# ---- design 1 ----
Figure 1. Gate families picked out (design 1).
Bar = 50 um.
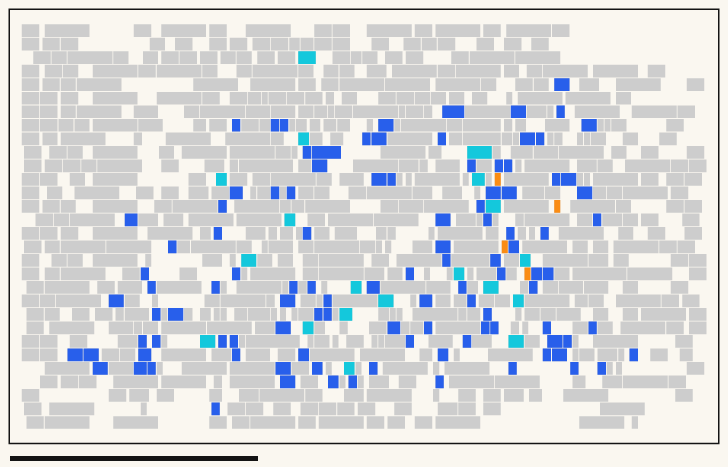

$ cat config.mk
export PLATFORM = sky130hd
export DESIGN_NAME = fetch_stage
export DESIGN_NICKNAME = d
export VERILOG_FILES = /design/src/rtl/fetch_stage.sv
export SDC_FILE = /design/constraint.sdc
export NUM_CORES = 1
export LEC_CHECK = 0
export CAP_MARGIN = 20
export CORE_ASPECT_RATIO = 0.6
export CORE_MARGIN = 2
export CORE_UTILIZATION = 54
export CTS_BUF_LIST = sky130_fd_sc_hd__clkbuf_4 sky130_fd_sc_hd__clkbuf_8
export CTS_CLUSTER_DIAMETER = 30
export CTS_CLUSTER_SIZE = 8
export DETAILED_ROUTE_END_ITERATION = 10
export PLACE_DENSITY = 0.88
export SLEW_MARGIN = 40
export SYNTH_ARGS = -nofsm -noshare
export SYNTH_HDL_FRONTEND = slang
export SYNTH_SLANG_ARGS = --single-unit
$ cat constraint.sdc
create_clock -name CLK -period 4.5 [get_ports CLK]
set_clock_uncertainty 0.05 [all_clocks]
set_input_delay 0.675 -clock CLK [delete_from_list [all_inputs] [get_ports CLK]]
set_output_delay 0.675 -clock CLK [all_outputs]
set_load 0.01 [all_outputs]
$ cat src/rtl/fetch_stage.sv
// Instruction fetch stage: owns the PC, talks to the instruction cache and
// produces the IF/ID pipeline register (instruction, PC+4, branch flag).
module fetch_stage #(
   parameter logic [31:0] PC_RESET = 32'h00000000
) (
   input  logic        CLK,
   input  logic        nRST,
   input  logic        ihit,
   input  logic [31:0] iload,
   input  logic        dhit,
   input  logic        dstall,
   input  logic        stall,
   input  logic        flush,
   input  logic [31:0] redirect_pc,
   input  logic        halt,
   output logic        iREN,
   output logic [31:0] iaddr,
   output logic [31:0] instr_r,
   output logic [31:0] npc_r,
   output logic        branch_r
);

   typedef enum logic [1:0] {RUN, REDIRECT, HALTED} state_t;

   state_t      r_state;
   state_t      w_stateNext;
   logic [31:0] r_pc;
   logic [31:0] r_target;
   logic [31:0] w_pcNext;
   logic [31:0] w_targetNext;
   logic [31:0] w_instrNext;
   logic [31:0] w_npcNext;
   logic        w_branchNext;
   logic        w_advance;
   logic [31:0] w_pcPlus4;
   logic        w_isBranch;

   // The decode register shares this enable, so both stages move in lockstep.
   assign w_advance  = ihit & (~dstall | dhit);
   assign w_pcPlus4  = r_pc + 32'd4;
   assign w_isBranch = (iload[31:26] == 6'h04) || (iload[31:26] == 6'h05);

   assign iaddr = r_pc;
   assign iREN  = (r_state != HALTED);

   always_ff @(posedge CLK or negedge nRST) begin
      if (!nRST) begin
         r_state  <= RUN;
         r_pc     <= PC_RESET;
         r_target <= 32'h0;
         instr_r  <= 32'h0;
         npc_r    <= 32'h0;
         branch_r <= 1'b0;
      end else begin
         r_state  <= w_stateNext;
         r_pc     <= w_pcNext;
         r_target <= w_targetNext;
         instr_r  <= w_instrNext;
         npc_r    <= w_npcNext;
         branch_r <= w_branchNext;
      end
   end

   // Priority: halt, then flush / pending redirect, then stall, then fetch.
   // A flush arriving while the cache misses is parked in r_target.
   always_comb begin
      w_stateNext  = r_state;
      w_pcNext     = r_pc;
      w_targetNext = r_target;
      w_instrNext  = instr_r;
      w_npcNext    = npc_r;
      w_branchNext = branch_r;
      case (r_state)
         HALTED: begin
         end
         default: begin
            if (halt) begin
               w_stateNext  = HALTED;
               w_instrNext  = 32'h0;
               w_npcNext    = 32'h0;
               w_branchNext = 1'b0;
            end else if (flush) begin
               if (w_advance) begin
                  w_stateNext  = RUN;
                  w_pcNext     = redirect_pc;
                  w_instrNext  = 32'h0;
                  w_npcNext    = 32'h0;
                  w_branchNext = 1'b0;
               end else begin
                  w_stateNext  = REDIRECT;
                  w_targetNext = redirect_pc;
               end
            end else if (r_state == REDIRECT) begin
               if (w_advance) begin
                  w_stateNext  = RUN;
                  w_pcNext     = r_target;
                  w_instrNext  = 32'h0;
                  w_npcNext    = 32'h0;
                  w_branchNext = 1'b0;
               end
            end else if (w_advance && !stall) begin
               w_pcNext     = w_pcPlus4;
               w_instrNext  = iload;
               w_npcNext    = w_pcPlus4;
               w_branchNext = w_isBranch;
            end
         end
      endcase
   end

endmodule
# ---- design 2 ----
--- src/rtl/agc_pkg.sv ---
// Shared AGC definitions for the instruction fetch slice: address/word
// widths, parity bit position, fetch FSM state encoding and a parity helper.
package agc_pkg;

  localparam int unsigned AGC_ADDR_W = 12;
  localparam int unsigned AGC_WORD_W = 16;
  localparam int unsigned PARITY_BIT = 15;

  typedef enum logic [1:0] {
    IDLE  = 2'd0,
    WAIT  = 2'd1,
    DRAIN = 2'd2
  } fetch_state_t;

  // AGC words carry odd parity: an even number of ones means the word is bad.
  function automatic logic parity_bad(input logic [AGC_WORD_W-1:0] w);
    return ~^w;
  endfunction

endpackage

--- src/rtl/fetch_fifo.sv ---
// fetch_fifo: 2-entry {addr, word} queue between memory and decode.
// Ports:
//   clk, reset            clock, async active-high reset
//   clear                 drop all entries (wins over push/pop)
//   push, push_addr/word  enqueue one entry
//   pop                   dequeue head (ignored when empty)
//   count                 number of valid entries, 0..2
//   head_valid/addr/word  registered head entry
module fetch_fifo
  import agc_pkg::*;
#(
  parameter int unsigned AW = AGC_ADDR_W,
  parameter int unsigned DW = AGC_WORD_W
) (
  input  logic          clk,
  input  logic          reset,
  input  logic          clear,
  input  logic          push,
  input  logic [AW-1:0] push_addr,
  input  logic [DW-1:0] push_word,
  input  logic          pop,
  output logic [1:0]    count,
  output logic          head_valid,
  output logic [AW-1:0] head_addr,
  output logic [DW-1:0] head_word
);

  logic [AW-1:0] addr0, addr1;
  logic [DW-1:0] word0, word1;
  logic [1:0]    cnt;
  logic          pop_en;
  logic          push_en;

  assign pop_en  = pop & (cnt != 2'd0);
  assign push_en = push & ((cnt != 2'd2) | pop_en);

  always_ff @(posedge clk or posedge reset) begin
    if (reset) begin
      cnt   <= '0;
      addr0 <= '0;
      addr1 <= '0;
      word0 <= '0;
      word1 <= '0;
    end else if (clear) begin
      cnt <= '0;
    end else begin
      unique case ({push_en, pop_en})
        2'b10: begin
          if (cnt == 2'd0) begin
            addr0 <= push_addr;
            word0 <= push_word;
          end else begin
            addr1 <= push_addr;
            word1 <= push_word;
          end
          cnt <= cnt + 2'd1;
        end
        2'b01: begin
          addr0 <= addr1;
          word0 <= word1;
          cnt   <= cnt - 2'd1;
        end
        2'b11: begin
          // Simultaneous push/pop: count holds, new entry lands behind
          // whatever survives the pop.
          if (cnt == 2'd1) begin
            addr0 <= push_addr;
            word0 <= push_word;
          end else begin
            addr0 <= addr1;
            word0 <= word1;
            addr1 <= push_addr;
            word1 <= push_word;
          end
        end
        default: ;
      endcase
    end
  end

  assign count      = cnt;
  assign head_valid = (cnt != 2'd0);
  assign head_addr  = addr0;
  assign head_word  = word0;

endmodule

--- src/rtl/instr_fetch.sv ---
// instr_fetch: fetches one word at a time from memory at the PC address,
// advances the PC only when a word returns, and queues words for decode.
// Ports:
//   clk, reset                      clock, async active-high reset
//   pc_addr / pc_enable             PC value in, PC advance strobe out
//   mem_req/mem_addr/mem_ack/mem_data  memory read handshake
//   flush                           discard queued and in-flight fetches
//   instr_valid/ready/word/addr     decode-side queue head
//   parity_err                      head word fails odd parity
module instr_fetch
  import agc_pkg::*;
#(
  parameter int unsigned ADDR_W = AGC_ADDR_W,
  parameter int unsigned WORD_W = AGC_WORD_W
) (
  input  logic              clk,
  input  logic              reset,
  input  logic [ADDR_W-1:0] pc_addr,
  output logic              pc_enable,
  output logic              mem_req,
  output logic [ADDR_W-1:0] mem_addr,
  input  logic              mem_ack,
  input  logic [WORD_W-1:0] mem_data,
  input  logic              flush,
  output logic              instr_valid,
  input  logic              instr_ready,
  output logic [WORD_W-1:0] instr_word,
  output logic [ADDR_W-1:0] instr_addr,
  output logic              parity_err
);

  fetch_state_t      state, state_n;
  logic              req_n;
  logic [ADDR_W-1:0] addr_n;
  logic              push;
  logic [1:0]        count;

  always_ff @(posedge clk or posedge reset) begin
    if (reset) begin
      state    <= IDLE;
      mem_req  <= 1'b0;
      mem_addr <= '0;
    end else begin
      state    <= state_n;
      mem_req  <= req_n;
      mem_addr <= addr_n;
    end
  end

  always_comb begin
    state_n   = state;
    req_n     = mem_req;
    addr_n    = mem_addr;
    push      = 1'b0;
    pc_enable = 1'b0;
    unique case (state)
      IDLE: begin
        if ((count != 2'd2) && !flush) begin
          req_n   = 1'b1;
          addr_n  = pc_addr;
          state_n = WAIT;
        end
      end
      WAIT: begin
        if (mem_ack) begin
          req_n   = 1'b0;
          state_n = IDLE;
          if (!flush) begin
            push      = 1'b1;
            pc_enable = 1'b1;
          end
        end else if (flush) begin
          // Request must stay up until memory answers; its word is dropped.
          state_n = DRAIN;
        end
      end
      DRAIN: begin
        if (mem_ack) begin
          req_n   = 1'b0;
          state_n = IDLE;
        end
      end
      default: begin
        req_n   = 1'b0;
        state_n = IDLE;
      end
    endcase
  end

  fetch_fifo #(
    .AW (ADDR_W),
    .DW (WORD_W)
  ) u_fifo (
    .clk        (clk),
    .reset      (reset),
    .clear      (flush),
    .push       (push),
    .push_addr  (mem_addr),
    .push_word  (mem_data),
    .pop        (instr_valid & instr_ready),
    .count      (count),
    .head_valid (instr_valid),
    .head_addr  (instr_addr),
    .head_word  (instr_word)
  );

  assign parity_err = instr_valid & parity_bad(instr_word);

endmodule

--- config.mk ---
export PLATFORM = sky130hd
export DESIGN_NAME = instr_fetch
export DESIGN_NICKNAME = d
export VERILOG_FILES = /design/src/rtl/agc_pkg.sv /design/src/rtl/fetch_fifo.sv /design/src/rtl/instr_fetch.sv
export SDC_FILE = /design/constraint.sdc
export NUM_CORES = 1
export LEC_CHECK = 0
export CORE_ASPECT_RATIO = 0.75
export CORE_MARGIN = 4
export CORE_UTILIZATION = 39
export CTS_CLUSTER_DIAMETER = 150
export DETAILED_ROUTE_END_ITERATION = 7
export MAX_ROUTING_LAYER = met4
export PLACE_DENSITY = 0.61
export RECOVER_POWER = 50
export SYNTH_ARGS = -nofsm -noshare
export SYNTH_HDL_FRONTEND = slang
export SYNTH_SLANG_ARGS = --single-unit
--- constraint.sdc ---
create_clock -name clk -period 7.1 [get_ports clk]
set_input_delay 1.42 -clock clk [delete_from_list [all_inputs] [get_ports clk]]
set_output_delay 1.42 -clock clk [all_outputs]
set_load 0.05 [all_outputs]
# ---- design 3 ----
### config.mk
export PLATFORM = sky130hd
export DESIGN_NAME = if_id_queue
export DESIGN_NICKNAME = d
export VERILOG_FILES = /design/src/rtl/if_id_queue.sv
export SDC_FILE = /design/constraint.sdc
export NUM_CORES = 1
export LEC_CHECK = 0
export ABC_AREA = 1
export CORE_ASPECT_RATIO = 0.75
export CORE_UTILIZATION = 36
export CTS_CLUSTER_DIAMETER = 120
export DETAILED_ROUTE_END_ITERATION = 7
export PLACE_DENSITY = 0.64
export SLEW_MARGIN = 20
export SYNTH_ARGS = -nofsm -noshare
export SYNTH_HDL_FRONTEND = slang
export SYNTH_SLANG_ARGS = --single-unit
### constraint.sdc
create_clock -name clk -period 3.3 [get_ports clk]
set_clock_uncertainty 0.05 [all_clocks]
set_input_delay 0.99 -clock clk [delete_from_list [all_inputs] [get_ports clk]]
set_output_delay 0.99 -clock clk [all_outputs]
set_load 0.01 [all_outputs]
### src/rtl/if_id_queue.sv
// if_id_queue: DEPTH-entry FIFO between fetch and decode, valid/ready both sides.
// Optional macro IF_ID_QUEUE_EXC_EN adds a per-entry fetch exception code.
module if_id_queue #(
    parameter int              PC_W     = 32,
    parameter int              INSTR_W  = 32,
    parameter int              DEPTH    = 2,
    parameter logic [PC_W-1:0] RESET_PC = PC_W'(32'h00003000)
) (
    input  logic                         clk,
    input  logic                         reset,
    input  logic                         flush,
    input  logic                         F_valid,
    output logic                         F_ready,
    input  logic [PC_W-1:0]              F_pc,
    input  logic [INSTR_W-1:0]           F_nInstr,
`ifdef IF_ID_QUEUE_EXC_EN
    input  logic [4:0]                   F_exc,
    output logic [4:0]                   exc_D,
`endif
    output logic                         D_valid,
    input  logic                         D_ready,
    output logic [PC_W-1:0]              pc_D,
    output logic [PC_W-1:0]              pcPlus4_D,
    output logic [PC_W-1:0]              pcPlus8_D,
    output logic [INSTR_W-1:0]           nInstr_D,
    output logic [$clog2(DEPTH+1)-1:0]   count
);

    localparam int AW = $clog2(DEPTH);
    localparam int CW = $clog2(DEPTH + 1);

    logic [CW-1:0]      count_q, count_d;
    logic [AW-1:0]      wr_ptr_q, wr_ptr_d;
    logic [AW-1:0]      rd_ptr_q, rd_ptr_d;
    logic [PC_W-1:0]    last_pc_q, last_pc_d;
    logic [PC_W-1:0]    pc_mem_q [DEPTH];
    logic [PC_W-1:0]    pc_mem_d [DEPTH];
    logic [INSTR_W-1:0] instr_mem_q [DEPTH];
    logic [INSTR_W-1:0] instr_mem_d [DEPTH];
    logic [INSTR_W-1:0] wr_instr;
`ifdef IF_ID_QUEUE_EXC_EN
    logic [4:0]         exc_mem_q [DEPTH];
    logic [4:0]         exc_mem_d [DEPTH];
`endif
    logic               push;
    logic               pop;

    // Handshake flags and the registered head presented to decode
    always_comb begin
        F_ready   = (count_q != CW'(DEPTH));
        D_valid   = (count_q != '0);
        push      = F_valid & F_ready;
        pop       = D_valid & D_ready;
        count     = count_q;
        pc_D      = D_valid ? pc_mem_q[rd_ptr_q] : last_pc_q;
        nInstr_D  = D_valid ? instr_mem_q[rd_ptr_q] : '0;
        pcPlus4_D = pc_D + PC_W'(4);
        pcPlus8_D = pc_D + PC_W'(8);
`ifdef IF_ID_QUEUE_EXC_EN
        exc_D     = D_valid ? exc_mem_q[rd_ptr_q] : 5'd0;
        wr_instr  = (F_exc != 5'd0) ? '0 : F_nInstr;
`else
        wr_instr  = F_nInstr;
`endif
    end

    // Next-state: flush wins over push/pop; pop latches the bubble pc
    always_comb begin
        count_d     = count_q;
        wr_ptr_d    = wr_ptr_q;
        rd_ptr_d    = rd_ptr_q;
        last_pc_d   = last_pc_q;
        pc_mem_d    = pc_mem_q;
        instr_mem_d = instr_mem_q;
`ifdef IF_ID_QUEUE_EXC_EN
        exc_mem_d   = exc_mem_q;
`endif
        if (flush) begin
            count_d  = '0;
            wr_ptr_d = '0;
            rd_ptr_d = '0;
        end else begin
            if (push) begin
                pc_mem_d[wr_ptr_q]    = F_pc;
                instr_mem_d[wr_ptr_q] = wr_instr;
`ifdef IF_ID_QUEUE_EXC_EN
                exc_mem_d[wr_ptr_q]   = F_exc;
`endif
                wr_ptr_d = wr_ptr_q + AW'(1);
            end
            if (pop) begin
                rd_ptr_d  = rd_ptr_q + AW'(1);
                last_pc_d = pc_mem_q[rd_ptr_q];
            end
            if (push && !pop) begin
                count_d = count_q + CW'(1);
            end else if (pop && !push) begin
                count_d = count_q - CW'(1);
            end
        end
    end

    // State registers with synchronous reset
    always_ff @(posedge clk) begin
        if (reset) begin
            count_q   <= '0;
            wr_ptr_q  <= '0;
            rd_ptr_q  <= '0;
            last_pc_q <= RESET_PC;
            for (int i = 0; i < DEPTH; i++) begin
                pc_mem_q[i]    <= '0;
                instr_mem_q[i] <= '0;
`ifdef IF_ID_QUEUE_EXC_EN
                exc_mem_q[i]   <= '0;
`endif
            end
        end else begin
            count_q     <= count_d;
            wr_ptr_q    <= wr_ptr_d;
            rd_ptr_q    <= rd_ptr_d;
            last_pc_q   <= last_pc_d;
            pc_mem_q    <= pc_mem_d;
            instr_mem_q <= instr_mem_d;
`ifdef IF_ID_QUEUE_EXC_EN
            exc_mem_q   <= exc_mem_d;
`endif
        end
    end

endmodule


==> layout pictures side by side <==
Sequential cells colored by netlist name.
Other sequential cells in the stronger gray, the rest of the logic in the fainter gray.
shot_01.png
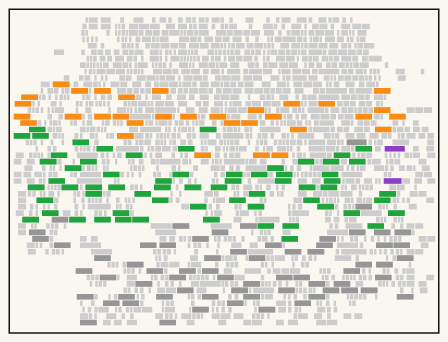
shot_02.png
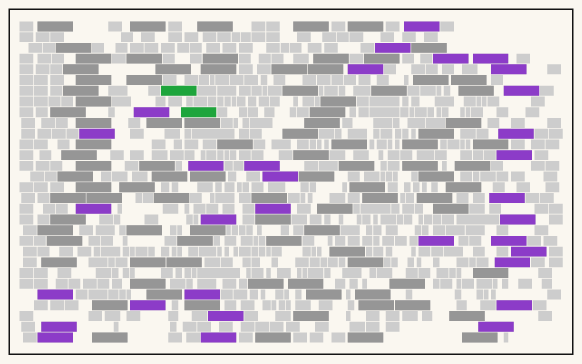
shot_03.png
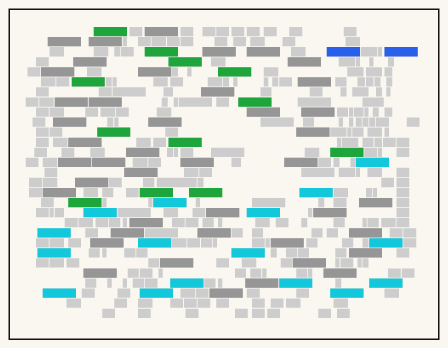
shot_01.png -> design 3
shot_02.png -> design 1
shot_03.png -> design 2
Of these, most sequential cells: shot_01.png
Of these, fewest cells: shot_03.png

Figure 2. I/O pins on the die edge (design 1).
Pins as bars across the die edge, other pins in gray.
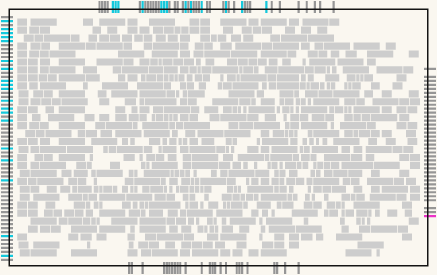
Cyan marks instr_r, pins 32, direction output, edge 19 west, 13 north. Magenta marks nRST, pins 1, direction input, edge east.

## Picture notes: Figure 1
Blue marks aoi and oai cells, cells 106. Orange marks inv cells, cells 4. Cyan marks and/or cells, cells 19.

==> run summary, design 1 <==
relative area of non-clock buffer cells in the final design -> 0.210
top layer in use -> met4
maximum root-to-sink buffer count -> 2
clock distribution area overhead in the final layout -> 0.0492
synthesized area divided by synthesized cell count -> 10.9 um^2
flops & latches, synth -> 131
number of signal-net inverters in the final layout -> 4
met3 global-route usage -> 0.0803
clk root buf -> clkbuf_8
endpoint required time on the critical path -> 4.78 ns
buffers added on ports -> 169
area fraction in and, or, nand and nor cells -> 0.133
met2 layer usage reported by global route -> 0.476
synthesized-area fraction occupied by xor and xnor cells -> 0.0380
outcome -> finished clean
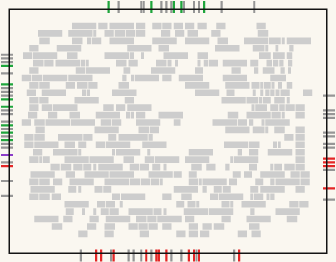
Figure 3: design 2, I/O pins on the die edge.
Pins as bars across the die edge, other pins in gray.
Green marks mem_addr, pins 12, direction output, edge 7 west, 5 north. Purple marks reset, pins 1, direction input, edge west. Red marks instr_word, pins 16, direction output, edge 11 south, 4 east, 1 west.
All pins by edge: 26 west, 21 south, 16 north, 14 east.

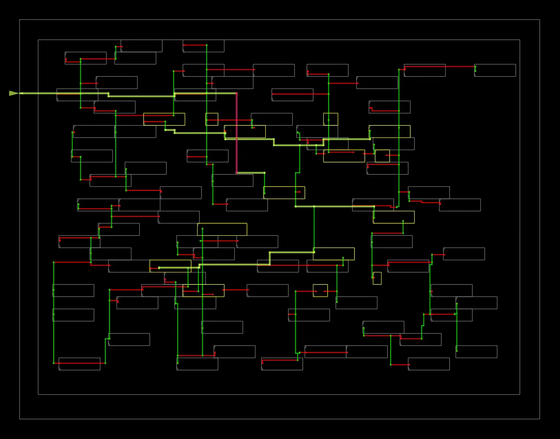
Figure 4: design 2, the clock network.
clock latency on the worst-skew pair: 0.33 ns
worst-case clock skew: 0.0103 ns
count of clock buffers in the final design: 9
seq_cells: 73

==> run summary, design 2 <==
outcome -> finished clean
clock tree from TritonCTS -> done
Min-Delay Startpoint -> mem_req$_DFFE_PP0P_
Critical Path Slowest Stage Cell -> clkdlybuf4s50_1
area fraction in mux cells -> 0.221
Synth logic family -> multiplexers
top layer in use -> met4
largest driver fanout on the critical path -> 8
most heavily used metal layer in global routing -> met2
endpoint required time on the critical path -> 5.68 ns
DIE WIDTH -> 116 um
worst setup path startpoint -> flush
count of hold buffers inserted by post-cts repair -> 0
H-tree levels -> 3
HP Class -> flip-flop to flip-flop
critical register-to-register path endpoint -> u_fifo.head_word[8]$_DFFE_PP0P_
detail-routed via count per cell -> 4.79
Reg-to-Reg Start -> state[1]$_DFFE_PP0P_
DRC violation total after the first TritonRoute iteration -> 103
Inserted Clock Buffers -> 9
number of detailed-route iterations in the first pass -> 4
instance area at placement -> 4220 um^2
Worst Max-Slew Pin Slew -> 1.01 ns
number of signal-net inverters in the final layout -> 7
area fraction in and, or, nand and nor cells -> 0.0593
Fmax achieved -> 221 MHz
destination of the critical timing path -> pc_enable
floorplan utilization -> 0.402
vias after detailed routing -> 2198
number of placed I/O pins -> 77
met1 Usage GRT -> 0.193
Final GP Congestion -> 0.797
maximum root-to-sink buffer count -> 2
Hold Slack -> 0.490 ns
final-layout fill cell count -> 774
synthesized-area fraction occupied by xor and xnor cells -> 0.0413
worst-case headroom to the max-slew limit -> 0.321
RSZ-0062 raised after global routing -> false
summed area of non-filler cells in the final layout -> 4510 um^2
Final min period -> 4.53 ns
# rows -> 29
CP arrival -> 3.11 ns
post-detailed-placement half-perimeter wirelength -> 4450 um
count of max-cap constraint violations -> 0
buffers added on ports -> 76
total stage count of the critical path -> 3
post-cts sizing count -> 0
global router's overall resource usage -> 0.144
commonest cells in the netlist -> 73 x dfrtp_1, 41 x mux2_2, 32 x nor2_1
sequential cell area in the final layout -> 1830 um^2
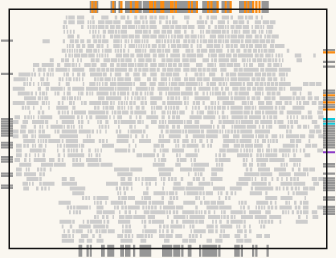
Figure 5: design 3, I/O pins on the die edge.
Pins as bars across the die edge, other pins in gray.
Purple marks reset, pins 1, direction input, edge east. Orange marks pcPlus4_D, pins 32, direction output, edge 28 north, 4 east. Cyan marks count, pins 2, direction output, edge east.
All pins by edge: 85 north, 54 south, 42 east, 20 west.

==> run summary, design 3 <==
outcome -> complete, but fails checks
violated checks -> setup timing
critical path's top delay family -> simple AND/OR/NAND/NOR gates
Final WS setup -> -0.235 ns
commonest cells in the netlist -> 351 x nand2_1, 164 x dfxtp_1, 160 x nor2_1
top layer in use -> met4
instance area at placement -> 11500 um^2
HP Class -> flip-flop to flip-flop
number of detailed-route iterations in the first pass -> 5
Finish-stage setup viols -> 47
worst-case headroom to the max-slew limit -> 0.579
worst-case hold path end point -> instr_mem_q[44]$_SDFFE_PP0P_
number of library cell types mapped by synthesis -> 28
met1 wire length -> 14600 um
vias in the first global route -> 8810
biggest regs -> instr_mem_q: 64 flops, pc_mem_q: 64 flops, last_pc_q: 32 flops
Yosys chip area -> 8640 um^2

# ---- design 4 ----
Figure 6. I/O pins on the die edge (design 4).
Pins as bars across the die edge, other pins in gray.
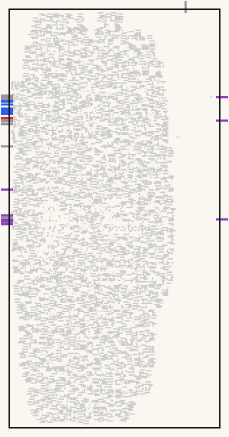

[src/rtl/instr_load_mem.sv]
// rtl/instr_load_mem.sv - instruction memory with byte-stream program loader
`timescale 1ns/1ps
module instr_load_mem #(
    parameter int                ADDR_W = 8,
    parameter int                DATA_W = 8,
    parameter logic [DATA_W-1:0] FILL   = '0
) (
    input  logic              i_clk,
    input  logic              i_reset,
    input  logic              i_load_start,
    input  logic              i_run_start,
    input  logic              i_load_valid,
    input  logic [DATA_W-1:0] i_load_data,
    input  logic              i_load_last,
    output logic              o_load_ready,
    input  logic [ADDR_W-1:0] i_read_address,
    output logic [DATA_W-1:0] o_instruction,
    output logic              o_cpu_reset,
    output logic [ADDR_W:0]   o_load_count,
    output logic              o_overflow,
    output logic              o_busy
);

    localparam int              DEPTH     = 1 << ADDR_W;
    localparam logic [ADDR_W-1:0] LAST_ADDR = '1;
    localparam logic [ADDR_W-1:0] PTR_ONE   = 1;
    localparam logic [ADDR_W:0]   CNT_ONE   = 1;

    typedef enum logic [1:0] {
        S_CLEAR = 2'd0,
        S_HALT  = 2'd1,
        S_LOAD  = 2'd2,
        S_RUN   = 2'd3
    } state_t;

    state_t              r_state;
    logic [ADDR_W-1:0]   r_ptr;
    logic [ADDR_W:0]     r_load_count;
    logic                r_overflow;
    logic [DATA_W-1:0]   r_mem [DEPTH];

    state_t              w_state_nxt;
    logic [ADDR_W-1:0]   w_ptr_nxt;
    logic [ADDR_W:0]     w_count_nxt;
    logic                w_ovf_nxt;
    logic                w_we;
    logic [DATA_W-1:0]   w_wdata;

    // One pointer serves as both the clear sweep pointer and the load write pointer.
    always_comb begin
        w_state_nxt = r_state;
        w_ptr_nxt   = r_ptr;
        w_count_nxt = r_load_count;
        w_ovf_nxt   = r_overflow;
        w_we        = 1'b0;
        w_wdata     = FILL;
        case (r_state)
            S_CLEAR: begin
                w_we      = 1'b1;
                w_ptr_nxt = r_ptr + PTR_ONE;
                if (r_ptr == LAST_ADDR) begin
                    w_state_nxt = S_HALT;
                end
            end
            S_HALT: begin
                if (i_load_start) begin
                    w_state_nxt = S_LOAD;
                    w_ptr_nxt   = '0;
                    w_count_nxt = '0;
                    w_ovf_nxt   = 1'b0;
                end else if (i_run_start) begin
                    w_state_nxt = S_RUN;
                end
            end
            S_LOAD: begin
                if (i_load_valid) begin
                    w_we        = 1'b1;
                    w_wdata     = i_load_data;
                    w_ptr_nxt   = r_ptr + PTR_ONE;
                    w_count_nxt = r_load_count + CNT_ONE;
                    if (i_load_last) begin
                        w_state_nxt = S_HALT;
                    end else if (r_ptr == LAST_ADDR) begin
                        w_ovf_nxt   = 1'b1;
                        w_state_nxt = S_HALT;
                    end
                end
            end
            S_RUN: begin
                if (i_load_start) begin
                    w_state_nxt = S_HALT;
                end
            end
            default: w_state_nxt = S_CLEAR;
        endcase
    end

    always_ff @(posedge i_clk) begin
        if (i_reset) begin
            r_state      <= S_CLEAR;
            r_ptr        <= '0;
            r_load_count <= '0;
            r_overflow   <= 1'b0;
        end else begin
            r_state      <= w_state_nxt;
            r_ptr        <= w_ptr_nxt;
            r_load_count <= w_count_nxt;
            r_overflow   <= w_ovf_nxt;
        end
    end

    // A reset edge must not commit a partial-program byte.
    always_ff @(posedge i_clk) begin
        if (!i_reset && w_we) begin
            r_mem[r_ptr] <= w_wdata;
        end
    end

    assign o_load_ready  = (r_state == S_LOAD);
    assign o_busy        = (r_state == S_CLEAR) || (r_state == S_LOAD);
    assign o_cpu_reset   = (r_state != S_RUN);
    assign o_load_count  = r_load_count;
    assign o_overflow    = r_overflow;
    assign o_instruction = (r_state == S_RUN) ? r_mem[i_read_address] : FILL;

endmodule

[config.mk]
export PLATFORM = sky130hd
export DESIGN_NAME = instr_load_mem
export DESIGN_NICKNAME = d
export VERILOG_FILES = /design/src/rtl/instr_load_mem.sv
export SDC_FILE = /design/constraint.sdc
export NUM_CORES = 2
export LEC_CHECK = 0
export ABC_AREA = 1
export CAP_MARGIN = 20
export CORE_ASPECT_RATIO = 2
export CORE_UTILIZATION = 24
export DETAILED_ROUTE_END_ITERATION = 16
export GPL_TIMING_DRIVEN = 0
export MAX_ROUTING_LAYER = met4
export PLACE_DENSITY_LB_ADDON = 0.15
export SLEW_MARGIN = 10
export SYNTH_ARGS = -nofsm -noshare
export SYNTH_HDL_FRONTEND = slang
export SYNTH_SLANG_ARGS = --single-unit
[constraint.sdc]
create_clock -name i_clk -period 26.7 [get_ports i_clk]
set_input_delay 5.34 -clock i_clk [delete_from_list [all_inputs] [get_ports i_clk]]
set_output_delay 5.34 -clock i_clk [all_outputs]
set_load 0.02 [all_outputs]
# ---- design 5 ----
**src/rtl/uart_word_receiver.sv**
```systemverilog
// uart_word_receiver
// Receive side of the APB UART. Bits are sampled from the synchronised Rx line
// using a 16x oversampling tick. Each frame carries 5-8 data bits, an optional
// odd/even parity bit and 1 or 2 stop bits. Data bits are packed LSB-first into
// DATA_WIDTH-bit words. When a word is complete, RX_done pulses for one cycle.
// The error flags are sticky: each is set if any frame of the word had that error.
module uart_word_receiver #(
    parameter int DATA_WIDTH = 32,
    parameter int OVERSAMPLE = 16
) (
    input  logic                  PCLK,
    input  logic                  PRESETn,
    input  logic                  rx_tick,
    input  logic                  Rx,
    input  logic                  RX_enable,
    input  logic [3:0]            frame_length,
    input  logic [1:0]            parity_signal,
    input  logic                  stop_bits,
    output logic [DATA_WIDTH-1:0] rx_data,
    output logic                  RX_done,
    output logic                  RX_busy,
    output logic                  parity_err,
    output logic                  frame_err
);

    localparam int TW = $clog2(OVERSAMPLE);
    localparam int BW = $clog2(DATA_WIDTH + 1);
    localparam int IW = (DATA_WIDTH > 1) ? $clog2(DATA_WIDTH) : 1;

    localparam logic [TW-1:0] TICK_HALF = TW'(OVERSAMPLE / 2 - 1);
    localparam logic [TW-1:0] TICK_LAST = TW'(OVERSAMPLE - 1);
    localparam logic [BW-1:0] WORD_END  = BW'(DATA_WIDTH);

    typedef enum logic [2:0] {
        S_IDLE   = 3'd0,
        S_START  = 3'd1,
        S_DATA   = 3'd2,
        S_PARITY = 3'd3,
        S_STOP1  = 3'd4,
        S_STOP2  = 3'd5,
        S_WAIT   = 3'd6,
        S_DONE   = 3'd7
    } state_t;

    state_t state_q, state_d;

    logic                  rx_meta_q, rxs_q;
    logic [TW-1:0]         tick_cnt_q, tick_cnt_d;
    logic [BW-1:0]         bit_idx_q, bit_idx_d;
    logic [2:0]            frame_bit_q, frame_bit_d;
    logic [DATA_WIDTH-1:0] rx_word_q, rx_word_d;
    logic                  par_acc_q, par_acc_d;
    logic                  perr_acc_q, perr_acc_d;
    logic                  ferr_acc_q, ferr_acc_d;
    logic [3:0]            len_q, len_d;
    logic                  par_en_q, par_en_d;
    logic                  par_even_q, par_even_d;
    logic                  stop2_q, stop2_d;

    logic                  sample;
    logic                  load_out;
    logic                  exp_par;
    logic [3:0]            len_norm;
    state_t                end_state;

    // Two-flop synchroniser for the asynchronous serial line (idles high).
    always_ff @(posedge PCLK or negedge PRESETn) begin
        if (!PRESETn) begin
            rx_meta_q <= 1'b1;
            rxs_q     <= 1'b1;
        end else begin
            rx_meta_q <= Rx;
            rxs_q     <= rx_meta_q;
        end
    end

    // Legal frame lengths pass through unchanged; anything else behaves as 8.
    always_comb begin
        len_norm = 4'd8;
        if (frame_length >= 4'd5 && frame_length <= 4'd8)
            len_norm = frame_length;
    end

    assign sample    = rx_tick && (tick_cnt_q == TICK_LAST);
    assign exp_par   = par_even_q ? par_acc_q : ~par_acc_q;
    assign end_state = (bit_idx_q == WORD_END) ? S_DONE : S_WAIT;

    // Next-state and datapath update logic for the receive FSM.
    always_comb begin
        state_d     = state_q;
        tick_cnt_d  = tick_cnt_q;
        bit_idx_d   = bit_idx_q;
        frame_bit_d = frame_bit_q;
        rx_word_d   = rx_word_q;
        par_acc_d   = par_acc_q;
        perr_acc_d  = perr_acc_q;
        ferr_acc_d  = ferr_acc_q;
        len_d       = len_q;
        par_en_d    = par_en_q;
        par_even_d  = par_even_q;
        stop2_d     = stop2_q;

        case (state_q)
            S_IDLE: begin
                if (RX_enable && !rxs_q) begin
                    state_d    = S_START;
                    tick_cnt_d = '0;
                    bit_idx_d  = '0;
                    rx_word_d  = '0;
                    perr_acc_d = 1'b0;
                    ferr_acc_d = 1'b0;
                    len_d      = len_norm;
                    par_en_d   = parity_signal[1];
                    par_even_d = parity_signal[0];
                    stop2_d    = stop_bits;
                end
            end
            S_START: begin
                if (rx_tick) begin
                    if (tick_cnt_q == TICK_HALF) begin
                        tick_cnt_d = '0;
                        if (rxs_q) begin
                            // Line went back high before mid-bit: glitch, not a start.
                            state_d = (bit_idx_q == '0) ? S_IDLE : S_WAIT;
                        end else begin
                            state_d     = S_DATA;
                            frame_bit_d = '0;
                            par_acc_d   = 1'b0;
                        end
                    end else begin
                        tick_cnt_d = tick_cnt_q + 1'b1;
                    end
                end
            end
            S_DATA: begin
                if (rx_tick)
                    tick_cnt_d = sample ? '0 : tick_cnt_q + 1'b1;
                if (sample) begin
                    // Bits past the end of the word are pad bits: counted in parity only.
                    if (bit_idx_q < WORD_END) begin
                        rx_word_d[bit_idx_q[IW-1:0]] = rxs_q;
                        bit_idx_d = bit_idx_q + 1'b1;
                    end
                    par_acc_d = par_acc_q ^ rxs_q;
                    if ({1'b0, frame_bit_q} == (len_q - 4'd1))
                        state_d = par_en_q ? S_PARITY : S_STOP1;
                    else
                        frame_bit_d = frame_bit_q + 1'b1;
                end
            end
            S_PARITY: begin
                if (rx_tick)
                    tick_cnt_d = sample ? '0 : tick_cnt_q + 1'b1;
                if (sample) begin
                    if (rxs_q != exp_par)
                        perr_acc_d = 1'b1;
                    state_d = S_STOP1;
                end
            end
            S_STOP1: begin
                if (rx_tick)
                    tick_cnt_d = sample ? '0 : tick_cnt_q + 1'b1;
                if (sample) begin
                    if (!rxs_q)
                        ferr_acc_d = 1'b1;
                    state_d = stop2_q ? S_STOP2 : end_state;
                end
            end
            S_STOP2: begin
                if (rx_tick)
                    tick_cnt_d = sample ? '0 : tick_cnt_q + 1'b1;
                if (sample) begin
                    if (!rxs_q)
                        ferr_acc_d = 1'b1;
                    state_d = end_state;
                end
            end
            S_WAIT: begin
                if (!rxs_q) begin
                    state_d    = S_START;
                    tick_cnt_d = '0;
                end
            end
            S_DONE: begin
                state_d = S_IDLE;
            end
            default: begin
                state_d = S_IDLE;
            end
        endcase

        // Disabling the receiver abandons any partial word immediately.
        if (!RX_enable)
            state_d = S_IDLE;
    end

    // State register.
    always_ff @(posedge PCLK or negedge PRESETn) begin
        if (!PRESETn)
            state_q <= S_IDLE;
        else
            state_q <= state_d;
    end

    // Per-word counters, word assembly and latched frame configuration.
    always_ff @(posedge PCLK or negedge PRESETn) begin
        if (!PRESETn) begin
            tick_cnt_q  <= '0;
            bit_idx_q   <= '0;
            frame_bit_q <= '0;
            rx_word_q   <= '0;
            par_acc_q   <= 1'b0;
            perr_acc_q  <= 1'b0;
            ferr_acc_q  <= 1'b0;
            len_q       <= 4'd8;
            par_en_q    <= 1'b0;
            par_even_q  <= 1'b0;
            stop2_q     <= 1'b0;
        end else begin
            tick_cnt_q  <= tick_cnt_d;
            bit_idx_q   <= bit_idx_d;
            frame_bit_q <= frame_bit_d;
            rx_word_q   <= rx_word_d;
            par_acc_q   <= par_acc_d;
            perr_acc_q  <= perr_acc_d;
            ferr_acc_q  <= ferr_acc_d;
            len_q       <= len_d;
            par_en_q    <= par_en_d;
            par_even_q  <= par_even_d;
            stop2_q     <= stop2_d;
        end
    end

    // Outputs are loaded on entry to DONE, so they are valid together with RX_done.
    assign load_out = (state_d == S_DONE) && (state_q != S_DONE);

    // Delivered word and error flags, held until the next completed word.
    always_ff @(posedge PCLK or negedge PRESETn) begin
        if (!PRESETn) begin
            rx_data    <= '0;
            parity_err <= 1'b0;
            frame_err  <= 1'b0;
        end else if (load_out) begin
            rx_data    <= rx_word_d;
            parity_err <= perr_acc_d;
            frame_err  <= ferr_acc_d;
        end
    end

    assign RX_done = (state_q == S_DONE);
    assign RX_busy = (state_q != S_IDLE);

endmodule

```
**config.mk**
```make
export PLATFORM = sky130hd
export DESIGN_NAME = uart_word_receiver
export DESIGN_NICKNAME = d
export VERILOG_FILES = /design/src/rtl/uart_word_receiver.sv
export SDC_FILE = /design/constraint.sdc
export NUM_CORES = 1
export LEC_CHECK = 0
export CAP_MARGIN = 30
export CELL_PAD_IN_SITES_DETAIL_PLACEMENT = 2
export CELL_PAD_IN_SITES_GLOBAL_PLACEMENT = 2
export CORE_MARGIN = 3
export CORE_UTILIZATION = 25
export CTS_BUF_LIST = sky130_fd_sc_hd__clkbuf_2
export DETAILED_ROUTE_END_ITERATION = 6
export PLACE_DENSITY = 0.61
export SLEW_MARGIN = 25
export SYNTH_ARGS = -nofsm -noshare
export SYNTH_HDL_FRONTEND = slang
export SYNTH_SLANG_ARGS = --single-unit
```
**constraint.sdc**
```tcl
create_clock -name PCLK -period 2.85 [get_ports PCLK]
set_input_delay 0.57 -clock PCLK [delete_from_list [all_inputs] [get_ports PCLK]]
set_output_delay 0.57 -clock PCLK [all_outputs]
set_load 0.02 [all_outputs]
```
# ---- design 6 ----
### src/rtl/ssd_scan_if.sv
// ============================================================================
// ssd_scan_if : load/value bus and scan outputs of the seven-segment scanner
// Revision 1.0
// ============================================================================
`default_nettype none

interface ssd_scan_if;
    logic [15:0] value_in;
    logic        load;
    logic [3:0]  blank_in;
    logic [3:0]  dp_in;
    logic [3:0]  nibble_out;
    logic [3:0]  anode_out;
    logic        dp_out;
    logic        frame_done;
    logic        pending;

    modport master (
        output value_in, load, blank_in, dp_in,
        input  nibble_out, anode_out, dp_out, frame_done, pending
    );

    modport slave (
        input  value_in, load, blank_in, dp_in,
        output nibble_out, anode_out, dp_out, frame_done, pending
    );
endinterface

`default_nettype wire

### src/rtl/ssd_scan_ctrl.sv
// ============================================================================
// ssd_scan_ctrl : four-digit multiplexed seven-segment scan controller with
// frame-synchronous value update. Optional macro: SSD_ZERO_BLANK_EN.
// Revision 1.0
// ============================================================================
`default_nettype none

module ssd_scan_ctrl #(
    parameter int REFRESH_DIV = 50000,
    parameter int GUARD       = 16
) (
    input  logic       clk,
    input  logic       rst_n,
    ssd_scan_if.slave  bus
);

    localparam int            CW           = $clog2(REFRESH_DIV);
    localparam logic [CW-1:0] C_CNT_LAST   = CW'(REFRESH_DIV - 1);
    localparam logic [CW-1:0] C_GUARD_LAST = CW'(GUARD - 1);
    localparam logic [CW-1:0] C_CNT_ONE    = CW'(1);

    typedef enum logic [1:0] {
        S_IDLE  = 2'd0,
        S_GUARD = 2'd1,
        S_ON    = 2'd2
    } state_t;

    state_t        state_q, state_d;
    logic [1:0]    d_q, d_d;
    logic [CW-1:0] cnt_q, cnt_d;

    logic [15:0]   stg_val_q, stg_val_d;
    logic [3:0]    stg_blank_q, stg_blank_d;
    logic [3:0]    stg_dp_q, stg_dp_d;
    logic [15:0]   disp_val_q, disp_val_d;
    logic [3:0]    disp_blank_q, disp_blank_d;
    logic [3:0]    disp_dp_q, disp_dp_d;
    logic [3:0]    nibble_q, nibble_d;
    logic          dp_q, dp_d;
    logic          pending_q, pending_d;

    logic          w_enter_guard;
    logic          w_frame_copy;
    logic [3:0]    w_next_blank;
    logic [3:0]    w_cur_blank;
    logic          w_lit;

`ifdef SSD_ZERO_BLANK_EN
    // Leading-zero suppression: digit k dark when it and all higher nibbles are 0.
    function automatic logic [3:0] zero_blank(input logic [15:0] v);
        logic z3, z2, z1;
        z3 = (v[15:12] == 4'h0);
        z2 = z3 && (v[11:8] == 4'h0);
        z1 = z2 && (v[7:4] == 4'h0);
        return {z3, z2, z1, 1'b0};
    endfunction
`endif

    always_comb begin
        state_d       = state_q;
        d_d           = d_q;
        cnt_d         = cnt_q;
        w_enter_guard = 1'b0;
        case (state_q)
            S_IDLE: begin
                state_d       = S_GUARD;
                d_d           = 2'd0;
                cnt_d         = '0;
                w_enter_guard = 1'b1;
            end
            S_GUARD: begin
                cnt_d = cnt_q + C_CNT_ONE;
                if (cnt_q == C_GUARD_LAST) begin
                    state_d = S_ON;
                end
            end
            S_ON: begin
                if (cnt_q == C_CNT_LAST) begin
                    state_d       = S_GUARD;
                    cnt_d         = '0;
                    d_d           = d_q + 2'd1;
                    w_enter_guard = 1'b1;
                end else begin
                    cnt_d = cnt_q + C_CNT_ONE;
                end
            end
            default: begin
                state_d = S_IDLE;
                d_d     = 2'd0;
                cnt_d   = '0;
            end
        endcase
    end

    // Staging only reaches the display at the digit-0 boundary so a frame never mixes values.
    always_comb begin
        w_frame_copy = w_enter_guard && (d_d == 2'd0);

        stg_val_d   = stg_val_q;
        stg_blank_d = stg_blank_q;
        stg_dp_d    = stg_dp_q;
        if (bus.load) begin
            stg_val_d   = bus.value_in;
            stg_blank_d = bus.blank_in;
            stg_dp_d    = bus.dp_in;
        end
        pending_d = bus.load | (pending_q & ~w_frame_copy);

        disp_val_d   = disp_val_q;
        disp_blank_d = disp_blank_q;
        disp_dp_d    = disp_dp_q;
        if (w_frame_copy) begin
            disp_val_d   = stg_val_q;
            disp_blank_d = stg_blank_q;
            disp_dp_d    = stg_dp_q;
        end

`ifdef SSD_ZERO_BLANK_EN
        w_next_blank = disp_blank_d | zero_blank(disp_val_d);
`else
        w_next_blank = disp_blank_d;
`endif

        nibble_d = nibble_q;
        dp_d     = dp_q;
        if (w_enter_guard) begin
            nibble_d = disp_val_d[{d_d, 2'b00} +: 4];
            dp_d     = ~disp_dp_d[d_d] | w_next_blank[d_d];
        end
    end

    always_ff @(posedge clk or negedge rst_n) begin
        if (!rst_n) begin
            state_q      <= S_IDLE;
            d_q          <= 2'd0;
            cnt_q        <= '0;
            stg_val_q    <= 16'h0000;
            stg_blank_q  <= 4'hF;
            stg_dp_q     <= 4'h0;
            disp_val_q   <= 16'h0000;
            disp_blank_q <= 4'hF;
            disp_dp_q    <= 4'h0;
            nibble_q     <= 4'h0;
            dp_q         <= 1'b1;
            pending_q    <= 1'b0;
        end else begin
            state_q      <= state_d;
            d_q          <= d_d;
            cnt_q        <= cnt_d;
            stg_val_q    <= stg_val_d;
            stg_blank_q  <= stg_blank_d;
            stg_dp_q     <= stg_dp_d;
            disp_val_q   <= disp_val_d;
            disp_blank_q <= disp_blank_d;
            disp_dp_q    <= disp_dp_d;
            nibble_q     <= nibble_d;
            dp_q         <= dp_d;
            pending_q    <= pending_d;
        end
    end

`ifdef SSD_ZERO_BLANK_EN
    assign w_cur_blank = disp_blank_q | zero_blank(disp_val_q);
`else
    assign w_cur_blank = disp_blank_q;
`endif

    assign w_lit          = (state_q == S_ON) && !w_cur_blank[d_q];
    assign bus.anode_out  = w_lit ? ~(4'b0001 << d_q) : 4'b1111;
    // Decimal point is held dark during the guard so it never lights on a dark digit.
    assign bus.dp_out     = dp_q | (state_q != S_ON);
    assign bus.nibble_out = nibble_q;
    assign bus.frame_done = (state_q == S_ON) && (d_q == 2'd3) && (cnt_q == C_CNT_LAST);
    assign bus.pending    = pending_q;

endmodule

`default_nettype wire

### src/flat_wrapper.sv
// flat-port wrapper written by rule: the top's interface ports become plain ports
module ssd_scan_ctrl_flat 
#(
    parameter int REFRESH_DIV = 50000,
    parameter int GUARD       = 16
)
  (clk, rst_n, bus_value_in, bus_load, bus_blank_in, bus_dp_in, bus_nibble_out, bus_anode_out, bus_dp_out, bus_frame_done, bus_pending);
  ssd_scan_if bus_i ();
  input  logic clk;
  input  logic rst_n;
  input wire logic [$bits(bus_i.value_in)-1:0] bus_value_in;
  input wire logic [$bits(bus_i.load)-1:0] bus_load;
  input wire logic [$bits(bus_i.blank_in)-1:0] bus_blank_in;
  input wire logic [$bits(bus_i.dp_in)-1:0] bus_dp_in;
  output wire logic [$bits(bus_i.nibble_out)-1:0] bus_nibble_out;
  output wire logic [$bits(bus_i.anode_out)-1:0] bus_anode_out;
  output wire logic [$bits(bus_i.dp_out)-1:0] bus_dp_out;
  output wire logic [$bits(bus_i.frame_done)-1:0] bus_frame_done;
  output wire logic [$bits(bus_i.pending)-1:0] bus_pending;
  assign bus_i.value_in = bus_value_in;
  assign bus_i.load = bus_load;
  assign bus_i.blank_in = bus_blank_in;
  assign bus_i.dp_in = bus_dp_in;
  assign bus_nibble_out = bus_i.nibble_out;
  assign bus_anode_out = bus_i.anode_out;
  assign bus_dp_out = bus_i.dp_out;
  assign bus_frame_done = bus_i.frame_done;
  assign bus_pending = bus_i.pending;
  ssd_scan_ctrl #(.REFRESH_DIV(REFRESH_DIV), .GUARD(GUARD)) u_core (.clk(clk), .rst_n(rst_n), .bus(bus_i));
endmodule
### config.mk
export PLATFORM = sky130hd
export DESIGN_NAME = ssd_scan_ctrl_flat
export DESIGN_NICKNAME = d
export VERILOG_FILES = /design/src/rtl/ssd_scan_if.sv /design/src/rtl/ssd_scan_ctrl.sv /design/src/flat_wrapper.sv
export SDC_FILE = /design/constraint.sdc
export NUM_CORES = 1
export LEC_CHECK = 0
export ABC_CLOCK_PERIOD_IN_PS = 5800
export CAP_MARGIN = 20
export CORE_MARGIN = 10
export CORE_UTILIZATION = 60
export DETAILED_ROUTE_END_ITERATION = 10
export GPL_ROUTABILITY_DRIVEN = 0
export HOLD_SLACK_MARGIN = 0.12
export PLACE_DENSITY = 0.89
export SYNTH_ARGS = -nofsm -noshare
export SYNTH_HDL_FRONTEND = slang
export SYNTH_SLANG_ARGS = --single-unit
export TNS_END_PERCENT = 5
### constraint.sdc
create_clock -name clk -period 5.8 [get_ports clk]
set_clock_uncertainty 0.1 [all_clocks]
set_input_delay 1.74 -clock clk [delete_from_list [all_inputs] [get_ports clk]]
set_output_delay 1.74 -clock clk [all_outputs]
set_load 0.01 [all_outputs]
Figure 7. I/O pins on the die edge (design 6).
Pins as bars across the die edge, other pins in gray.
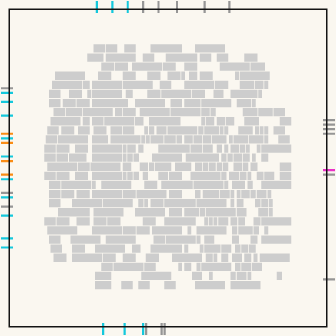
Cyan marks bus_value_in, pins 16, direction input, edge 10 west, 3 south, 3 north. Orange marks bus_nibble_out, pins 4, direction output, edge west. Magenta marks bus_frame_done, pins 1, direction output, edge east.
All pins by edge: 17 west, 8 north, 7 east, 6 south.

==> run summary, design 6 <==
fraction of registers with async set or reset after synthesis -> 1.00
proportion of layout cells with a drive suffix above 1 -> 0.232
proportion of cell area occupied by registers -> 0.442
Min-Delay Startpoint -> u_core.cnt_q[0]$_DFF_PN0_
floorplan utilization -> 0.611
global-route wire length before repair -> 11100 um
Yosys warning total -> 0
worst IR drop on VDD -> 0.175 mV
most common cell in the synthesized netlist -> dfrtp_1
largest driver fanout on the critical path -> 6
RSZ-0062 raised after global routing -> false
inserted tap cell count -> 72
hold path depth -> 1
number of detailed-route iterations in the first pass -> 4
met1 wire length -> 2930 um
Leakage -> 1.69 nW
syn nets -> 316
number of library cell types mapped by synthesis -> 50
clock tree from TritonCTS -> done
Inserted Clock Buffers -> 9
critical path's most frequent cell -> and3_1
Sequential Power Share -> 0.538
Final min period -> 4.22 ns
area fraction in and, or, nand and nor cells -> 0.131
number of placed I/O pins -> 38
clock network power share -> 0.392
biggest regs -> u_core.cnt_q: 16 flops, u_core.stg_val_q: 16 flops, u_core.disp_val_q: 12 flops
cell class ranked first by area -> sequential cells
cell count in the Yosys report -> 279
comb pwr -> 0.0000683 W
Synth-to-Final Area Change -> 18.3%
Critical Path Slowest Stage Cell -> clkdlybuf4s50_1
clock latency on the worst-skew pair -> 0.34 ns
Internal Dissipation -> 0.000764 W
critical path endpoint category -> primary output
Synth logic family -> multiplexers
summed area of non-filler cells in the final layout -> 3930 um^2
total stage count of the critical path -> 6
vias after detailed routing -> 2266
Top Consumer -> sequential cells
met2 layer usage reported by global route -> 0.253
antenna violations before repair -> 0
outcome -> finished clean
met3 layer wire length in the routed design -> 372 um
Post CTS Setup Buffer Count -> 0
Final WS setup -> 1.58 ns
most heavily used metal layer in global routing -> met2
type of element launching the critical path -> flip-flop
DRC violation total after the first TritonRoute iteration -> 150
count of clock buffers in the final design -> 14
mapped cell area -> 3330 um^2
final routed wirelength across all metal layers -> 6710 um
Hold Slack -> 0.379 ns
relative area of non-clock buffer cells in the final design -> 0.101
total net switching power -> 0.000211 W
Combinational Power Share -> 0.070
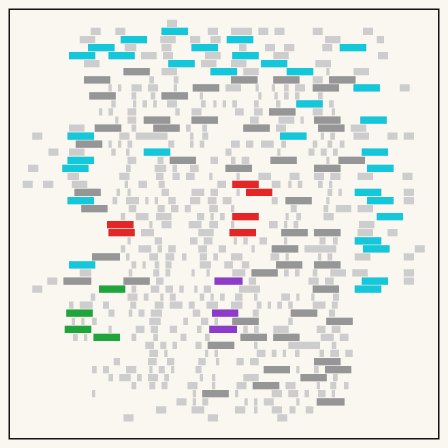
Figure 8: design 5, sequential cells colored by netlist name.
Other sequential cells in the stronger gray, the rest of the logic in the fainter gray.
Green marks tick_cnt_q, sequential cells 4, where south-west. Red marks bit_idx_q, sequential cells 6, where center. Cyan marks rx_data, sequential cells 32. Purple marks state_q, sequential cells 3.
Another 49 sequential cells are not colored.

==> run summary, design 5 <==
Final GP Congestion -> 0.765
Critical Path Max Stage Delay -> 0.60 ns
Final nets -> 522
DIE WIDTH -> 145 um
worst-case headroom to the max-slew limit -> 0.579
clock-net power -> 0.000885 W
endpoint required time on the critical path -> 2.28 ns
seq_cells -> 94
flops & latches, synth -> 94
most common cell in the synthesized netlist -> dfrtp_1
instance area at placement -> 5620 um^2
final worst path period share -> 0.915
fraction of registers with async set or reset after synthesis -> 1.00
CP arrival -> 2.04 ns
final routed wirelength across all metal layers -> 14100 um
chip area -> 20900 um^2
# rows -> 50
outcome -> finished clean
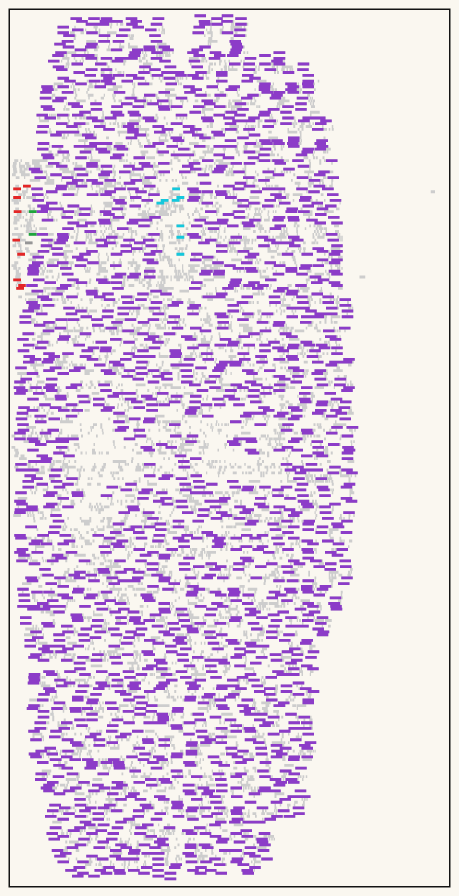
Figure 9: design 4, sequential cells colored by netlist name.
Other sequential cells in the stronger gray, the rest of the logic in the fainter gray.
Red marks o_load_count, sequential cells 9, where north-west. Green marks r_state, sequential cells 2. Purple marks r_mem, sequential cells 2048. Cyan marks r_ptr, sequential cells 8.

## Picture notes: Figure 6
Red marks i_load_start, pins 1, direction input, edge west. Purple marks i_read_address, pins 8, direction input, edge 5 west, 3 east. Blue marks o_load_count, pins 9, direction output, edge west.
All pins by edge: 39 west, 3 east, 1 north.

==> run summary, design 4 <==
Cells after DPL -> 12000
cell class ranked first by area -> sequential cells
footprint of the multi-input gates -> 20000 um^2
type of element launching the critical path -> input pin
hold path depth -> 2
flip-flops with a built-in enable -> 2048
outcome -> finished clean
total net switching power -> 0.00176 W
top logic cells by instance count in the layout -> 2098 x nand2_1, 2048 x edfxtp_1, 1944 x nand3_1
seq_cells -> 2068
clock network power share -> 0.405
overall power consumption -> 0.00682 W
most common cell in the synthesized netlist -> nand2_1
met1 wire length -> 138000 um
count of max-cap constraint violations -> 0
most heavily used metal layer in global routing -> met2
number of DRC violations after detailed routing -> 0
number of library cell types mapped by synthesis -> 28
Yosys chip area -> 84100 um^2
Finish-stage setup viols -> 0
Yosys warning total -> 0

==> notes/layouts.md <==
Pictures saved along the way, in no particular order.

Signal wires by layer.
picture 1
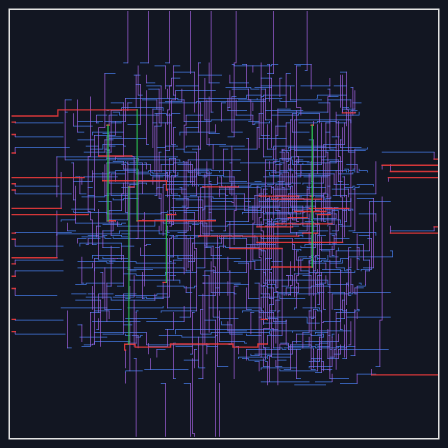
picture 2
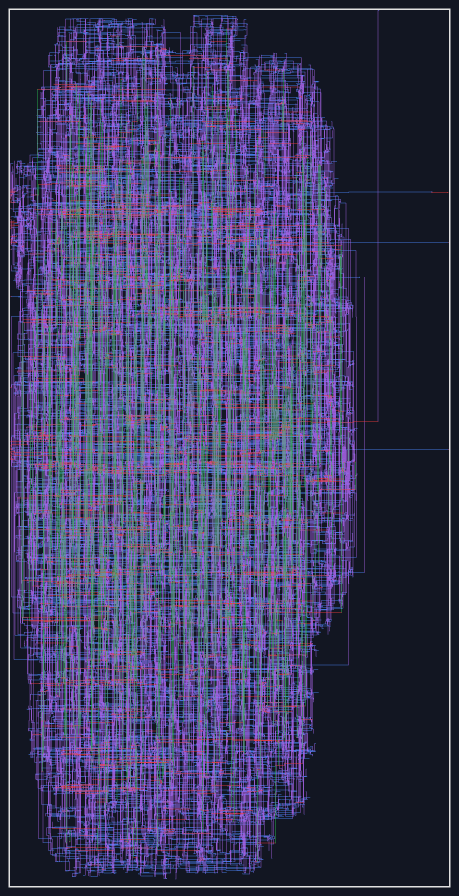
picture 3
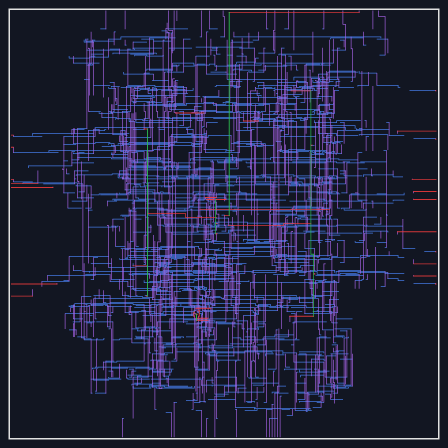
- least wire: picture 1
Picture 1 comes from design 6.
Picture 2 comes from design 4.
Picture 3 comes from design 5.

Key to picture 1:
Blue marks M1, wire length 2930 um. Purple marks M2, wire length 3280 um. Green marks M4, wire length 127 um. Red marks M3, wire length 372 um.


# ---- design 7 ----
Figure 10. Sequential cells colored by netlist name (design 7).
Other sequential cells in the stronger gray, the rest of the logic in the fainter gray.
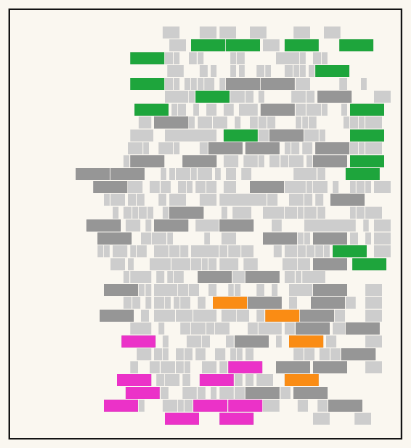

**src/rtl/mf_disp_scan_timing.sv**
```systemverilog
// Raster scan timing generator with a windowed framebuffer read strobe and
// double-buffer swap control locked to the first vertical blanking line.
module mf_disp_scan_timing #(
  parameter int H_ACTIVE = 640,
  parameter int H_FP     = 16,
  parameter int H_SYNC   = 96,
  parameter int H_BP     = 48,
  parameter int V_ACTIVE = 480,
  parameter int V_FP     = 10,
  parameter int V_SYNC   = 2,
  parameter int V_BP     = 33,
  parameter int FB_X0    = 192,
  parameter int FB_Y0    = 112,
  parameter int FB_W     = 256,
  parameter int FB_H     = 256,
  parameter int PIPE_DLY = 3
) (
  input  logic        pix_clk,
  input  logic        reset,
  input  logic        swap_req,
  output logic        pix_fb_active_sel,
  output logic        swap_done,
  output logic        pix_rd_vld,
  output logic [15:0] pix_rd_addr,
  output logic        hsync,
  output logic        vsync,
  output logic        de,
  output logic        in_window,
  output logic        frame_start
);

  localparam int H_TOTAL = H_ACTIVE + H_FP + H_SYNC + H_BP;
  localparam int V_TOTAL = V_ACTIVE + V_FP + V_SYNC + V_BP;
  localparam int HW      = $clog2(H_TOTAL);
  localparam int VW      = $clog2(V_TOTAL);
  localparam int DLY     = 1 + PIPE_DLY;

  localparam logic [HW-1:0] H_LAST    = HW'(H_TOTAL - 1);
  localparam logic [VW-1:0] V_LAST    = VW'(V_TOTAL - 1);
  localparam logic [HW-1:0] H_ACT_END = HW'(H_ACTIVE);
  localparam logic [VW-1:0] V_ACT_END = VW'(V_ACTIVE);
  localparam logic [HW-1:0] HS_BEG    = HW'(H_ACTIVE + H_FP);
  localparam logic [HW-1:0] HS_END    = HW'(H_ACTIVE + H_FP + H_SYNC);
  localparam logic [VW-1:0] VS_BEG    = VW'(V_ACTIVE + V_FP);
  localparam logic [VW-1:0] VS_END    = VW'(V_ACTIVE + V_FP + V_SYNC);
  localparam logic [HW-1:0] WX_BEG    = HW'(FB_X0);
  localparam logic [HW-1:0] WX_END    = HW'(FB_X0 + FB_W);
  localparam logic [VW-1:0] WY_BEG    = VW'(FB_Y0);
  localparam logic [VW-1:0] WY_END    = VW'(FB_Y0 + FB_H);

  logic [HW-1:0] h_cnt_q, h_cnt_d;
  logic [VW-1:0] v_cnt_q, v_cnt_d;
  logic          raw_act, raw_win, raw_hs_n, raw_vs_n;
  logic          frame_origin, swap_point;

  logic [15:0]   next_idx_q, next_idx_d;
  logic [15:0]   pix_rd_addr_q, pix_rd_addr_d;
  logic          pix_rd_vld_q;
  logic          frame_start_q;
  logic          pending_q, pending_d;
  logic          sel_q, sel_d;
  logic          swap_done_q, swap_done_d;

  logic [DLY-1:0] de_pipe_q, de_pipe_d;
  logic [DLY-1:0] win_pipe_q, win_pipe_d;
  logic [DLY-1:0] hs_pipe_q, hs_pipe_d;
  logic [DLY-1:0] vs_pipe_q, vs_pipe_d;

  always_comb begin
    h_cnt_d = h_cnt_q + 1'b1;
    v_cnt_d = v_cnt_q;
    if (h_cnt_q == H_LAST) begin
      h_cnt_d = '0;
      v_cnt_d = (v_cnt_q == V_LAST) ? '0 : v_cnt_q + 1'b1;
    end
  end

  assign raw_act      = (h_cnt_q < H_ACT_END) && (v_cnt_q < V_ACT_END);
  assign raw_win      = (h_cnt_q >= WX_BEG) && (h_cnt_q < WX_END) &&
                        (v_cnt_q >= WY_BEG) && (v_cnt_q < WY_END);
  assign raw_hs_n     = !((h_cnt_q >= HS_BEG) && (h_cnt_q < HS_END));
  assign raw_vs_n     = !((v_cnt_q >= VS_BEG) && (v_cnt_q < VS_END));
  assign frame_origin = (h_cnt_q == '0) && (v_cnt_q == '0);
  assign swap_point   = (h_cnt_q == '0) && (v_cnt_q == V_ACT_END);

  // next_idx_q is the index of the next window pixel; the output register
  // latches it on each window cycle, so no multiplier is needed.
  always_comb begin
    next_idx_d    = frame_origin ? 16'd0 : next_idx_q;
    pix_rd_addr_d = frame_origin ? 16'd0 : pix_rd_addr_q;
    if (raw_win) begin
      pix_rd_addr_d = next_idx_d;
      next_idx_d    = next_idx_d + 16'd1;
    end
  end

  always_comb begin
    sel_d       = sel_q;
    swap_done_d = 1'b0;
    pending_d   = pending_q;
    if (swap_point && (pending_q || swap_req)) begin
      sel_d       = ~sel_q;
      swap_done_d = 1'b1;
      pending_d   = 1'b0;
    end else if (swap_req) begin
      pending_d = 1'b1;
    end
  end

  assign de_pipe_d[0]  = raw_act;
  assign win_pipe_d[0] = raw_win;
  assign hs_pipe_d[0]  = raw_hs_n;
  assign vs_pipe_d[0]  = raw_vs_n;

  generate
    for (genvar gi = 1; gi < DLY; gi++) begin : g_dly
      assign de_pipe_d[gi]  = de_pipe_q[gi-1];
      assign win_pipe_d[gi] = win_pipe_q[gi-1];
      assign hs_pipe_d[gi]  = hs_pipe_q[gi-1];
      assign vs_pipe_d[gi]  = vs_pipe_q[gi-1];
    end
  endgenerate

  always_ff @(posedge pix_clk) begin
    if (reset) begin
      h_cnt_q       <= '0;
      v_cnt_q       <= '0;
      next_idx_q    <= '0;
      pix_rd_addr_q <= '0;
      pix_rd_vld_q  <= 1'b0;
      frame_start_q <= 1'b0;
      pending_q     <= 1'b0;
      sel_q         <= 1'b0;
      swap_done_q   <= 1'b0;
      de_pipe_q     <= '0;
      win_pipe_q    <= '0;
      hs_pipe_q     <= '1;
      vs_pipe_q     <= '1;
    end else begin
      h_cnt_q       <= h_cnt_d;
      v_cnt_q       <= v_cnt_d;
      next_idx_q    <= next_idx_d;
      pix_rd_addr_q <= pix_rd_addr_d;
      pix_rd_vld_q  <= raw_win;
      frame_start_q <= frame_origin;
      pending_q     <= pending_d;
      sel_q         <= sel_d;
      swap_done_q   <= swap_done_d;
      de_pipe_q     <= de_pipe_d;
      win_pipe_q    <= win_pipe_d;
      hs_pipe_q     <= hs_pipe_d;
      vs_pipe_q     <= vs_pipe_d;
    end
  end

  assign pix_fb_active_sel = sel_q;
  assign swap_done         = swap_done_q;
  assign pix_rd_vld        = pix_rd_vld_q;
  assign pix_rd_addr       = pix_rd_addr_q;
  assign frame_start       = frame_start_q;
  assign de                = de_pipe_q[DLY-1];
  assign in_window         = win_pipe_q[DLY-1];
  assign hsync             = hs_pipe_q[DLY-1];
  assign vsync             = vs_pipe_q[DLY-1];

endmodule

```
**config.mk**
```make
export PLATFORM = sky130hd
export DESIGN_NAME = mf_disp_scan_timing
export DESIGN_NICKNAME = d
export VERILOG_FILES = /design/src/rtl/mf_disp_scan_timing.sv
export SDC_FILE = /design/constraint.sdc
export NUM_CORES = 1
export LEC_CHECK = 0
export CORE_ASPECT_RATIO = 1.1
export CORE_MARGIN = 2
export CORE_UTILIZATION = 45
export CTS_CLUSTER_SIZE = 14
export DETAILED_ROUTE_END_ITERATION = 6
export HOLD_SLACK_MARGIN = 0.15
export PLACE_DENSITY = 0.77
export SLEW_MARGIN = 20
export SYNTH_ARGS = -nofsm -noshare
export SYNTH_HDL_FRONTEND = slang
export SYNTH_SLANG_ARGS = --single-unit
```
**constraint.sdc**
```tcl
create_clock -name pix_clk -period 3 [get_ports pix_clk]
set_input_delay 0.6 -clock pix_clk [delete_from_list [all_inputs] [get_ports pix_clk]]
set_output_delay 0.6 -clock pix_clk [all_outputs]
set_load 0.005 [all_outputs]
```
# ---- design 8 ----
--- src/rtl/riscv_pkg.sv ---
// Shared pipeline constants: opcodes, forwarding codes, hazard FSM states and the
// per-stage shadow record tracked by the hazard unit.
package riscv_pkg;

  localparam logic [6:0] OpLoad = 7'b0000011;
  localparam logic [6:0] OpJal  = 7'b1101111;
  localparam logic [6:0] OpJalr = 7'b1100111;

  localparam logic [2:0] FwdNone   = 3'd0;
  localparam logic [2:0] FwdAluRs1 = 3'd1;
  localparam logic [2:0] FwdAluRs2 = 3'd2;
  localparam logic [2:0] FwdMemRs1 = 3'd3;
  localparam logic [2:0] FwdMemRs2 = 3'd4;

  typedef enum logic [1:0] {
    StRun     = 2'd0,
    StLdStall = 2'd1,
    StFlush   = 2'd2
  } hd_state_e;

  typedef struct packed {
    logic       valid;
    logic [4:0] rd;
    logic       reg_write;
    logic [6:0] op;
  } pipe_rec_t;

endpackage

--- src/rtl/hazard_match.sv ---
// Compares one producer record against the ID-stage source operands.
// x0 is never a producer, so a write to rd=0 cannot match.
module hazard_match (
  input  logic       i_vld,
  input  logic       i_reg_write,
  input  logic [4:0] i_rd,
  input  logic [4:0] i_rs1,
  input  logic [4:0] i_rs2,
  input  logic       i_use_rs1,
  input  logic       i_use_rs2,
  output logic       o_match_rs1,
  output logic       o_match_rs2
);

  logic w_writes;

  always_comb begin
    w_writes    = i_vld && i_reg_write && (i_rd != 5'd0);
    o_match_rs1 = w_writes && i_use_rs1 && (i_rd == i_rs1);
    o_match_rs2 = w_writes && i_use_rs2 && (i_rd == i_rs2);
  end

endmodule

--- src/rtl/hazard_detect.sv ---
// Hazard unit: tracks EX/MEM producers, generates registered forwarding codes,
// inserts a one-cycle load-use stall and flushes on taken branches.
module hazard_detect
  import riscv_pkg::*;
(
  input  logic        clk,
  input  logic        rst_n,
  input  logic        id_valid,
  input  logic [6:0]  id_op,
  input  logic [4:0]  id_rs1,
  input  logic [4:0]  id_rs2,
  input  logic        id_use_rs1,
  input  logic        id_use_rs2,
  input  logic [4:0]  id_rd,
  input  logic        id_reg_write,
  input  logic        branch_taken,
  output logic        is_hazard1,
  output logic [2:0]  hazard_reg1,
  output logic        is_hazard2,
  output logic [2:0]  hazard_reg2,
  output logic [6:0]  mem_op,
  output logic        stall,
  output logic        flush_id,
  output logic        bubble_ex,
  output logic [15:0] stall_count
);

  pipe_rec_t  r_ex, r_mem, w_ex_next;
  hd_state_e  r_state, w_state_next;

  logic       w_use_rs1, w_use_rs2;
  logic       w_ex_m1, w_ex_m2, w_mem_m1, w_mem_m2;
  logic       w_load_use, w_stall, w_flush, w_bubble, w_fwd_en;
  logic       w_hz1, w_hz2;
  logic [2:0] w_code1, w_code2;
  logic [6:0] w_mem_op;

  logic       r_hz1, r_hz2;
  logic [2:0] r_code1, r_code2;
  logic [6:0] r_mem_op;
  logic [15:0] r_stall_count;

  assign w_use_rs1 = id_valid && id_use_rs1;
  assign w_use_rs2 = id_valid && id_use_rs2;

  hazard_match u_match_ex (
    .i_vld       (r_ex.valid),
    .i_reg_write (r_ex.reg_write),
    .i_rd        (r_ex.rd),
    .i_rs1       (id_rs1),
    .i_rs2       (id_rs2),
    .i_use_rs1   (w_use_rs1),
    .i_use_rs2   (w_use_rs2),
    .o_match_rs1 (w_ex_m1),
    .o_match_rs2 (w_ex_m2)
  );

  hazard_match u_match_mem (
    .i_vld       (r_mem.valid),
    .i_reg_write (r_mem.reg_write),
    .i_rd        (r_mem.rd),
    .i_rs1       (id_rs1),
    .i_rs2       (id_rs2),
    .i_use_rs1   (w_use_rs1),
    .i_use_rs2   (w_use_rs2),
    .o_match_rs1 (w_mem_m1),
    .o_match_rs2 (w_mem_m2)
  );

  // Gated by rst_n so every output reads 0 while reset is held.
  always_comb begin
    w_flush    = branch_taken && rst_n;
    w_load_use = (r_ex.op == OpLoad) && (w_ex_m1 || w_ex_m2);
    w_stall    = w_load_use && !w_flush;
    w_bubble   = w_stall || w_flush;
    // An instruction replaced by a bubble never reaches EX, so it gets no forward.
    w_fwd_en   = id_valid && !w_bubble;
  end

  always_comb begin
    w_hz1    = 1'b0;
    w_code1  = FwdNone;
    w_hz2    = 1'b0;
    w_code2  = FwdNone;
    w_mem_op = '0;
    if (w_fwd_en) begin
      if (w_ex_m1) begin
        w_hz1   = 1'b1;
        w_code1 = FwdAluRs1;
      end else if (w_ex_m2) begin
        w_hz1   = 1'b1;
        w_code1 = FwdAluRs2;
      end
      // The younger EX producer owns an operand it matches.
      if (w_mem_m1 && !w_ex_m1) begin
        w_hz2   = 1'b1;
        w_code2 = FwdMemRs1;
      end else if (w_mem_m2 && !w_ex_m2) begin
        w_hz2   = 1'b1;
        w_code2 = FwdMemRs2;
      end
      if (w_hz2) begin
        w_mem_op = r_mem.op;
      end
    end
  end

  always_comb begin
    w_ex_next.valid     = id_valid && !w_bubble;
    w_ex_next.rd        = id_rd;
    w_ex_next.reg_write = id_reg_write;
    w_ex_next.op        = id_op;
  end

  always_comb begin
    w_state_next = r_state;
    case (r_state)
      StRun:     if (w_stall) w_state_next = StLdStall;
      StLdStall: w_state_next = StRun;
      StFlush:   w_state_next = StRun;
      default:   w_state_next = StRun;
    endcase
    if (w_flush) begin
      w_state_next = StFlush;
    end
  end

  always_ff @(posedge clk or negedge rst_n) begin
    if (!rst_n) begin
      r_ex          <= '0;
      r_mem         <= '0;
      r_state       <= StRun;
      r_hz1         <= 1'b0;
      r_code1       <= FwdNone;
      r_hz2         <= 1'b0;
      r_code2       <= FwdNone;
      r_mem_op      <= '0;
      r_stall_count <= '0;
    end else begin
      r_mem    <= r_ex;
      r_ex     <= w_ex_next;
      r_state  <= w_state_next;
      r_hz1    <= w_hz1;
      r_code1  <= w_code1;
      r_hz2    <= w_hz2;
      r_code2  <= w_code2;
      r_mem_op <= w_mem_op;
      if (w_stall && (r_stall_count != 16'hFFFF)) begin
        r_stall_count <= r_stall_count + 16'd1;
      end
    end
  end

  assign is_hazard1  = r_hz1;
  assign hazard_reg1 = r_code1;
  assign is_hazard2  = r_hz2;
  assign hazard_reg2 = r_code2;
  assign mem_op      = r_mem_op;
  assign stall       = w_stall;
  assign flush_id    = w_flush;
  assign bubble_ex   = w_bubble;
  assign stall_count = r_stall_count;

endmodule

--- config.mk ---
export PLATFORM = sky130hd
export DESIGN_NAME = hazard_detect
export DESIGN_NICKNAME = d
export VERILOG_FILES = /design/src/rtl/riscv_pkg.sv /design/src/rtl/hazard_match.sv /design/src/rtl/hazard_detect.sv
export SDC_FILE = /design/constraint.sdc
export NUM_CORES = 1
export LEC_CHECK = 0
export ABC_AREA = 0
export CORE_MARGIN = 5
export CORE_UTILIZATION = 47
export DETAILED_ROUTE_END_ITERATION = 8
export GPL_ROUTABILITY_DRIVEN = 0
export HOLD_SLACK_MARGIN = 0.15
export MAX_ROUTING_LAYER = met4
export PLACE_DENSITY = 0.78
export SLEW_MARGIN = 20
export SYNTH_ARGS = -nofsm -noshare
export SYNTH_HDL_FRONTEND = slang
export SYNTH_SLANG_ARGS = --single-unit
--- constraint.sdc ---
create_clock -name clk -period 2.5 [get_ports clk]
set_clock_uncertainty 0.2 [all_clocks]
set_input_delay 0.25 -clock clk [delete_from_list [all_inputs] [get_ports clk]]
set_output_delay 0.25 -clock clk [all_outputs]
set_load 0.01 [all_outputs]
# ---- design 9 ----
$ cat config.mk
export PLATFORM = sky130hd
export DESIGN_NAME = qed_inst_window
export DESIGN_NICKNAME = d
export VERILOG_FILES = /design/src/rtl/qed_inst_pkg.sv /design/src/rtl/qed_inst_decode.sv /design/src/rtl/qed_inst_window.sv
export SDC_FILE = /design/constraint.sdc
export NUM_CORES = 1
export LEC_CHECK = 0
export ABC_AREA = 1
export CORE_MARGIN = 2
export CORE_UTILIZATION = 38
export DETAILED_ROUTE_END_ITERATION = 6
export PLACE_DENSITY_LB_ADDON = 0.05
export RECOVER_POWER = 100
export SYNTH_ARGS = -nofsm -noshare
export SYNTH_HDL_FRONTEND = slang
export SYNTH_SLANG_ARGS = --single-unit
$ cat constraint.sdc
create_clock -name clk -period 2.9 [get_ports clk]
set_input_delay 0.58 -clock clk [delete_from_list [all_inputs] [get_ports clk]]
set_output_delay 0.58 -clock clk [all_outputs]
set_load 0.02 [all_outputs]
$ cat src/rtl/qed_inst_pkg.sv
// Shared encodings and FSM state values for the QED original-stream instruction window.
// Imported by qed_inst_decode and qed_inst_window.
package qed_inst_pkg;

    localparam logic [6:0] OPC_OP_IMM = 7'h13;
    localparam logic [6:0] OPC_OP     = 7'h33;
    localparam logic [6:0] OPC_LOAD   = 7'h03;
    localparam logic [6:0] OPC_STORE  = 7'h23;
    localparam logic [6:0] OPC_NOP    = 7'h7F;

    localparam logic [2:0] F3_ADD_SUB = 3'b000;
    localparam logic [2:0] F3_SLL     = 3'b001;
    localparam logic [2:0] F3_SR      = 3'b101;
    localparam logic [2:0] F3_WORD    = 3'b010;

    localparam logic [6:0] F7_BASE   = 7'h00;
    localparam logic [6:0] F7_ALT    = 7'h20;
    localparam logic [6:0] F7_MULDIV = 7'h01;

    typedef enum logic [1:0] {
        ST_FILL  = 2'b00,
        ST_DRAIN = 2'b01,
        ST_DONE  = 2'b10
    } qed_state_e;

endpackage

$ cat src/rtl/qed_inst_decode.sv
// Combinational classifier: instruction -> NOP flag, class-legal flag, register-rule flag.
// Only the low 32 bits carry the RV32IM encoding.
module qed_inst_decode
    import qed_inst_pkg::*;
#(
    parameter int INST_W        = 32,
    parameter int NUM_ORIG_REGS = 16,
    parameter int MEM_LIMIT     = 1024,
    parameter int ALLOW_MUL     = 1
) (
    input  logic [INST_W-1:0] i_instruction,
    output logic              o_is_nop,
    output logic              o_class_ok,
    output logic              o_regs_ok
);

    localparam logic [5:0] REG_LIM = 6'(NUM_ORIG_REGS);
    localparam logic [31:0] MEM_LIM = 32'(MEM_LIMIT);

    logic [6:0]  w_opc;
    logic [2:0]  w_f3;
    logic [6:0]  w_f7;
    logic [4:0]  w_rd;
    logic [4:0]  w_rs1;
    logic [4:0]  w_rs2;
    logic [11:0] w_imm_i;
    logic [11:0] w_imm_s;
    logic        w_rd_ok;
    logic        w_rs1_ok;
    logic        w_rs2_ok;
    logic        w_imm_i_ok;
    logic        w_imm_s_ok;
    logic        w_mul_en;
    logic        w_is_nop;
    logic        w_class_ok;
    logic        w_regs_ok;

    assign w_opc   = i_instruction[6:0];
    assign w_rd    = i_instruction[11:7];
    assign w_f3    = i_instruction[14:12];
    assign w_rs1   = i_instruction[19:15];
    assign w_rs2   = i_instruction[24:20];
    assign w_f7    = i_instruction[31:25];
    assign w_imm_i = i_instruction[31:20];
    assign w_imm_s = {i_instruction[31:25], i_instruction[11:7]};

    assign w_rd_ok    = {1'b0, w_rd}  < REG_LIM;
    assign w_rs1_ok   = {1'b0, w_rs1} < REG_LIM;
    assign w_rs2_ok   = {1'b0, w_rs2} < REG_LIM;
    assign w_imm_i_ok = {20'd0, w_imm_i} < MEM_LIM;
    assign w_imm_s_ok = {20'd0, w_imm_s} < MEM_LIM;
    assign w_mul_en   = (ALLOW_MUL != 0);

    always_comb begin
        w_is_nop   = 1'b0;
        w_class_ok = 1'b0;
        w_regs_ok  = 1'b0;
        unique case (1'b1)
            (w_opc == OPC_NOP): begin
                w_is_nop   = 1'b1;
                w_class_ok = 1'b1;
                w_regs_ok  = 1'b1;
            end
            (w_opc == OPC_OP_IMM): begin
                unique case (w_f3)
                    F3_SLL:  w_class_ok = (w_f7 == F7_BASE);
                    F3_SR:   w_class_ok = (w_f7 == F7_BASE) || (w_f7 == F7_ALT);
                    default: w_class_ok = 1'b1;
                endcase
                w_regs_ok = w_rs1_ok && w_rd_ok;
            end
            (w_opc == OPC_OP): begin
                // M extension: only the multiplies (funct3[2]==0), never divides
                w_class_ok = (w_f7 == F7_BASE)
                          || ((w_f7 == F7_ALT) && ((w_f3 == F3_ADD_SUB) || (w_f3 == F3_SR)))
                          || ((w_f7 == F7_MULDIV) && w_mul_en && !w_f3[2]);
                w_regs_ok  = w_rs1_ok && w_rs2_ok && w_rd_ok;
            end
            (w_opc == OPC_LOAD): begin
                w_class_ok = (w_f3 == F3_WORD) && (w_rs1 == 5'd0) && w_imm_i_ok;
                w_regs_ok  = w_rs1_ok && w_rd_ok;
            end
            (w_opc == OPC_STORE): begin
                w_class_ok = (w_f3 == F3_WORD) && (w_rs1 == 5'd0) && w_imm_s_ok;
                w_regs_ok  = w_rs1_ok && w_rs2_ok;
            end
            default: begin
                w_class_ok = 1'b0;
            end
        endcase
    end

    assign o_is_nop   = w_is_nop;
    assign o_class_ok = w_class_ok;
    assign o_regs_ok  = w_regs_ok;

endmodule

$ cat src/rtl/qed_inst_window.sv
// SQED original-stream filter with a FILL/DRAIN/DONE window and violation monitor.
// Define QED_FORMAL_ASSUME_EN to constrain the solver to legal instructions.
module qed_inst_window
    import qed_inst_pkg::*;
#(
    parameter int INST_W        = 32,
    parameter int NUM_ORIG_REGS = 16,
    parameter int MEM_LIMIT     = 1024,
    parameter int ALLOW_MUL     = 1,
    parameter int MAX_ORIG      = 8,
    parameter int DRAIN_CYCLES  = 16,
    parameter int CNT_W         = 8
) (
    input  logic              clk,
    input  logic              rst,
    input  logic              inst_valid,
    input  logic [INST_W-1:0] instruction,
    input  logic              flush,
    output logic              inst_allowed,
    output logic [1:0]        state,
    output logic [CNT_W-1:0]  orig_count,
    output logic [CNT_W-1:0]  drain_count,
    output logic              viol,
    output logic [CNT_W-1:0]  viol_count
);

    localparam logic [CNT_W-1:0] ORIG_LAST  = CNT_W'(MAX_ORIG - 1);
    localparam logic [CNT_W-1:0] DRAIN_LAST = CNT_W'(DRAIN_CYCLES - 1);
    localparam logic [CNT_W-1:0] VCNT_MAX   = '1;

    qed_state_e       r_state;
    qed_state_e       w_state_nx;
    logic [CNT_W-1:0] r_orig;
    logic [CNT_W-1:0] r_drain;
    logic             r_viol;
    logic [CNT_W-1:0] r_vcnt;

    logic w_is_nop;
    logic w_class_ok;
    logic w_regs_ok;
    logic w_allowed;
    logic w_accept;
    logic w_viol_ev;

    qed_inst_decode #(
        .INST_W        (INST_W),
        .NUM_ORIG_REGS (NUM_ORIG_REGS),
        .MEM_LIMIT     (MEM_LIMIT),
        .ALLOW_MUL     (ALLOW_MUL)
    ) u_decode (
        .i_instruction (instruction),
        .o_is_nop      (w_is_nop),
        .o_class_ok    (w_class_ok),
        .o_regs_ok     (w_regs_ok)
    );

    always_comb begin
        w_allowed = 1'b1;
        if (inst_valid) begin
            if (r_state == ST_FILL) w_allowed = w_class_ok && w_regs_ok;
            else                    w_allowed = w_is_nop;
        end
    end

    assign w_accept  = inst_valid && w_allowed && !w_is_nop && (r_state == ST_FILL);
    assign w_viol_ev = inst_valid && !w_allowed;

    always_ff @(posedge clk or posedge rst) begin
        if (rst) r_state <= ST_FILL;
        else     r_state <= w_state_nx;
    end

    always_comb begin
        w_state_nx = r_state;
        unique case (r_state)
            ST_FILL: begin
                // an accept that coincides with flush still counts before closing
                if ((w_accept && (r_orig == ORIG_LAST)) || flush)
                    w_state_nx = ST_DRAIN;
            end
            ST_DRAIN: begin
                if (r_drain == DRAIN_LAST) w_state_nx = ST_DONE;
            end
            default: w_state_nx = r_state;
        endcase
    end

    always_ff @(posedge clk or posedge rst) begin
        if (rst) begin
            r_orig  <= '0;
            r_drain <= '0;
        end else begin
            if (w_accept) r_orig <= r_orig + 1'b1;
            if (r_state == ST_DRAIN) r_drain <= r_drain + 1'b1;
        end
    end

    always_ff @(posedge clk or posedge rst) begin
        if (rst) begin
            r_viol <= 1'b0;
            r_vcnt <= '0;
        end else if (w_viol_ev) begin
            r_viol <= 1'b1;
            if (r_vcnt != VCNT_MAX) r_vcnt <= r_vcnt + 1'b1;
        end
    end

`ifdef QED_FORMAL_ASSUME_EN
    a_legal_only: assume property (@(posedge clk) disable iff (rst)
        inst_valid |-> inst_allowed);
`else
    // pure monitor: illegal input is only reported through viol/viol_count
`endif

    assign inst_allowed = w_allowed;
    assign state        = r_state;
    assign orig_count   = r_orig;
    assign drain_count  = r_drain;
    assign viol         = r_viol;
    assign viol_count   = r_vcnt;

endmodule

Figure 11. Gate families picked out (design 7).
Bar = 20 um.
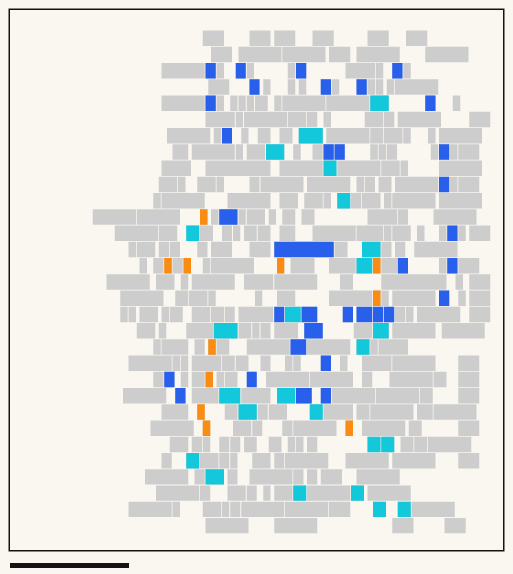
Cyan marks and/or cells, cells 24. Blue marks aoi and oai cells, cells 34. Orange marks inv cells, cells 11.

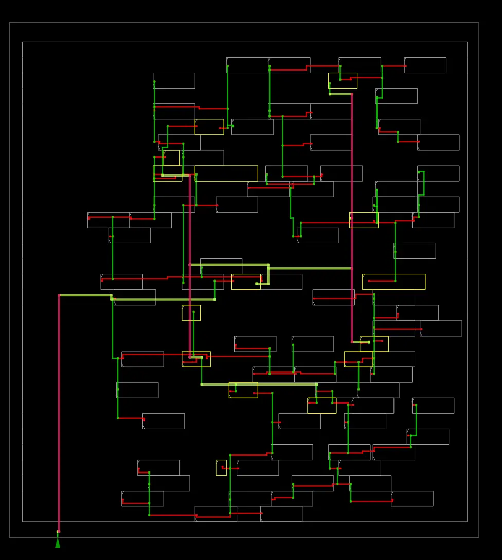
Figure 12: design 7, the clock network.
Num Clock Sinks: 72
seq_cells: 72
worst-case clock skew: 0.00847 ns

About Figure 10:
Orange marks vs_pipe_q, sequential cells 4, where south-east. Green marks pix_rd_addr, sequential cells 16. Magenta marks h_cnt_q, sequential cells 10, where south.
Another 42 sequential cells are not colored.

==> run summary, design 7 <==
outcome -> finished clean
sequential cell area in the final layout -> 1440 um^2
Post CTS Setup Buffer Count -> 0
largest driver fanout on the critical path -> 10
Final WS setup -> 0.476 ns
Final min period -> 2.52 ns
average wire per cell in the routed design -> 13.0 um
vias after detailed routing -> 2405
CP arrival -> 2.77 ns
Min-Delay Startpoint -> hs_pipe_q[2]$_SDFF_PP1_
Synth logic family -> simple AND/OR/NAND/NOR gates
largest net degree at the start of global routing -> 36
cell count in the Yosys report -> 351
Synth-to-Final Area Change -> 15.7%
Post-synth area hogs -> dfxtp_1 47%, nand2_1 5.9%, xnor2_1 5.2%, a21oi_1 3.8%, nor2_1 3.7%
sequential power -> 0.000969 W
clock latency on the worst-skew pair -> 0.35 ns
Leakage -> 1.17 nW
Cells after DPL -> 438
synthesized area divided by synthesized cell count -> 8.70 um^2
final routed wirelength across all metal layers -> 5870 um
most common cell in the synthesized netlist -> dfxtp_1
syn nets -> 360
Yosys chip area -> 3060 um^2
Post-Route Setup TNS -> 0 ns
remaining number of nets flagged by the antenna check after routing -> 0
combinational gates -> 245
buffers added on ports -> 26
Fmax achieved -> 396 MHz
post-synth top area cell -> dfxtp_1
buffering stage count on the worst path with inverters included -> 1
met2 layer usage reported by global route -> 0.281
destination of the critical timing path -> next_idx_q[8]$_SDFF_PP0_
final worst path period share -> 0.841
count of clock buffers in the final design -> 10
top layer in use -> met4
top logic cells by instance count in the layout -> 72 x dfxtp_1, 48 x nand2_1, 30 x nor2_1
number of cells in the finished layout apart from fillers -> 453
met3 global-route usage -> 0.0380
Switching Fraction -> 0.217
Power Dens Cells -> 530 nW/um^2
Critical Path Max Stage Delay -> 0.47 ns
number of non-clock buffers in the layout -> 28
H-tree levels -> 3
DRC violation total after the first TritonRoute iteration -> 100
CORE AREA -> 6590 um^2
Critical Path Slowest Stage Cell -> o311a_2
critical path's most frequent cell -> ha_1
HP Class -> flip-flop to flip-flop
worst-case headroom to the max-slew limit -> 0.449
inserted tap cell count -> 82
area fraction in and, or, nand and nor cells -> 0.293
summed area of non-filler cells in the final layout -> 3530 um^2
Finish-stage setup viols -> 0
proportion of layout cells with a drive suffix above 1 -> 0.0970
Top Consumer -> sequential cells
Hold Slack -> 0.412 ns
clk root buf -> clkbuf_8
Inserted Clock Buffers -> 9
instance area at placement -> 3320 um^2
met1 wire length -> 2720 um
most common cell after layout, fill and taps aside -> dfxtp_1
post-detailed-placement half-perimeter wirelength -> 4000 um
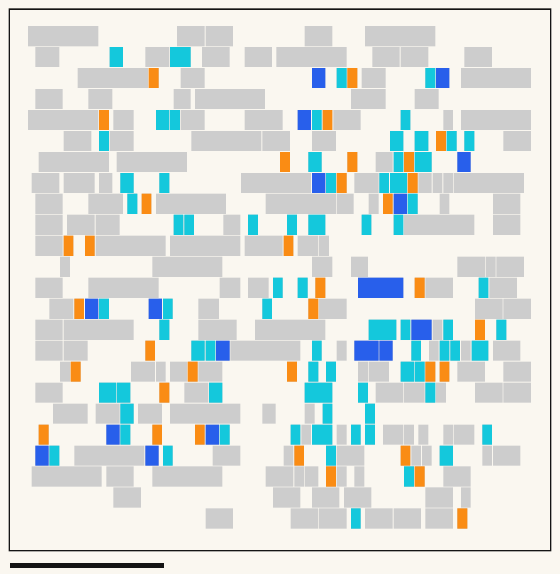
Figure 13: design 9, gate families picked out.
Bar = 20 um.
Cyan marks nand cells, cells 74. Blue marks aoi and oai cells, cells 17, where all over the die. Orange marks inv cells, cells 35, where all over the die.

==> run summary, design 9 <==
flip-flops with a built-in enable -> 0
footprint of the multi-input gates -> 803 um^2
Yosys warning total -> 0
Final min period -> 2.62 ns
cell count in the Yosys report -> 216
Cells after DPL -> 330
number of cells produced by synthesis -> 216
outcome -> finished clean
number of cells on the worst reg-to-reg path -> 8
Reg-to-Reg Start -> state[0]$_DFFE_PP0P_
inserted tap cell count -> 52
Combinational Power Share -> 0.281
Yosys chip area -> 1660 um^2
Critical Path Max Stage Delay -> 0.57 ns
most common cell in the synthesized netlist -> nand2_1
Util after Layout -> 0.547
post-synth top area cell -> dfrtp_1
Post-Route Setup TNS -> 0 ns
average wire per cell in the routed design -> 10.5 um
number of DRC violations after detailed routing -> 0
met3 layer wire length in the routed design -> 144 um
met1 wire length -> 1810 um
dominant synthesized flop cell -> dfrtp_1
Finish-stage setup viols -> 0
worst IR drop on VDD -> 0.388 mV
HP Class -> flip-flop to flip-flop
post-cts sizing count -> 1
total stage count of the critical path -> 11
top layer in use -> met4
critical register-to-register path endpoint -> orig_count[3]$_DFFE_PP0P_
worst-case hold path end point -> viol$_DFFE_PP0P_
buffers added on ports -> 55
clock latency on the worst-skew pair -> 0.28 ns
met1 Usage GRT -> 0.209
area fraction in and, or, nand and nor cells -> 0.310
type of element launching the critical path -> input pin
Post CTS Setup Buffer Count -> 0
Post-synth area hogs -> dfrtp_1 41%, nand2_1 12%, inv_1 7.9%, nor2_1 6.6%, xor2_1 6.3%
critical path endpoint category -> primary output
endpoint required time on the critical path -> 2.32 ns
count of hold buffers inserted by post-cts repair -> 0
synthesized-area fraction occupied by xor and xnor cells -> 0.0952
critical path's most frequent cell -> nand2_1
fraction of registers with async set or reset after synthesis -> 1.00
critical path's top delay family -> buffers and inverters
cell class ranked first by area -> logic gates
number of non-clock buffers in the layout -> 64
# rows -> 24
die height -> 70.0 um
summed area of non-filler cells in the final layout -> 2330 um^2
CP arrival -> 2.04 ns
count of clock buffers in the final design -> 3
clock tree from TritonCTS -> done
DIE WIDTH -> 70.0 um
top logic cells by instance count in the layout -> 53 x nand2_1, 35 x inv_1, 29 x nor2_1, 29 x dlygate4sd3_1, 27 x dfrtp_1
cell-by-cell listing of the critical path -> dlygate4sd3_1 -> nor2_1 -> nand3_1 -> nor2_1 -> nand2_1 -> nand2_1 -> inv_1 -> nand3_2 -> nand2_1 -> nand2_1 -> clkbuf_2
r2r setup slk -> 0.96 ns
remaining number of nets flagged by the antenna check after routing -> 0
Final GP Congestion -> 0.786
global router's overall resource usage -> 0.149
met3 global-route usage -> 0.0245
chip area -> 4900 um^2
proportion of layout cells with a drive suffix above 1 -> 0.0709
fa+ha+maj area frac -> 0.0227
Synth-to-Final Area Change -> 40.9%
mapped cell area -> 1660 um^2
number of cells in the finished layout apart from fillers -> 334
flops & latches, synth -> 27
commonest cells in the netlist -> 52 x nand2_1, 35 x inv_1, 29 x nor2_1
synthesized area divided by synthesized cell count -> 7.67 um^2
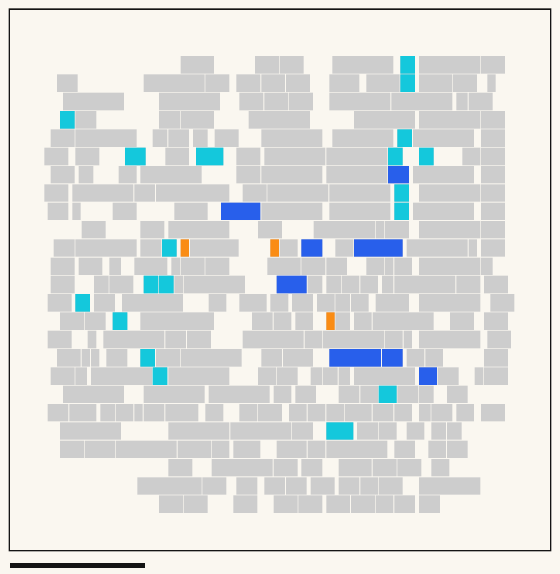
Figure 14: design 8, gate families picked out.
Bar = 20 um.
Cyan marks and/or cells, cells 19. Blue marks aoi and oai cells, cells 8. Orange marks inv cells, cells 3.

==> run summary, design 8 <==
final-layout fill cell count -> 329
seq_cells -> 57
Util after Layout -> 0.758
outcome -> complete, but fails checks
violated checks -> setup timing
area fraction in and, or, nand and nor cells -> 0.174
clock distribution area overhead in the final layout -> 0.0632
Switching Fraction -> 0.213
clock-net power -> 0.000972 W
combinational gates -> 110
Final WS setup -> -0.0183 ns
hold path depth -> 1
share of synthesized cell area in and-or and or-and compound cells -> 0.0496
Critical Path Max Stage Delay -> 0.40 ns
number of library cell types mapped by synthesis -> 37
Finish-stage setup viols -> 1

==> gallery <==
Signal wires by layer.
(a)
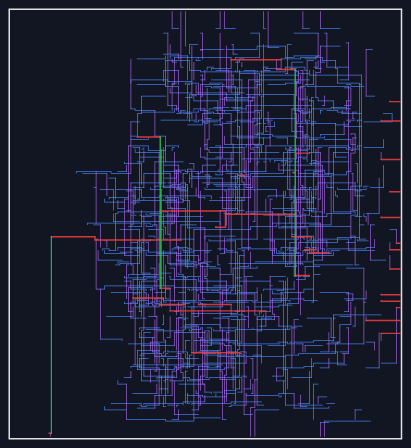
(b)
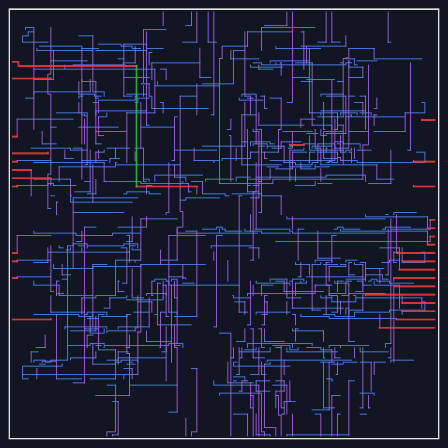
(c)
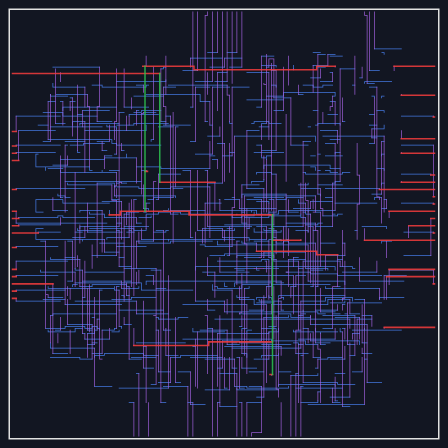
- (c) = design 8
- (a) = design 7
- (b) = design 9
- least wire: (b)

Key to (c):
Blue marks M1, wire length 2380 um. Red marks M3, wire length 277 um. Green marks M4, wire length 77.5 um. Purple marks M2, wire length 2550 um.


# ---- design 10 ----
Figure 15. Gate families picked out (design 10).
Bar = 20 um.
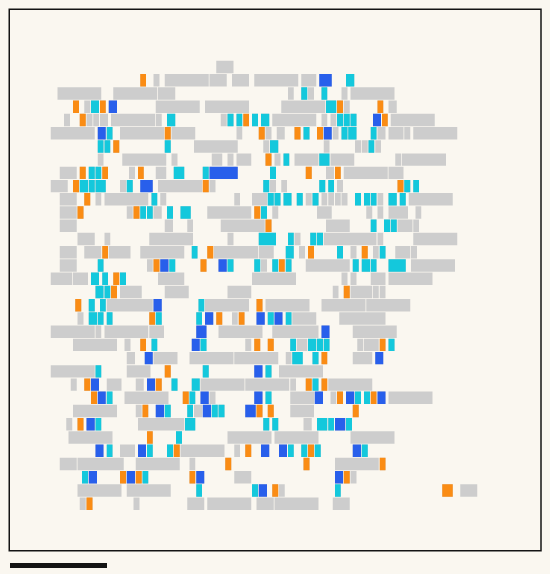

===== src/rtl/lock_pkg.sv =====
// Shared encodings and default sizing for the keypad-to-lock sequencer.
package lock_pkg;

    localparam int              DEF_NUM_DIGITS = 4;
    localparam int              DEF_DIGIT_W    = 4;
    localparam logic [15:0]     DEF_CODE       = 16'h1234;

    typedef enum logic [2:0] {
        COLLECT = 3'd0,
        CHECK   = 3'd1,
        ISSUE   = 3'd2,
        SETTLE  = 3'd3,
        LOCKOUT = 3'd4
    } state_t;

    typedef enum logic {
        OP_ENTER  = 1'b0,
        OP_CHANGE = 1'b1
    } op_t;

endpackage


===== src/rtl/lock_keypad_controller_if.sv =====
// Keypad strobes, lock status and lock command/status outputs of the sequencer.
interface lock_keypad_controller_if import lock_pkg::*; #(
    parameter int NUM_DIGITS = DEF_NUM_DIGITS,
    parameter int DIGIT_W    = DEF_DIGIT_W
);
    localparam int CW = $clog2(NUM_DIGITS + 2);

    logic               key_valid;
    logic [DIGIT_W-1:0] key_digit;
    logic               key_enter;
    logic               key_change;
    logic               lock_open;
    logic               lock_new;
    logic               lock_alarm;
    logic               lock_correct;
    logic               lock_enter;
    logic               lock_change;
    logic               busy;
    logic [CW-1:0]      digit_count;
    logic               code_updated;
    logic               prog_error;

    modport master (
        output key_valid, key_digit, key_enter, key_change,
        output lock_open, lock_new, lock_alarm,
        input  lock_correct, lock_enter, lock_change,
        input  busy, digit_count, code_updated, prog_error
    );

    modport slave (
        input  key_valid, key_digit, key_enter, key_change,
        input  lock_open, lock_new, lock_alarm,
        output lock_correct, lock_enter, lock_change,
        output busy, digit_count, code_updated, prog_error
    );

endinterface


===== src/rtl/lock_digit_buffer.sv =====
// Shift buffer of keyed digits with saturating count, overflow flag and idle timeout.
// Digit enters the LSBs one edge after shift; timeout clears after TIMEOUT_CYCLES idle edges.
module lock_digit_buffer #(
    parameter int NUM_DIGITS     = 4,
    parameter int DIGIT_W        = 4,
    parameter int TIMEOUT_CYCLES = 1000000
) (
    input  logic                              clock,
    input  logic                              reset,
    input  logic                              clear,
    input  logic                              shift,
    input  logic                              idle,
    input  logic [DIGIT_W-1:0]                digit,
    output logic [NUM_DIGITS*DIGIT_W-1:0]     buffer,
    output logic [$clog2(NUM_DIGITS+2)-1:0]   digit_count,
    output logic                              overflow
);
    localparam int BW = NUM_DIGITS * DIGIT_W;
    localparam int CW = $clog2(NUM_DIGITS + 2);
    localparam int TW = (TIMEOUT_CYCLES > 1) ? $clog2(TIMEOUT_CYCLES) : 1;
    localparam logic [CW-1:0] FULL = CW'(NUM_DIGITS + 1);

    logic [TW-1:0] timer;
    logic          expire;

    // A zero TIMEOUT_CYCLES never expires, so a partial entry is held indefinitely.
    assign expire = (TIMEOUT_CYCLES != 0) && idle && (digit_count != '0) &&
                    (timer == TW'(TIMEOUT_CYCLES - 1));

    always_ff @(posedge clock or posedge reset) begin
        if (reset) begin
            timer <= '0;
        end else if (!idle || (digit_count == '0) || expire) begin
            timer <= '0;
        end else begin
            timer <= timer + 1'b1;
        end
    end

    always_ff @(posedge clock or posedge reset) begin
        if (reset) begin
            buffer      <= '0;
            digit_count <= '0;
            overflow    <= 1'b0;
        end else if (clear || expire) begin
            buffer      <= '0;
            digit_count <= '0;
            overflow    <= 1'b0;
        end else if (shift) begin
            buffer <= {buffer[BW-DIGIT_W-1:0], digit};
            if (digit_count != FULL) begin
                digit_count <= digit_count + 1'b1;
            end
            if (digit_count == CW'(NUM_DIGITS)) begin
                overflow <= 1'b1;
            end
        end
    end

endmodule


===== src/rtl/lock_keypad_controller.sv =====
// Keypad sequencer: collects digits, compares against the code register, pulses the lock.
// Enter/change at edge k -> lock pulse in cycle k+2, keys accepted again from k+4; busy blocks keys.
module lock_keypad_controller import lock_pkg::*; #(
    parameter int                             NUM_DIGITS     = DEF_NUM_DIGITS,
    parameter int                             DIGIT_W        = DEF_DIGIT_W,
    parameter logic [NUM_DIGITS*DIGIT_W-1:0]  DEFAULT_CODE   = DEF_CODE,
    parameter int                             TIMEOUT_CYCLES = 1000000
) (
    input  logic                     clock,
    input  logic                     reset,
    lock_keypad_controller_if.slave  bus
);
    localparam int BW = NUM_DIGITS * DIGIT_W;
    localparam int CW = $clog2(NUM_DIGITS + 2);

    state_t         state, state_nxt;
    op_t            op, op_nxt;
    logic [BW-1:0]  buffer, code;
    logic [CW-1:0]  digit_count;
    logic           overflow;
    logic           full_entry, match;
    logic           shift, clear, idle;
    logic           correct_nxt, enter_nxt, change_nxt, upd_nxt, err_nxt, busy_nxt;
    logic           lock_correct, lock_enter, lock_change, code_updated, prog_error, busy;

    assign full_entry = (digit_count == CW'(NUM_DIGITS)) && !overflow;
    assign match      = full_entry && (buffer == code);
    assign idle       = (state == COLLECT) &&
                        !(bus.key_enter || bus.key_change || bus.key_valid);

    lock_digit_buffer #(
        .NUM_DIGITS     (NUM_DIGITS),
        .DIGIT_W        (DIGIT_W),
        .TIMEOUT_CYCLES (TIMEOUT_CYCLES)
    ) u_buf (
        .clock       (clock),
        .reset       (reset),
        .clear       (clear),
        .shift       (shift),
        .idle        (idle),
        .digit       (bus.key_digit),
        .buffer      (buffer),
        .digit_count (digit_count),
        .overflow    (overflow)
    );

    always_ff @(posedge clock or posedge reset) begin
        if (reset) begin
            state <= COLLECT;
            op    <= OP_ENTER;
        end else begin
            state <= state_nxt;
            op    <= op_nxt;
        end
    end

    // Pulse values are decided in CHECK so they are registered outputs during ISSUE.
    always_comb begin
        state_nxt   = state;
        op_nxt      = op;
        correct_nxt = 1'b0;
        enter_nxt   = 1'b0;
        change_nxt  = 1'b0;
        upd_nxt     = 1'b0;
        err_nxt     = 1'b0;
        shift       = 1'b0;
        clear       = 1'b0;
        case (state)
            COLLECT: begin
                if (bus.key_enter) begin
                    op_nxt    = OP_ENTER;
                    state_nxt = CHECK;
                end else if (bus.key_change) begin
                    op_nxt    = OP_CHANGE;
                    state_nxt = CHECK;
                end else if (bus.key_valid) begin
                    shift = 1'b1;
                end
            end
            CHECK: begin
                state_nxt = ISSUE;
                if (op == OP_CHANGE) begin
                    change_nxt  = 1'b1;
                    correct_nxt = match;
                end else if (bus.lock_new) begin
                    enter_nxt = 1'b1;
                    upd_nxt   = full_entry;
                    err_nxt   = !full_entry;
                end else begin
                    enter_nxt   = 1'b1;
                    correct_nxt = match;
                end
            end
            ISSUE:   state_nxt = SETTLE;
            SETTLE: begin
                clear     = 1'b1;
                state_nxt = COLLECT;
            end
            default: state_nxt = LOCKOUT;
        endcase
        // Alarm dominates every state and is only left through reset.
        if (bus.lock_alarm) begin
            state_nxt   = LOCKOUT;
            correct_nxt = 1'b0;
            enter_nxt   = 1'b0;
            change_nxt  = 1'b0;
            upd_nxt     = 1'b0;
            err_nxt     = 1'b0;
            shift       = 1'b0;
        end
        busy_nxt = (state_nxt != COLLECT);
    end

    always_ff @(posedge clock or posedge reset) begin
        if (reset) begin
            lock_correct <= 1'b0;
            lock_enter   <= 1'b0;
            lock_change  <= 1'b0;
            code_updated <= 1'b0;
            prog_error   <= 1'b0;
            busy         <= 1'b0;
        end else begin
            lock_correct <= correct_nxt;
            lock_enter   <= enter_nxt;
            lock_change  <= change_nxt;
            code_updated <= upd_nxt;
            prog_error   <= err_nxt;
            busy         <= busy_nxt;
        end
    end

    always_ff @(posedge clock or posedge reset) begin
        if (reset) begin
            code <= DEFAULT_CODE;
        end else if ((state == ISSUE) && code_updated) begin
            code <= buffer;
        end
    end

    assign bus.lock_correct = lock_correct;
    assign bus.lock_enter   = lock_enter;
    assign bus.lock_change  = lock_change;
    assign bus.code_updated = code_updated;
    assign bus.prog_error   = prog_error;
    assign bus.busy         = busy;
    assign bus.digit_count  = digit_count;

endmodule


===== src/flat_wrapper.sv =====
// flat-port wrapper written by rule: the top's interface ports become plain ports
module lock_keypad_controller_flat import lock_pkg::*;
#(
    parameter int                             NUM_DIGITS     = DEF_NUM_DIGITS,
    parameter int                             DIGIT_W        = DEF_DIGIT_W,
    parameter logic [NUM_DIGITS*DIGIT_W-1:0]  DEFAULT_CODE   = DEF_CODE,
    parameter int                             TIMEOUT_CYCLES = 1000000
)
  (clock, reset, bus_key_valid, bus_key_digit, bus_key_enter, bus_key_change, bus_lock_open, bus_lock_new, bus_lock_alarm, bus_lock_correct, bus_lock_enter, bus_lock_change, bus_busy, bus_digit_count, bus_code_updated, bus_prog_error);
  lock_keypad_controller_if #(.NUM_DIGITS(NUM_DIGITS), .DIGIT_W(DIGIT_W)) bus_i ();
  input  logic clock;
  input  logic reset;
  input wire logic [$bits(bus_i.key_valid)-1:0] bus_key_valid;
  input wire logic [$bits(bus_i.key_digit)-1:0] bus_key_digit;
  input wire logic [$bits(bus_i.key_enter)-1:0] bus_key_enter;
  input wire logic [$bits(bus_i.key_change)-1:0] bus_key_change;
  input wire logic [$bits(bus_i.lock_open)-1:0] bus_lock_open;
  input wire logic [$bits(bus_i.lock_new)-1:0] bus_lock_new;
  input wire logic [$bits(bus_i.lock_alarm)-1:0] bus_lock_alarm;
  output wire logic [$bits(bus_i.lock_correct)-1:0] bus_lock_correct;
  output wire logic [$bits(bus_i.lock_enter)-1:0] bus_lock_enter;
  output wire logic [$bits(bus_i.lock_change)-1:0] bus_lock_change;
  output wire logic [$bits(bus_i.busy)-1:0] bus_busy;
  output wire logic [$bits(bus_i.digit_count)-1:0] bus_digit_count;
  output wire logic [$bits(bus_i.code_updated)-1:0] bus_code_updated;
  output wire logic [$bits(bus_i.prog_error)-1:0] bus_prog_error;
  assign bus_i.key_valid = bus_key_valid;
  assign bus_i.key_digit = bus_key_digit;
  assign bus_i.key_enter = bus_key_enter;
  assign bus_i.key_change = bus_key_change;
  assign bus_i.lock_open = bus_lock_open;
  assign bus_i.lock_new = bus_lock_new;
  assign bus_i.lock_alarm = bus_lock_alarm;
  assign bus_lock_correct = bus_i.lock_correct;
  assign bus_lock_enter = bus_i.lock_enter;
  assign bus_lock_change = bus_i.lock_change;
  assign bus_busy = bus_i.busy;
  assign bus_digit_count = bus_i.digit_count;
  assign bus_code_updated = bus_i.code_updated;
  assign bus_prog_error = bus_i.prog_error;
  lock_keypad_controller #(.NUM_DIGITS(NUM_DIGITS), .DIGIT_W(DIGIT_W), .DEFAULT_CODE(DEFAULT_CODE), .TIMEOUT_CYCLES(TIMEOUT_CYCLES)) u_core (.clock(clock), .reset(reset), .bus(bus_i));
endmodule

===== config.mk =====
export PLATFORM = sky130hd
export DESIGN_NAME = lock_keypad_controller_flat
export DESIGN_NICKNAME = d
export VERILOG_FILES = /design/src/rtl/lock_pkg.sv /design/src/rtl/lock_keypad_controller_if.sv /design/src/rtl/lock_digit_buffer.sv /design/src/rtl/lock_keypad_controller.sv /design/src/flat_wrapper.sv
export SDC_FILE = /design/constraint.sdc
export NUM_CORES = 1
export LEC_CHECK = 0
export ABC_AREA = 1
export CAP_MARGIN = 20
export CORE_AREA = 8 8 101 103
export DETAILED_ROUTE_END_ITERATION = 10
export DIE_AREA = 0 0 109 111
export GPL_TIMING_DRIVEN = 0
export PLACE_DENSITY = 0.54
export REMOVE_ABC_BUFFERS = 1
export SYNTH_ARGS = -nofsm -noshare
export SYNTH_HDL_FRONTEND = slang
export SYNTH_SLANG_ARGS = --single-unit

===== constraint.sdc =====
create_clock -name clock -period 4 [get_ports clock]
set_clock_uncertainty 0.2 [all_clocks]
set_input_delay 0.8 -clock clock [delete_from_list [all_inputs] [get_ports clock]]
set_output_delay 0.8 -clock clock [all_outputs]
set_load 0.01 [all_outputs]

# ---- design 11 ----
<file path="src/rtl/mc_core_pkg.sv">
// Shared definitions for the multi-cycle core: opcode set, FSM states and
// the HALT encoding, which depends on the register-address width.
package definitions;

  typedef enum logic [3:0] {
    OP_ADC = 4'h0,
    OP_SBB = 4'h1,
    OP_AND = 4'h2,
    OP_OR  = 4'h3,
    OP_XOR = 4'h4,
    OP_SHL = 4'h5,
    OP_SHR = 4'h6,
    OP_MOV = 4'h7,
    OP_MVA = 4'h8,
    OP_CLR = 4'h9,
    OP_BZ  = 4'hA,
    OP_BNZ = 4'hB,
    OP_LD  = 4'hC,
    OP_ST  = 4'hD,
    OP_JMP = 4'hE,
    OP_NOP = 4'hF
  } op_code;

  typedef enum logic [2:0] {
    IDLE,
    FETCH,
    EXEC,
    MEM,
    HALTED
  } mc_state_t;

  // HALT is the all-ones instruction word of width 1+4+raw.
  function automatic logic [31:0] halt_instr(input int unsigned raw);
    return (32'd1 << (raw + 32'd5)) - 32'd1;
  endfunction

endpackage

</file>
<file path="src/rtl/mc_alu.sv">
// Combinational ALU for the multi-cycle core; rs is always the accumulator r0.
module mc_alu
  import definitions::*;
#(
  parameter int unsigned DW = 8
) (
  input  logic [DW-1:0] rs,
  input  logic [DW-1:0] rt,
  input  logic          c_in,
  input  op_code        op,
  output logic [DW-1:0] result,
  output logic          c_out,
  output logic          z
);

  logic [DW:0] sum;
  logic [DW:0] diff;

  assign sum  = {1'b0, rt} + {1'b0, rs} + {{DW{1'b0}}, c_in};
  // Bit DW of the difference is the borrow out.
  assign diff = {1'b0, rt} - {1'b0, rs} - {{DW{1'b0}}, c_in};

  always_comb begin
    result = rt;
    c_out  = c_in;
    case (op)
      OP_ADC: {c_out, result} = sum;
      OP_SBB: {c_out, result} = diff;
      OP_AND: result = rt & rs;
      OP_OR:  result = rt | rs;
      OP_XOR: result = rt ^ rs;
      OP_SHL: begin
        result = {rt[DW-2:0], 1'b0};
        c_out  = rt[DW-1];
      end
      OP_SHR: begin
        result = {1'b0, rt[DW-1:1]};
        c_out  = rt[0];
      end
      OP_MOV: result = rs;
      OP_MVA: result = rt;
      default: ;
    endcase
    z = (result == '0);
  end

endmodule

</file>
<file path="src/rtl/mc_core.sv">
// Multi-cycle accumulator core: fetch/execute/memory FSM, PC, flags and an
// inline register file; data memory is reached through a req/ack handshake.
module mc_core
  import definitions::*;
#(
  parameter  int unsigned DW  = 8,
  parameter  int unsigned RAW = 4,
  parameter  int unsigned PCW = 16,
  localparam int unsigned IW  = 1 + 4 + RAW
) (
  input  logic           clk,
  input  logic           reset,
  input  logic           start,
  output logic [PCW-1:0] imem_addr,
  input  logic [IW-1:0]  imem_data,
  output logic           dmem_req,
  output logic           dmem_we,
  output logic [DW-1:0]  dmem_addr,
  output logic [DW-1:0]  dmem_wdata,
  input  logic [DW-1:0]  dmem_rdata,
  input  logic           dmem_ack,
  output logic           done,
  output logic [31:0]    instr_count
);

  localparam int unsigned   NREG = 2 ** RAW;
  localparam logic [IW-1:0] HALT = IW'(halt_instr(RAW));

  mc_state_t       state, state_next;
  logic [PCW-1:0]  pc;
  logic [IW-1:0]   ir;
  logic [DW-1:0]   regs [NREG];
  logic            c_flag, z_flag;

  logic            f;
  op_code          op;
  logic [RAW-1:0]  rt;
  logic [DW-1:0]   r0, rt_val, alu_result;
  logic            alu_c, alu_z;
  logic            is_halt, is_mem, retire;

  assign f       = ir[IW-1];
  assign op      = op_code'(ir[IW-2:RAW]);
  assign rt      = ir[RAW-1:0];
  assign r0      = regs[0];
  assign rt_val  = regs[rt];
  assign is_halt = (ir == HALT);
  assign is_mem  = (op == OP_LD) || (op == OP_ST);

  assign imem_addr = pc;
  assign done      = (state == HALTED);

  mc_alu #(.DW(DW)) u_alu (
    .rs     (r0),
    .rt     (rt_val),
    .c_in   (c_flag),
    .op     (op),
    .result (alu_result),
    .c_out  (alu_c),
    .z      (alu_z)
  );

  always_ff @(posedge clk or negedge reset) begin
    if (!reset) state <= IDLE;
    else        state <= state_next;
  end

  always_comb begin
    state_next = state;
    retire     = 1'b0;
    case (state)
      IDLE, HALTED: if (start) state_next = FETCH;
      FETCH:        state_next = EXEC;
      EXEC: begin
        if (is_halt) begin
          state_next = HALTED;
        end else if (is_mem) begin
          state_next = MEM;
        end else begin
          state_next = FETCH;
          retire     = 1'b1;
        end
      end
      MEM: begin
        if (dmem_ack) begin
          state_next = FETCH;
          retire     = 1'b1;
        end
      end
      default: state_next = IDLE;
    endcase
  end

  always_ff @(posedge clk or negedge reset) begin
    if (!reset) begin
      pc          <= '0;
      ir          <= '0;
      c_flag      <= 1'b0;
      z_flag      <= 1'b0;
      instr_count <= '0;
      dmem_req    <= 1'b0;
      dmem_we     <= 1'b0;
      dmem_addr   <= '0;
      dmem_wdata  <= '0;
      for (int unsigned i = 0; i < NREG; i++) regs[i] <= '0;
    end else begin
      if (retire && (instr_count != '1)) instr_count <= instr_count + 32'd1;
      case (state)
        IDLE, HALTED: begin
          if (start) begin
            pc          <= '0;
            c_flag      <= 1'b0;
            z_flag      <= 1'b0;
            instr_count <= '0;
          end
        end
        FETCH: ir <= imem_data;
        EXEC: begin
          if (!is_halt) begin
            // Default successor; branches and JMP override it below.
            pc <= pc + PCW'(1);
            case (op)
              OP_ADC, OP_SBB, OP_AND, OP_OR, OP_XOR,
              OP_SHL, OP_SHR, OP_MOV, OP_MVA: begin
                c_flag <= alu_c;
                z_flag <= alu_z;
                if (!f) begin
                  if (op == OP_MVA) regs[0]  <= alu_result;
                  else              regs[rt] <= alu_result;
                end
              end
              OP_CLR: c_flag <= 1'b0;
              OP_BZ:  if (z_flag)  pc <= pc + PCW'($signed(rt_val));
              OP_BNZ: if (!z_flag) pc <= pc + PCW'($signed(rt_val));
              OP_LD, OP_ST: begin
                dmem_req   <= 1'b1;
                dmem_we    <= (op == OP_ST);
                dmem_addr  <= rt_val;
                dmem_wdata <= r0;
              end
              OP_JMP: pc <= pc - PCW'(rt_val);
              default: ;
            endcase
          end
        end
        MEM: begin
          if (dmem_ack) begin
            dmem_req <= 1'b0;
            if (!dmem_we) regs[0] <= dmem_rdata;
          end
        end
        default: ;
      endcase
    end
  end

endmodule
</file>
<file path="config.mk">
export PLATFORM = sky130hd
export DESIGN_NAME = mc_core
export DESIGN_NICKNAME = d
export VERILOG_FILES = /design/src/rtl/mc_core_pkg.sv /design/src/rtl/mc_alu.sv /design/src/rtl/mc_core.sv
export SDC_FILE = /design/constraint.sdc
export NUM_CORES = 1
export LEC_CHECK = 0
export ABC_AREA = 1
export CAP_MARGIN = 10
export CORE_ASPECT_RATIO = 1.5
export CORE_MARGIN = 2
export CORE_UTILIZATION = 60
export DETAILED_ROUTE_END_ITERATION = 6
export MAX_ROUTING_LAYER = met4
export PLACE_DENSITY = 0.78
export SYNTH_ARGS = -nofsm -noshare
export SYNTH_HDL_FRONTEND = slang
export SYNTH_SLANG_ARGS = --single-unit
</file>
<file path="constraint.sdc">
create_clock -name clk -period 4.2 [get_ports clk]
set_input_delay 0.63 -clock clk [delete_from_list [all_inputs] [get_ports clk]]
set_output_delay 0.63 -clock clk [all_outputs]
set_load 0.01 [all_outputs]
</file>
Figure 16. Sequential cells colored by netlist name (design 10).
Other sequential cells in the stronger gray, the rest of the logic in the fainter gray.
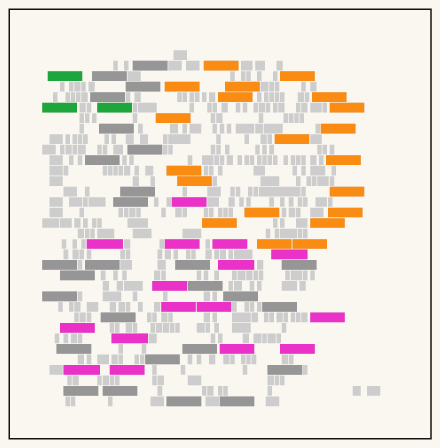
Green marks u_core.state, sequential cells 3. Orange marks u_core.u_buf.timer, sequential cells 20. Magenta marks u_core.code, sequential cells 16.
Another 27 sequential cells are not colored.

About Figure 15:
Orange marks inv cells, cells 75. Blue marks aoi and oai cells, cells 42. Cyan marks nand cells, cells 135.

==> run summary, design 10 <==
number of cells in the finished layout apart from fillers -> 576
top layer in use -> met4
dominant synthesized flop cell -> dfrtp_1
count of clock buffers in the final design -> 12
total net switching power -> 0.000266 W
Combinational Power Share -> 0.027
met1 wire length -> 3400 um
hold path depth -> 1
post-synth top area cell -> dfrtp_1
detail-routed via count per cell -> 4.58
r2r setup slk -> 1.92 ns
maximum root-to-sink buffer count -> 2
final worst path period share -> 0.659
Sequential Power Share -> 0.530
Top Consumer -> sequential cells
clk root buf -> clkbuf_8
Yosys chip area -> 3370 um^2
synthesized-area fraction occupied by xor and xnor cells -> 0.0390
most common cell after layout, fill and taps aside -> nand2_1
Critical Path Max Stage Delay -> 0.48 ns
Switching Fraction -> 0.210
worst IR drop on VDD -> 0.233 mV
met3 layer wire length in the routed design -> 250 um
relative area of non-clock buffer cells in the final design -> 0.0534
critical path's top delay family -> buffers and inverters
clock-net power -> 0.000560 W
Synth-to-Final Area Change -> 14.2%
floorplan utilization -> 0.394
critical path's most frequent cell -> nand2_1
inserted tap cell count -> 108
instance area at placement -> 3630 um^2
most heavily used metal layer in global routing -> met2
number of library cell types mapped by synthesis -> 28
total tool warning count -> 28
H-tree levels -> 3
total stage count of the critical path -> 11
commonest cells in the netlist -> 109 x nand2_1, 82 x nor2_1, 73 x inv_1
share of the synthesized area in the top cell type -> 0.454
clock tree from TritonCTS -> done
critical path endpoint category -> flip-flop
outcome -> finished clean
combinational gates -> 292
sequential cell area in the final layout -> 1660 um^2
final-layout fill cell count -> 856
max FFs per register -> 20
antenna violations before repair -> 0
cell count in the Yosys report -> 442
clock edge transition at the registers on the reported setup and hold paths -> 0.07 ns
Finish-stage setup viols -> 0
critical register-to-register path endpoint -> u_core.u_buf.digit_count[2]$_DFFE_PP0P_
average wire per cell in the routed design -> 11.7 um
share of synthesized cell area in and-or and or-and compound cells -> 0.0684
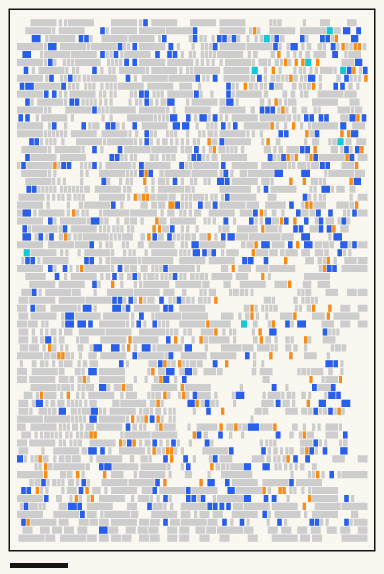
Figure 17: design 11, gate families picked out.
Bar = 20 um.
Blue marks aoi and oai cells, cells 342, where all over the die. Cyan marks and/or cells, cells 8. Orange marks inv cells, cells 150, where all over the die.

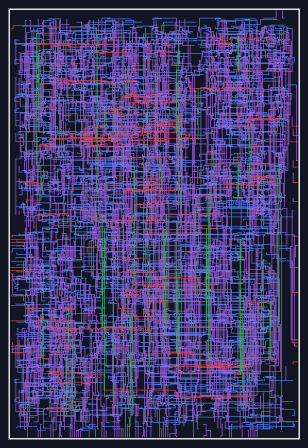
Figure 18: design 11, signal wires by layer.
Blue marks M1, wire length 15800 um. Purple marks M2, wire length 21.8 mm. Red marks M3, wire length 2380 um. Green marks M4, wire length 2170 um.

==> run summary, design 11 <==
outcome -> finished clean
count of max-cap constraint violations -> 0
sequential power -> 0.00331 W
Power Dens Cells -> 783 nW/um^2
Internal Dissipation -> 0.00611 W
fa+ha+maj area frac -> 0.0596
worst IR drop on VDD -> 0.413 mV
Final WS setup -> 0.265 ns
comb pwr -> 0.00646 W
Final min period -> 3.93 ns
Yosys chip area -> 13100 um^2
count of hold buffers inserted by post-cts repair -> 0
Final Hold Violation Tally -> 0
average wire per cell in the routed design -> 19.3 um
met1 wire length -> 15800 um
commonest cells in the netlist -> 612 x nand2_1, 208 x dfrtp_1, 167 x o21ai_0
post-detailed-placement half-perimeter wirelength -> 31400 um


==> layout pictures side by side <==
The clock network.
panel A
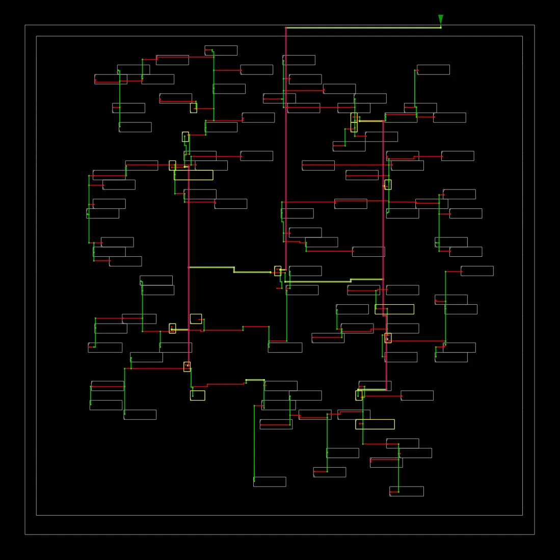
panel B
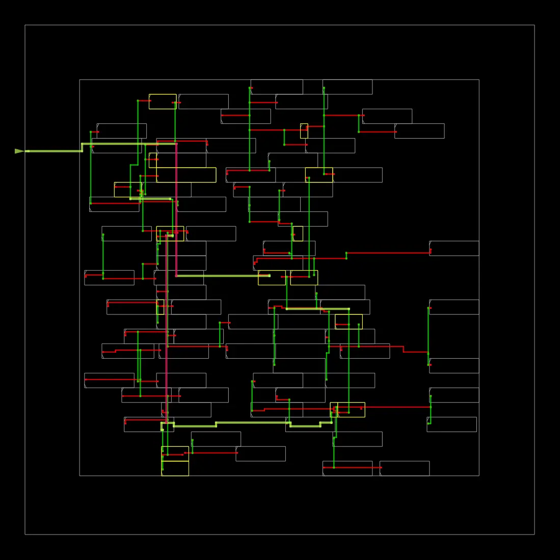
panel C
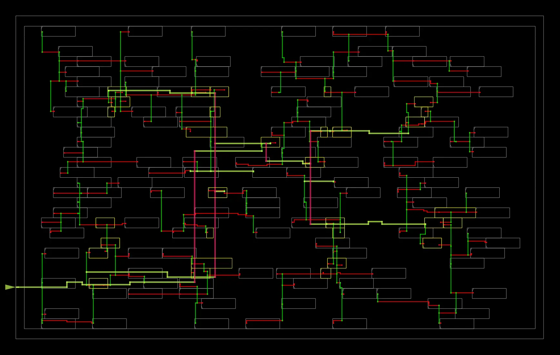
panel D
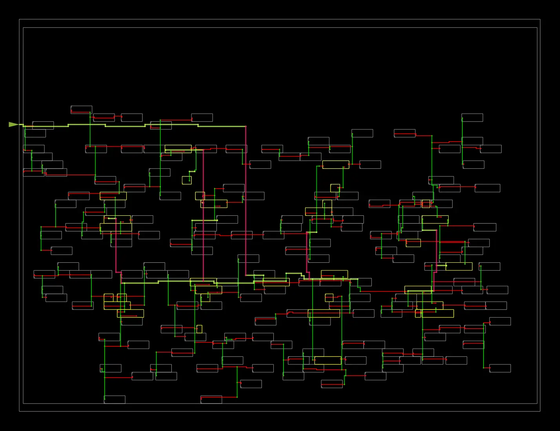
panel E
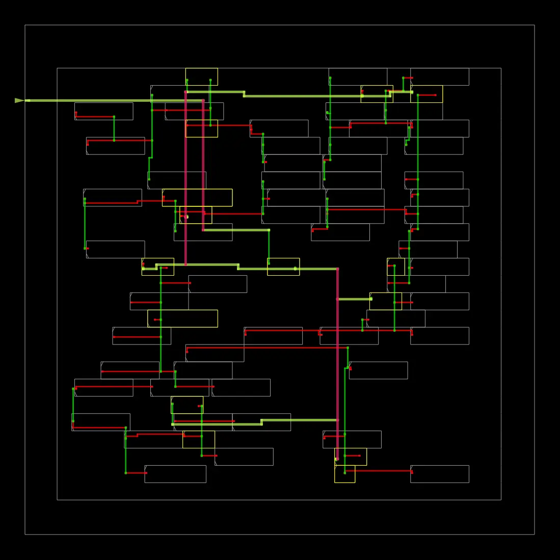
panel F
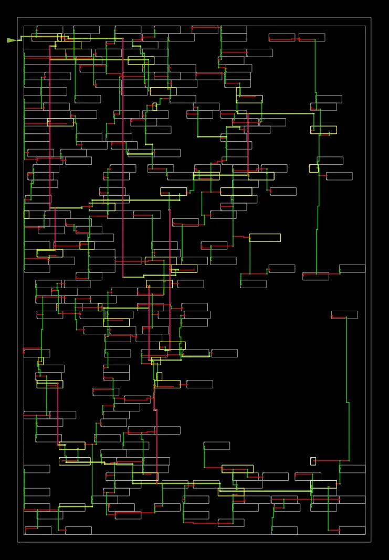
Design 6 is panel B.
Design 5 is panel A.
Design 8 is panel E.
Design 1 is panel C.
Design 3 is panel D.
Design 11 is panel F.


==> gallery <==
Sequential cells colored by netlist name.
Other sequential cells in the stronger gray, the rest of the logic in the fainter gray.
image #1
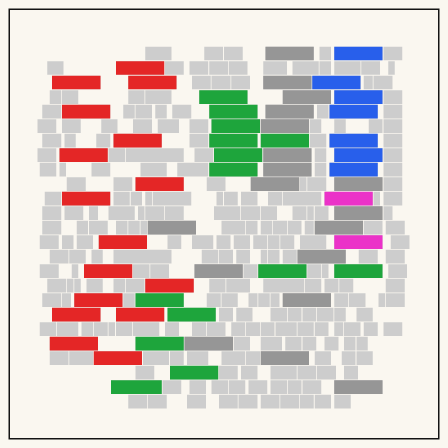
image #2
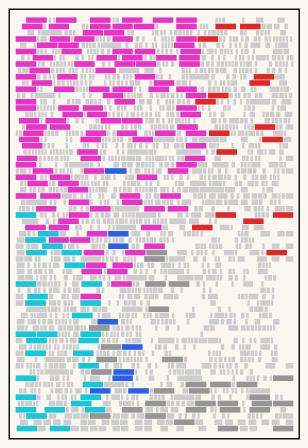
image #3
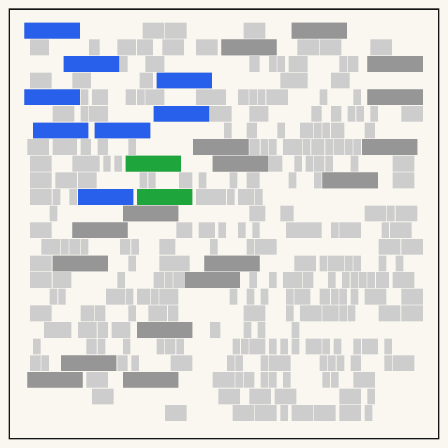
image #4
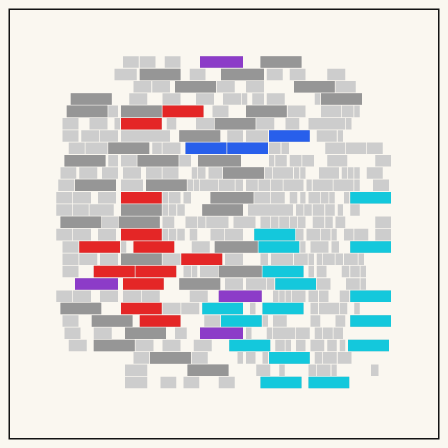
Image #2 is design 11.
Image #1 is design 8.
Image #4 is design 6.
Image #3 is design 9.
Of these, most cells: image #2
Of these, fewest sequential cells: image #3

Power and IR drop assume default switching activity.
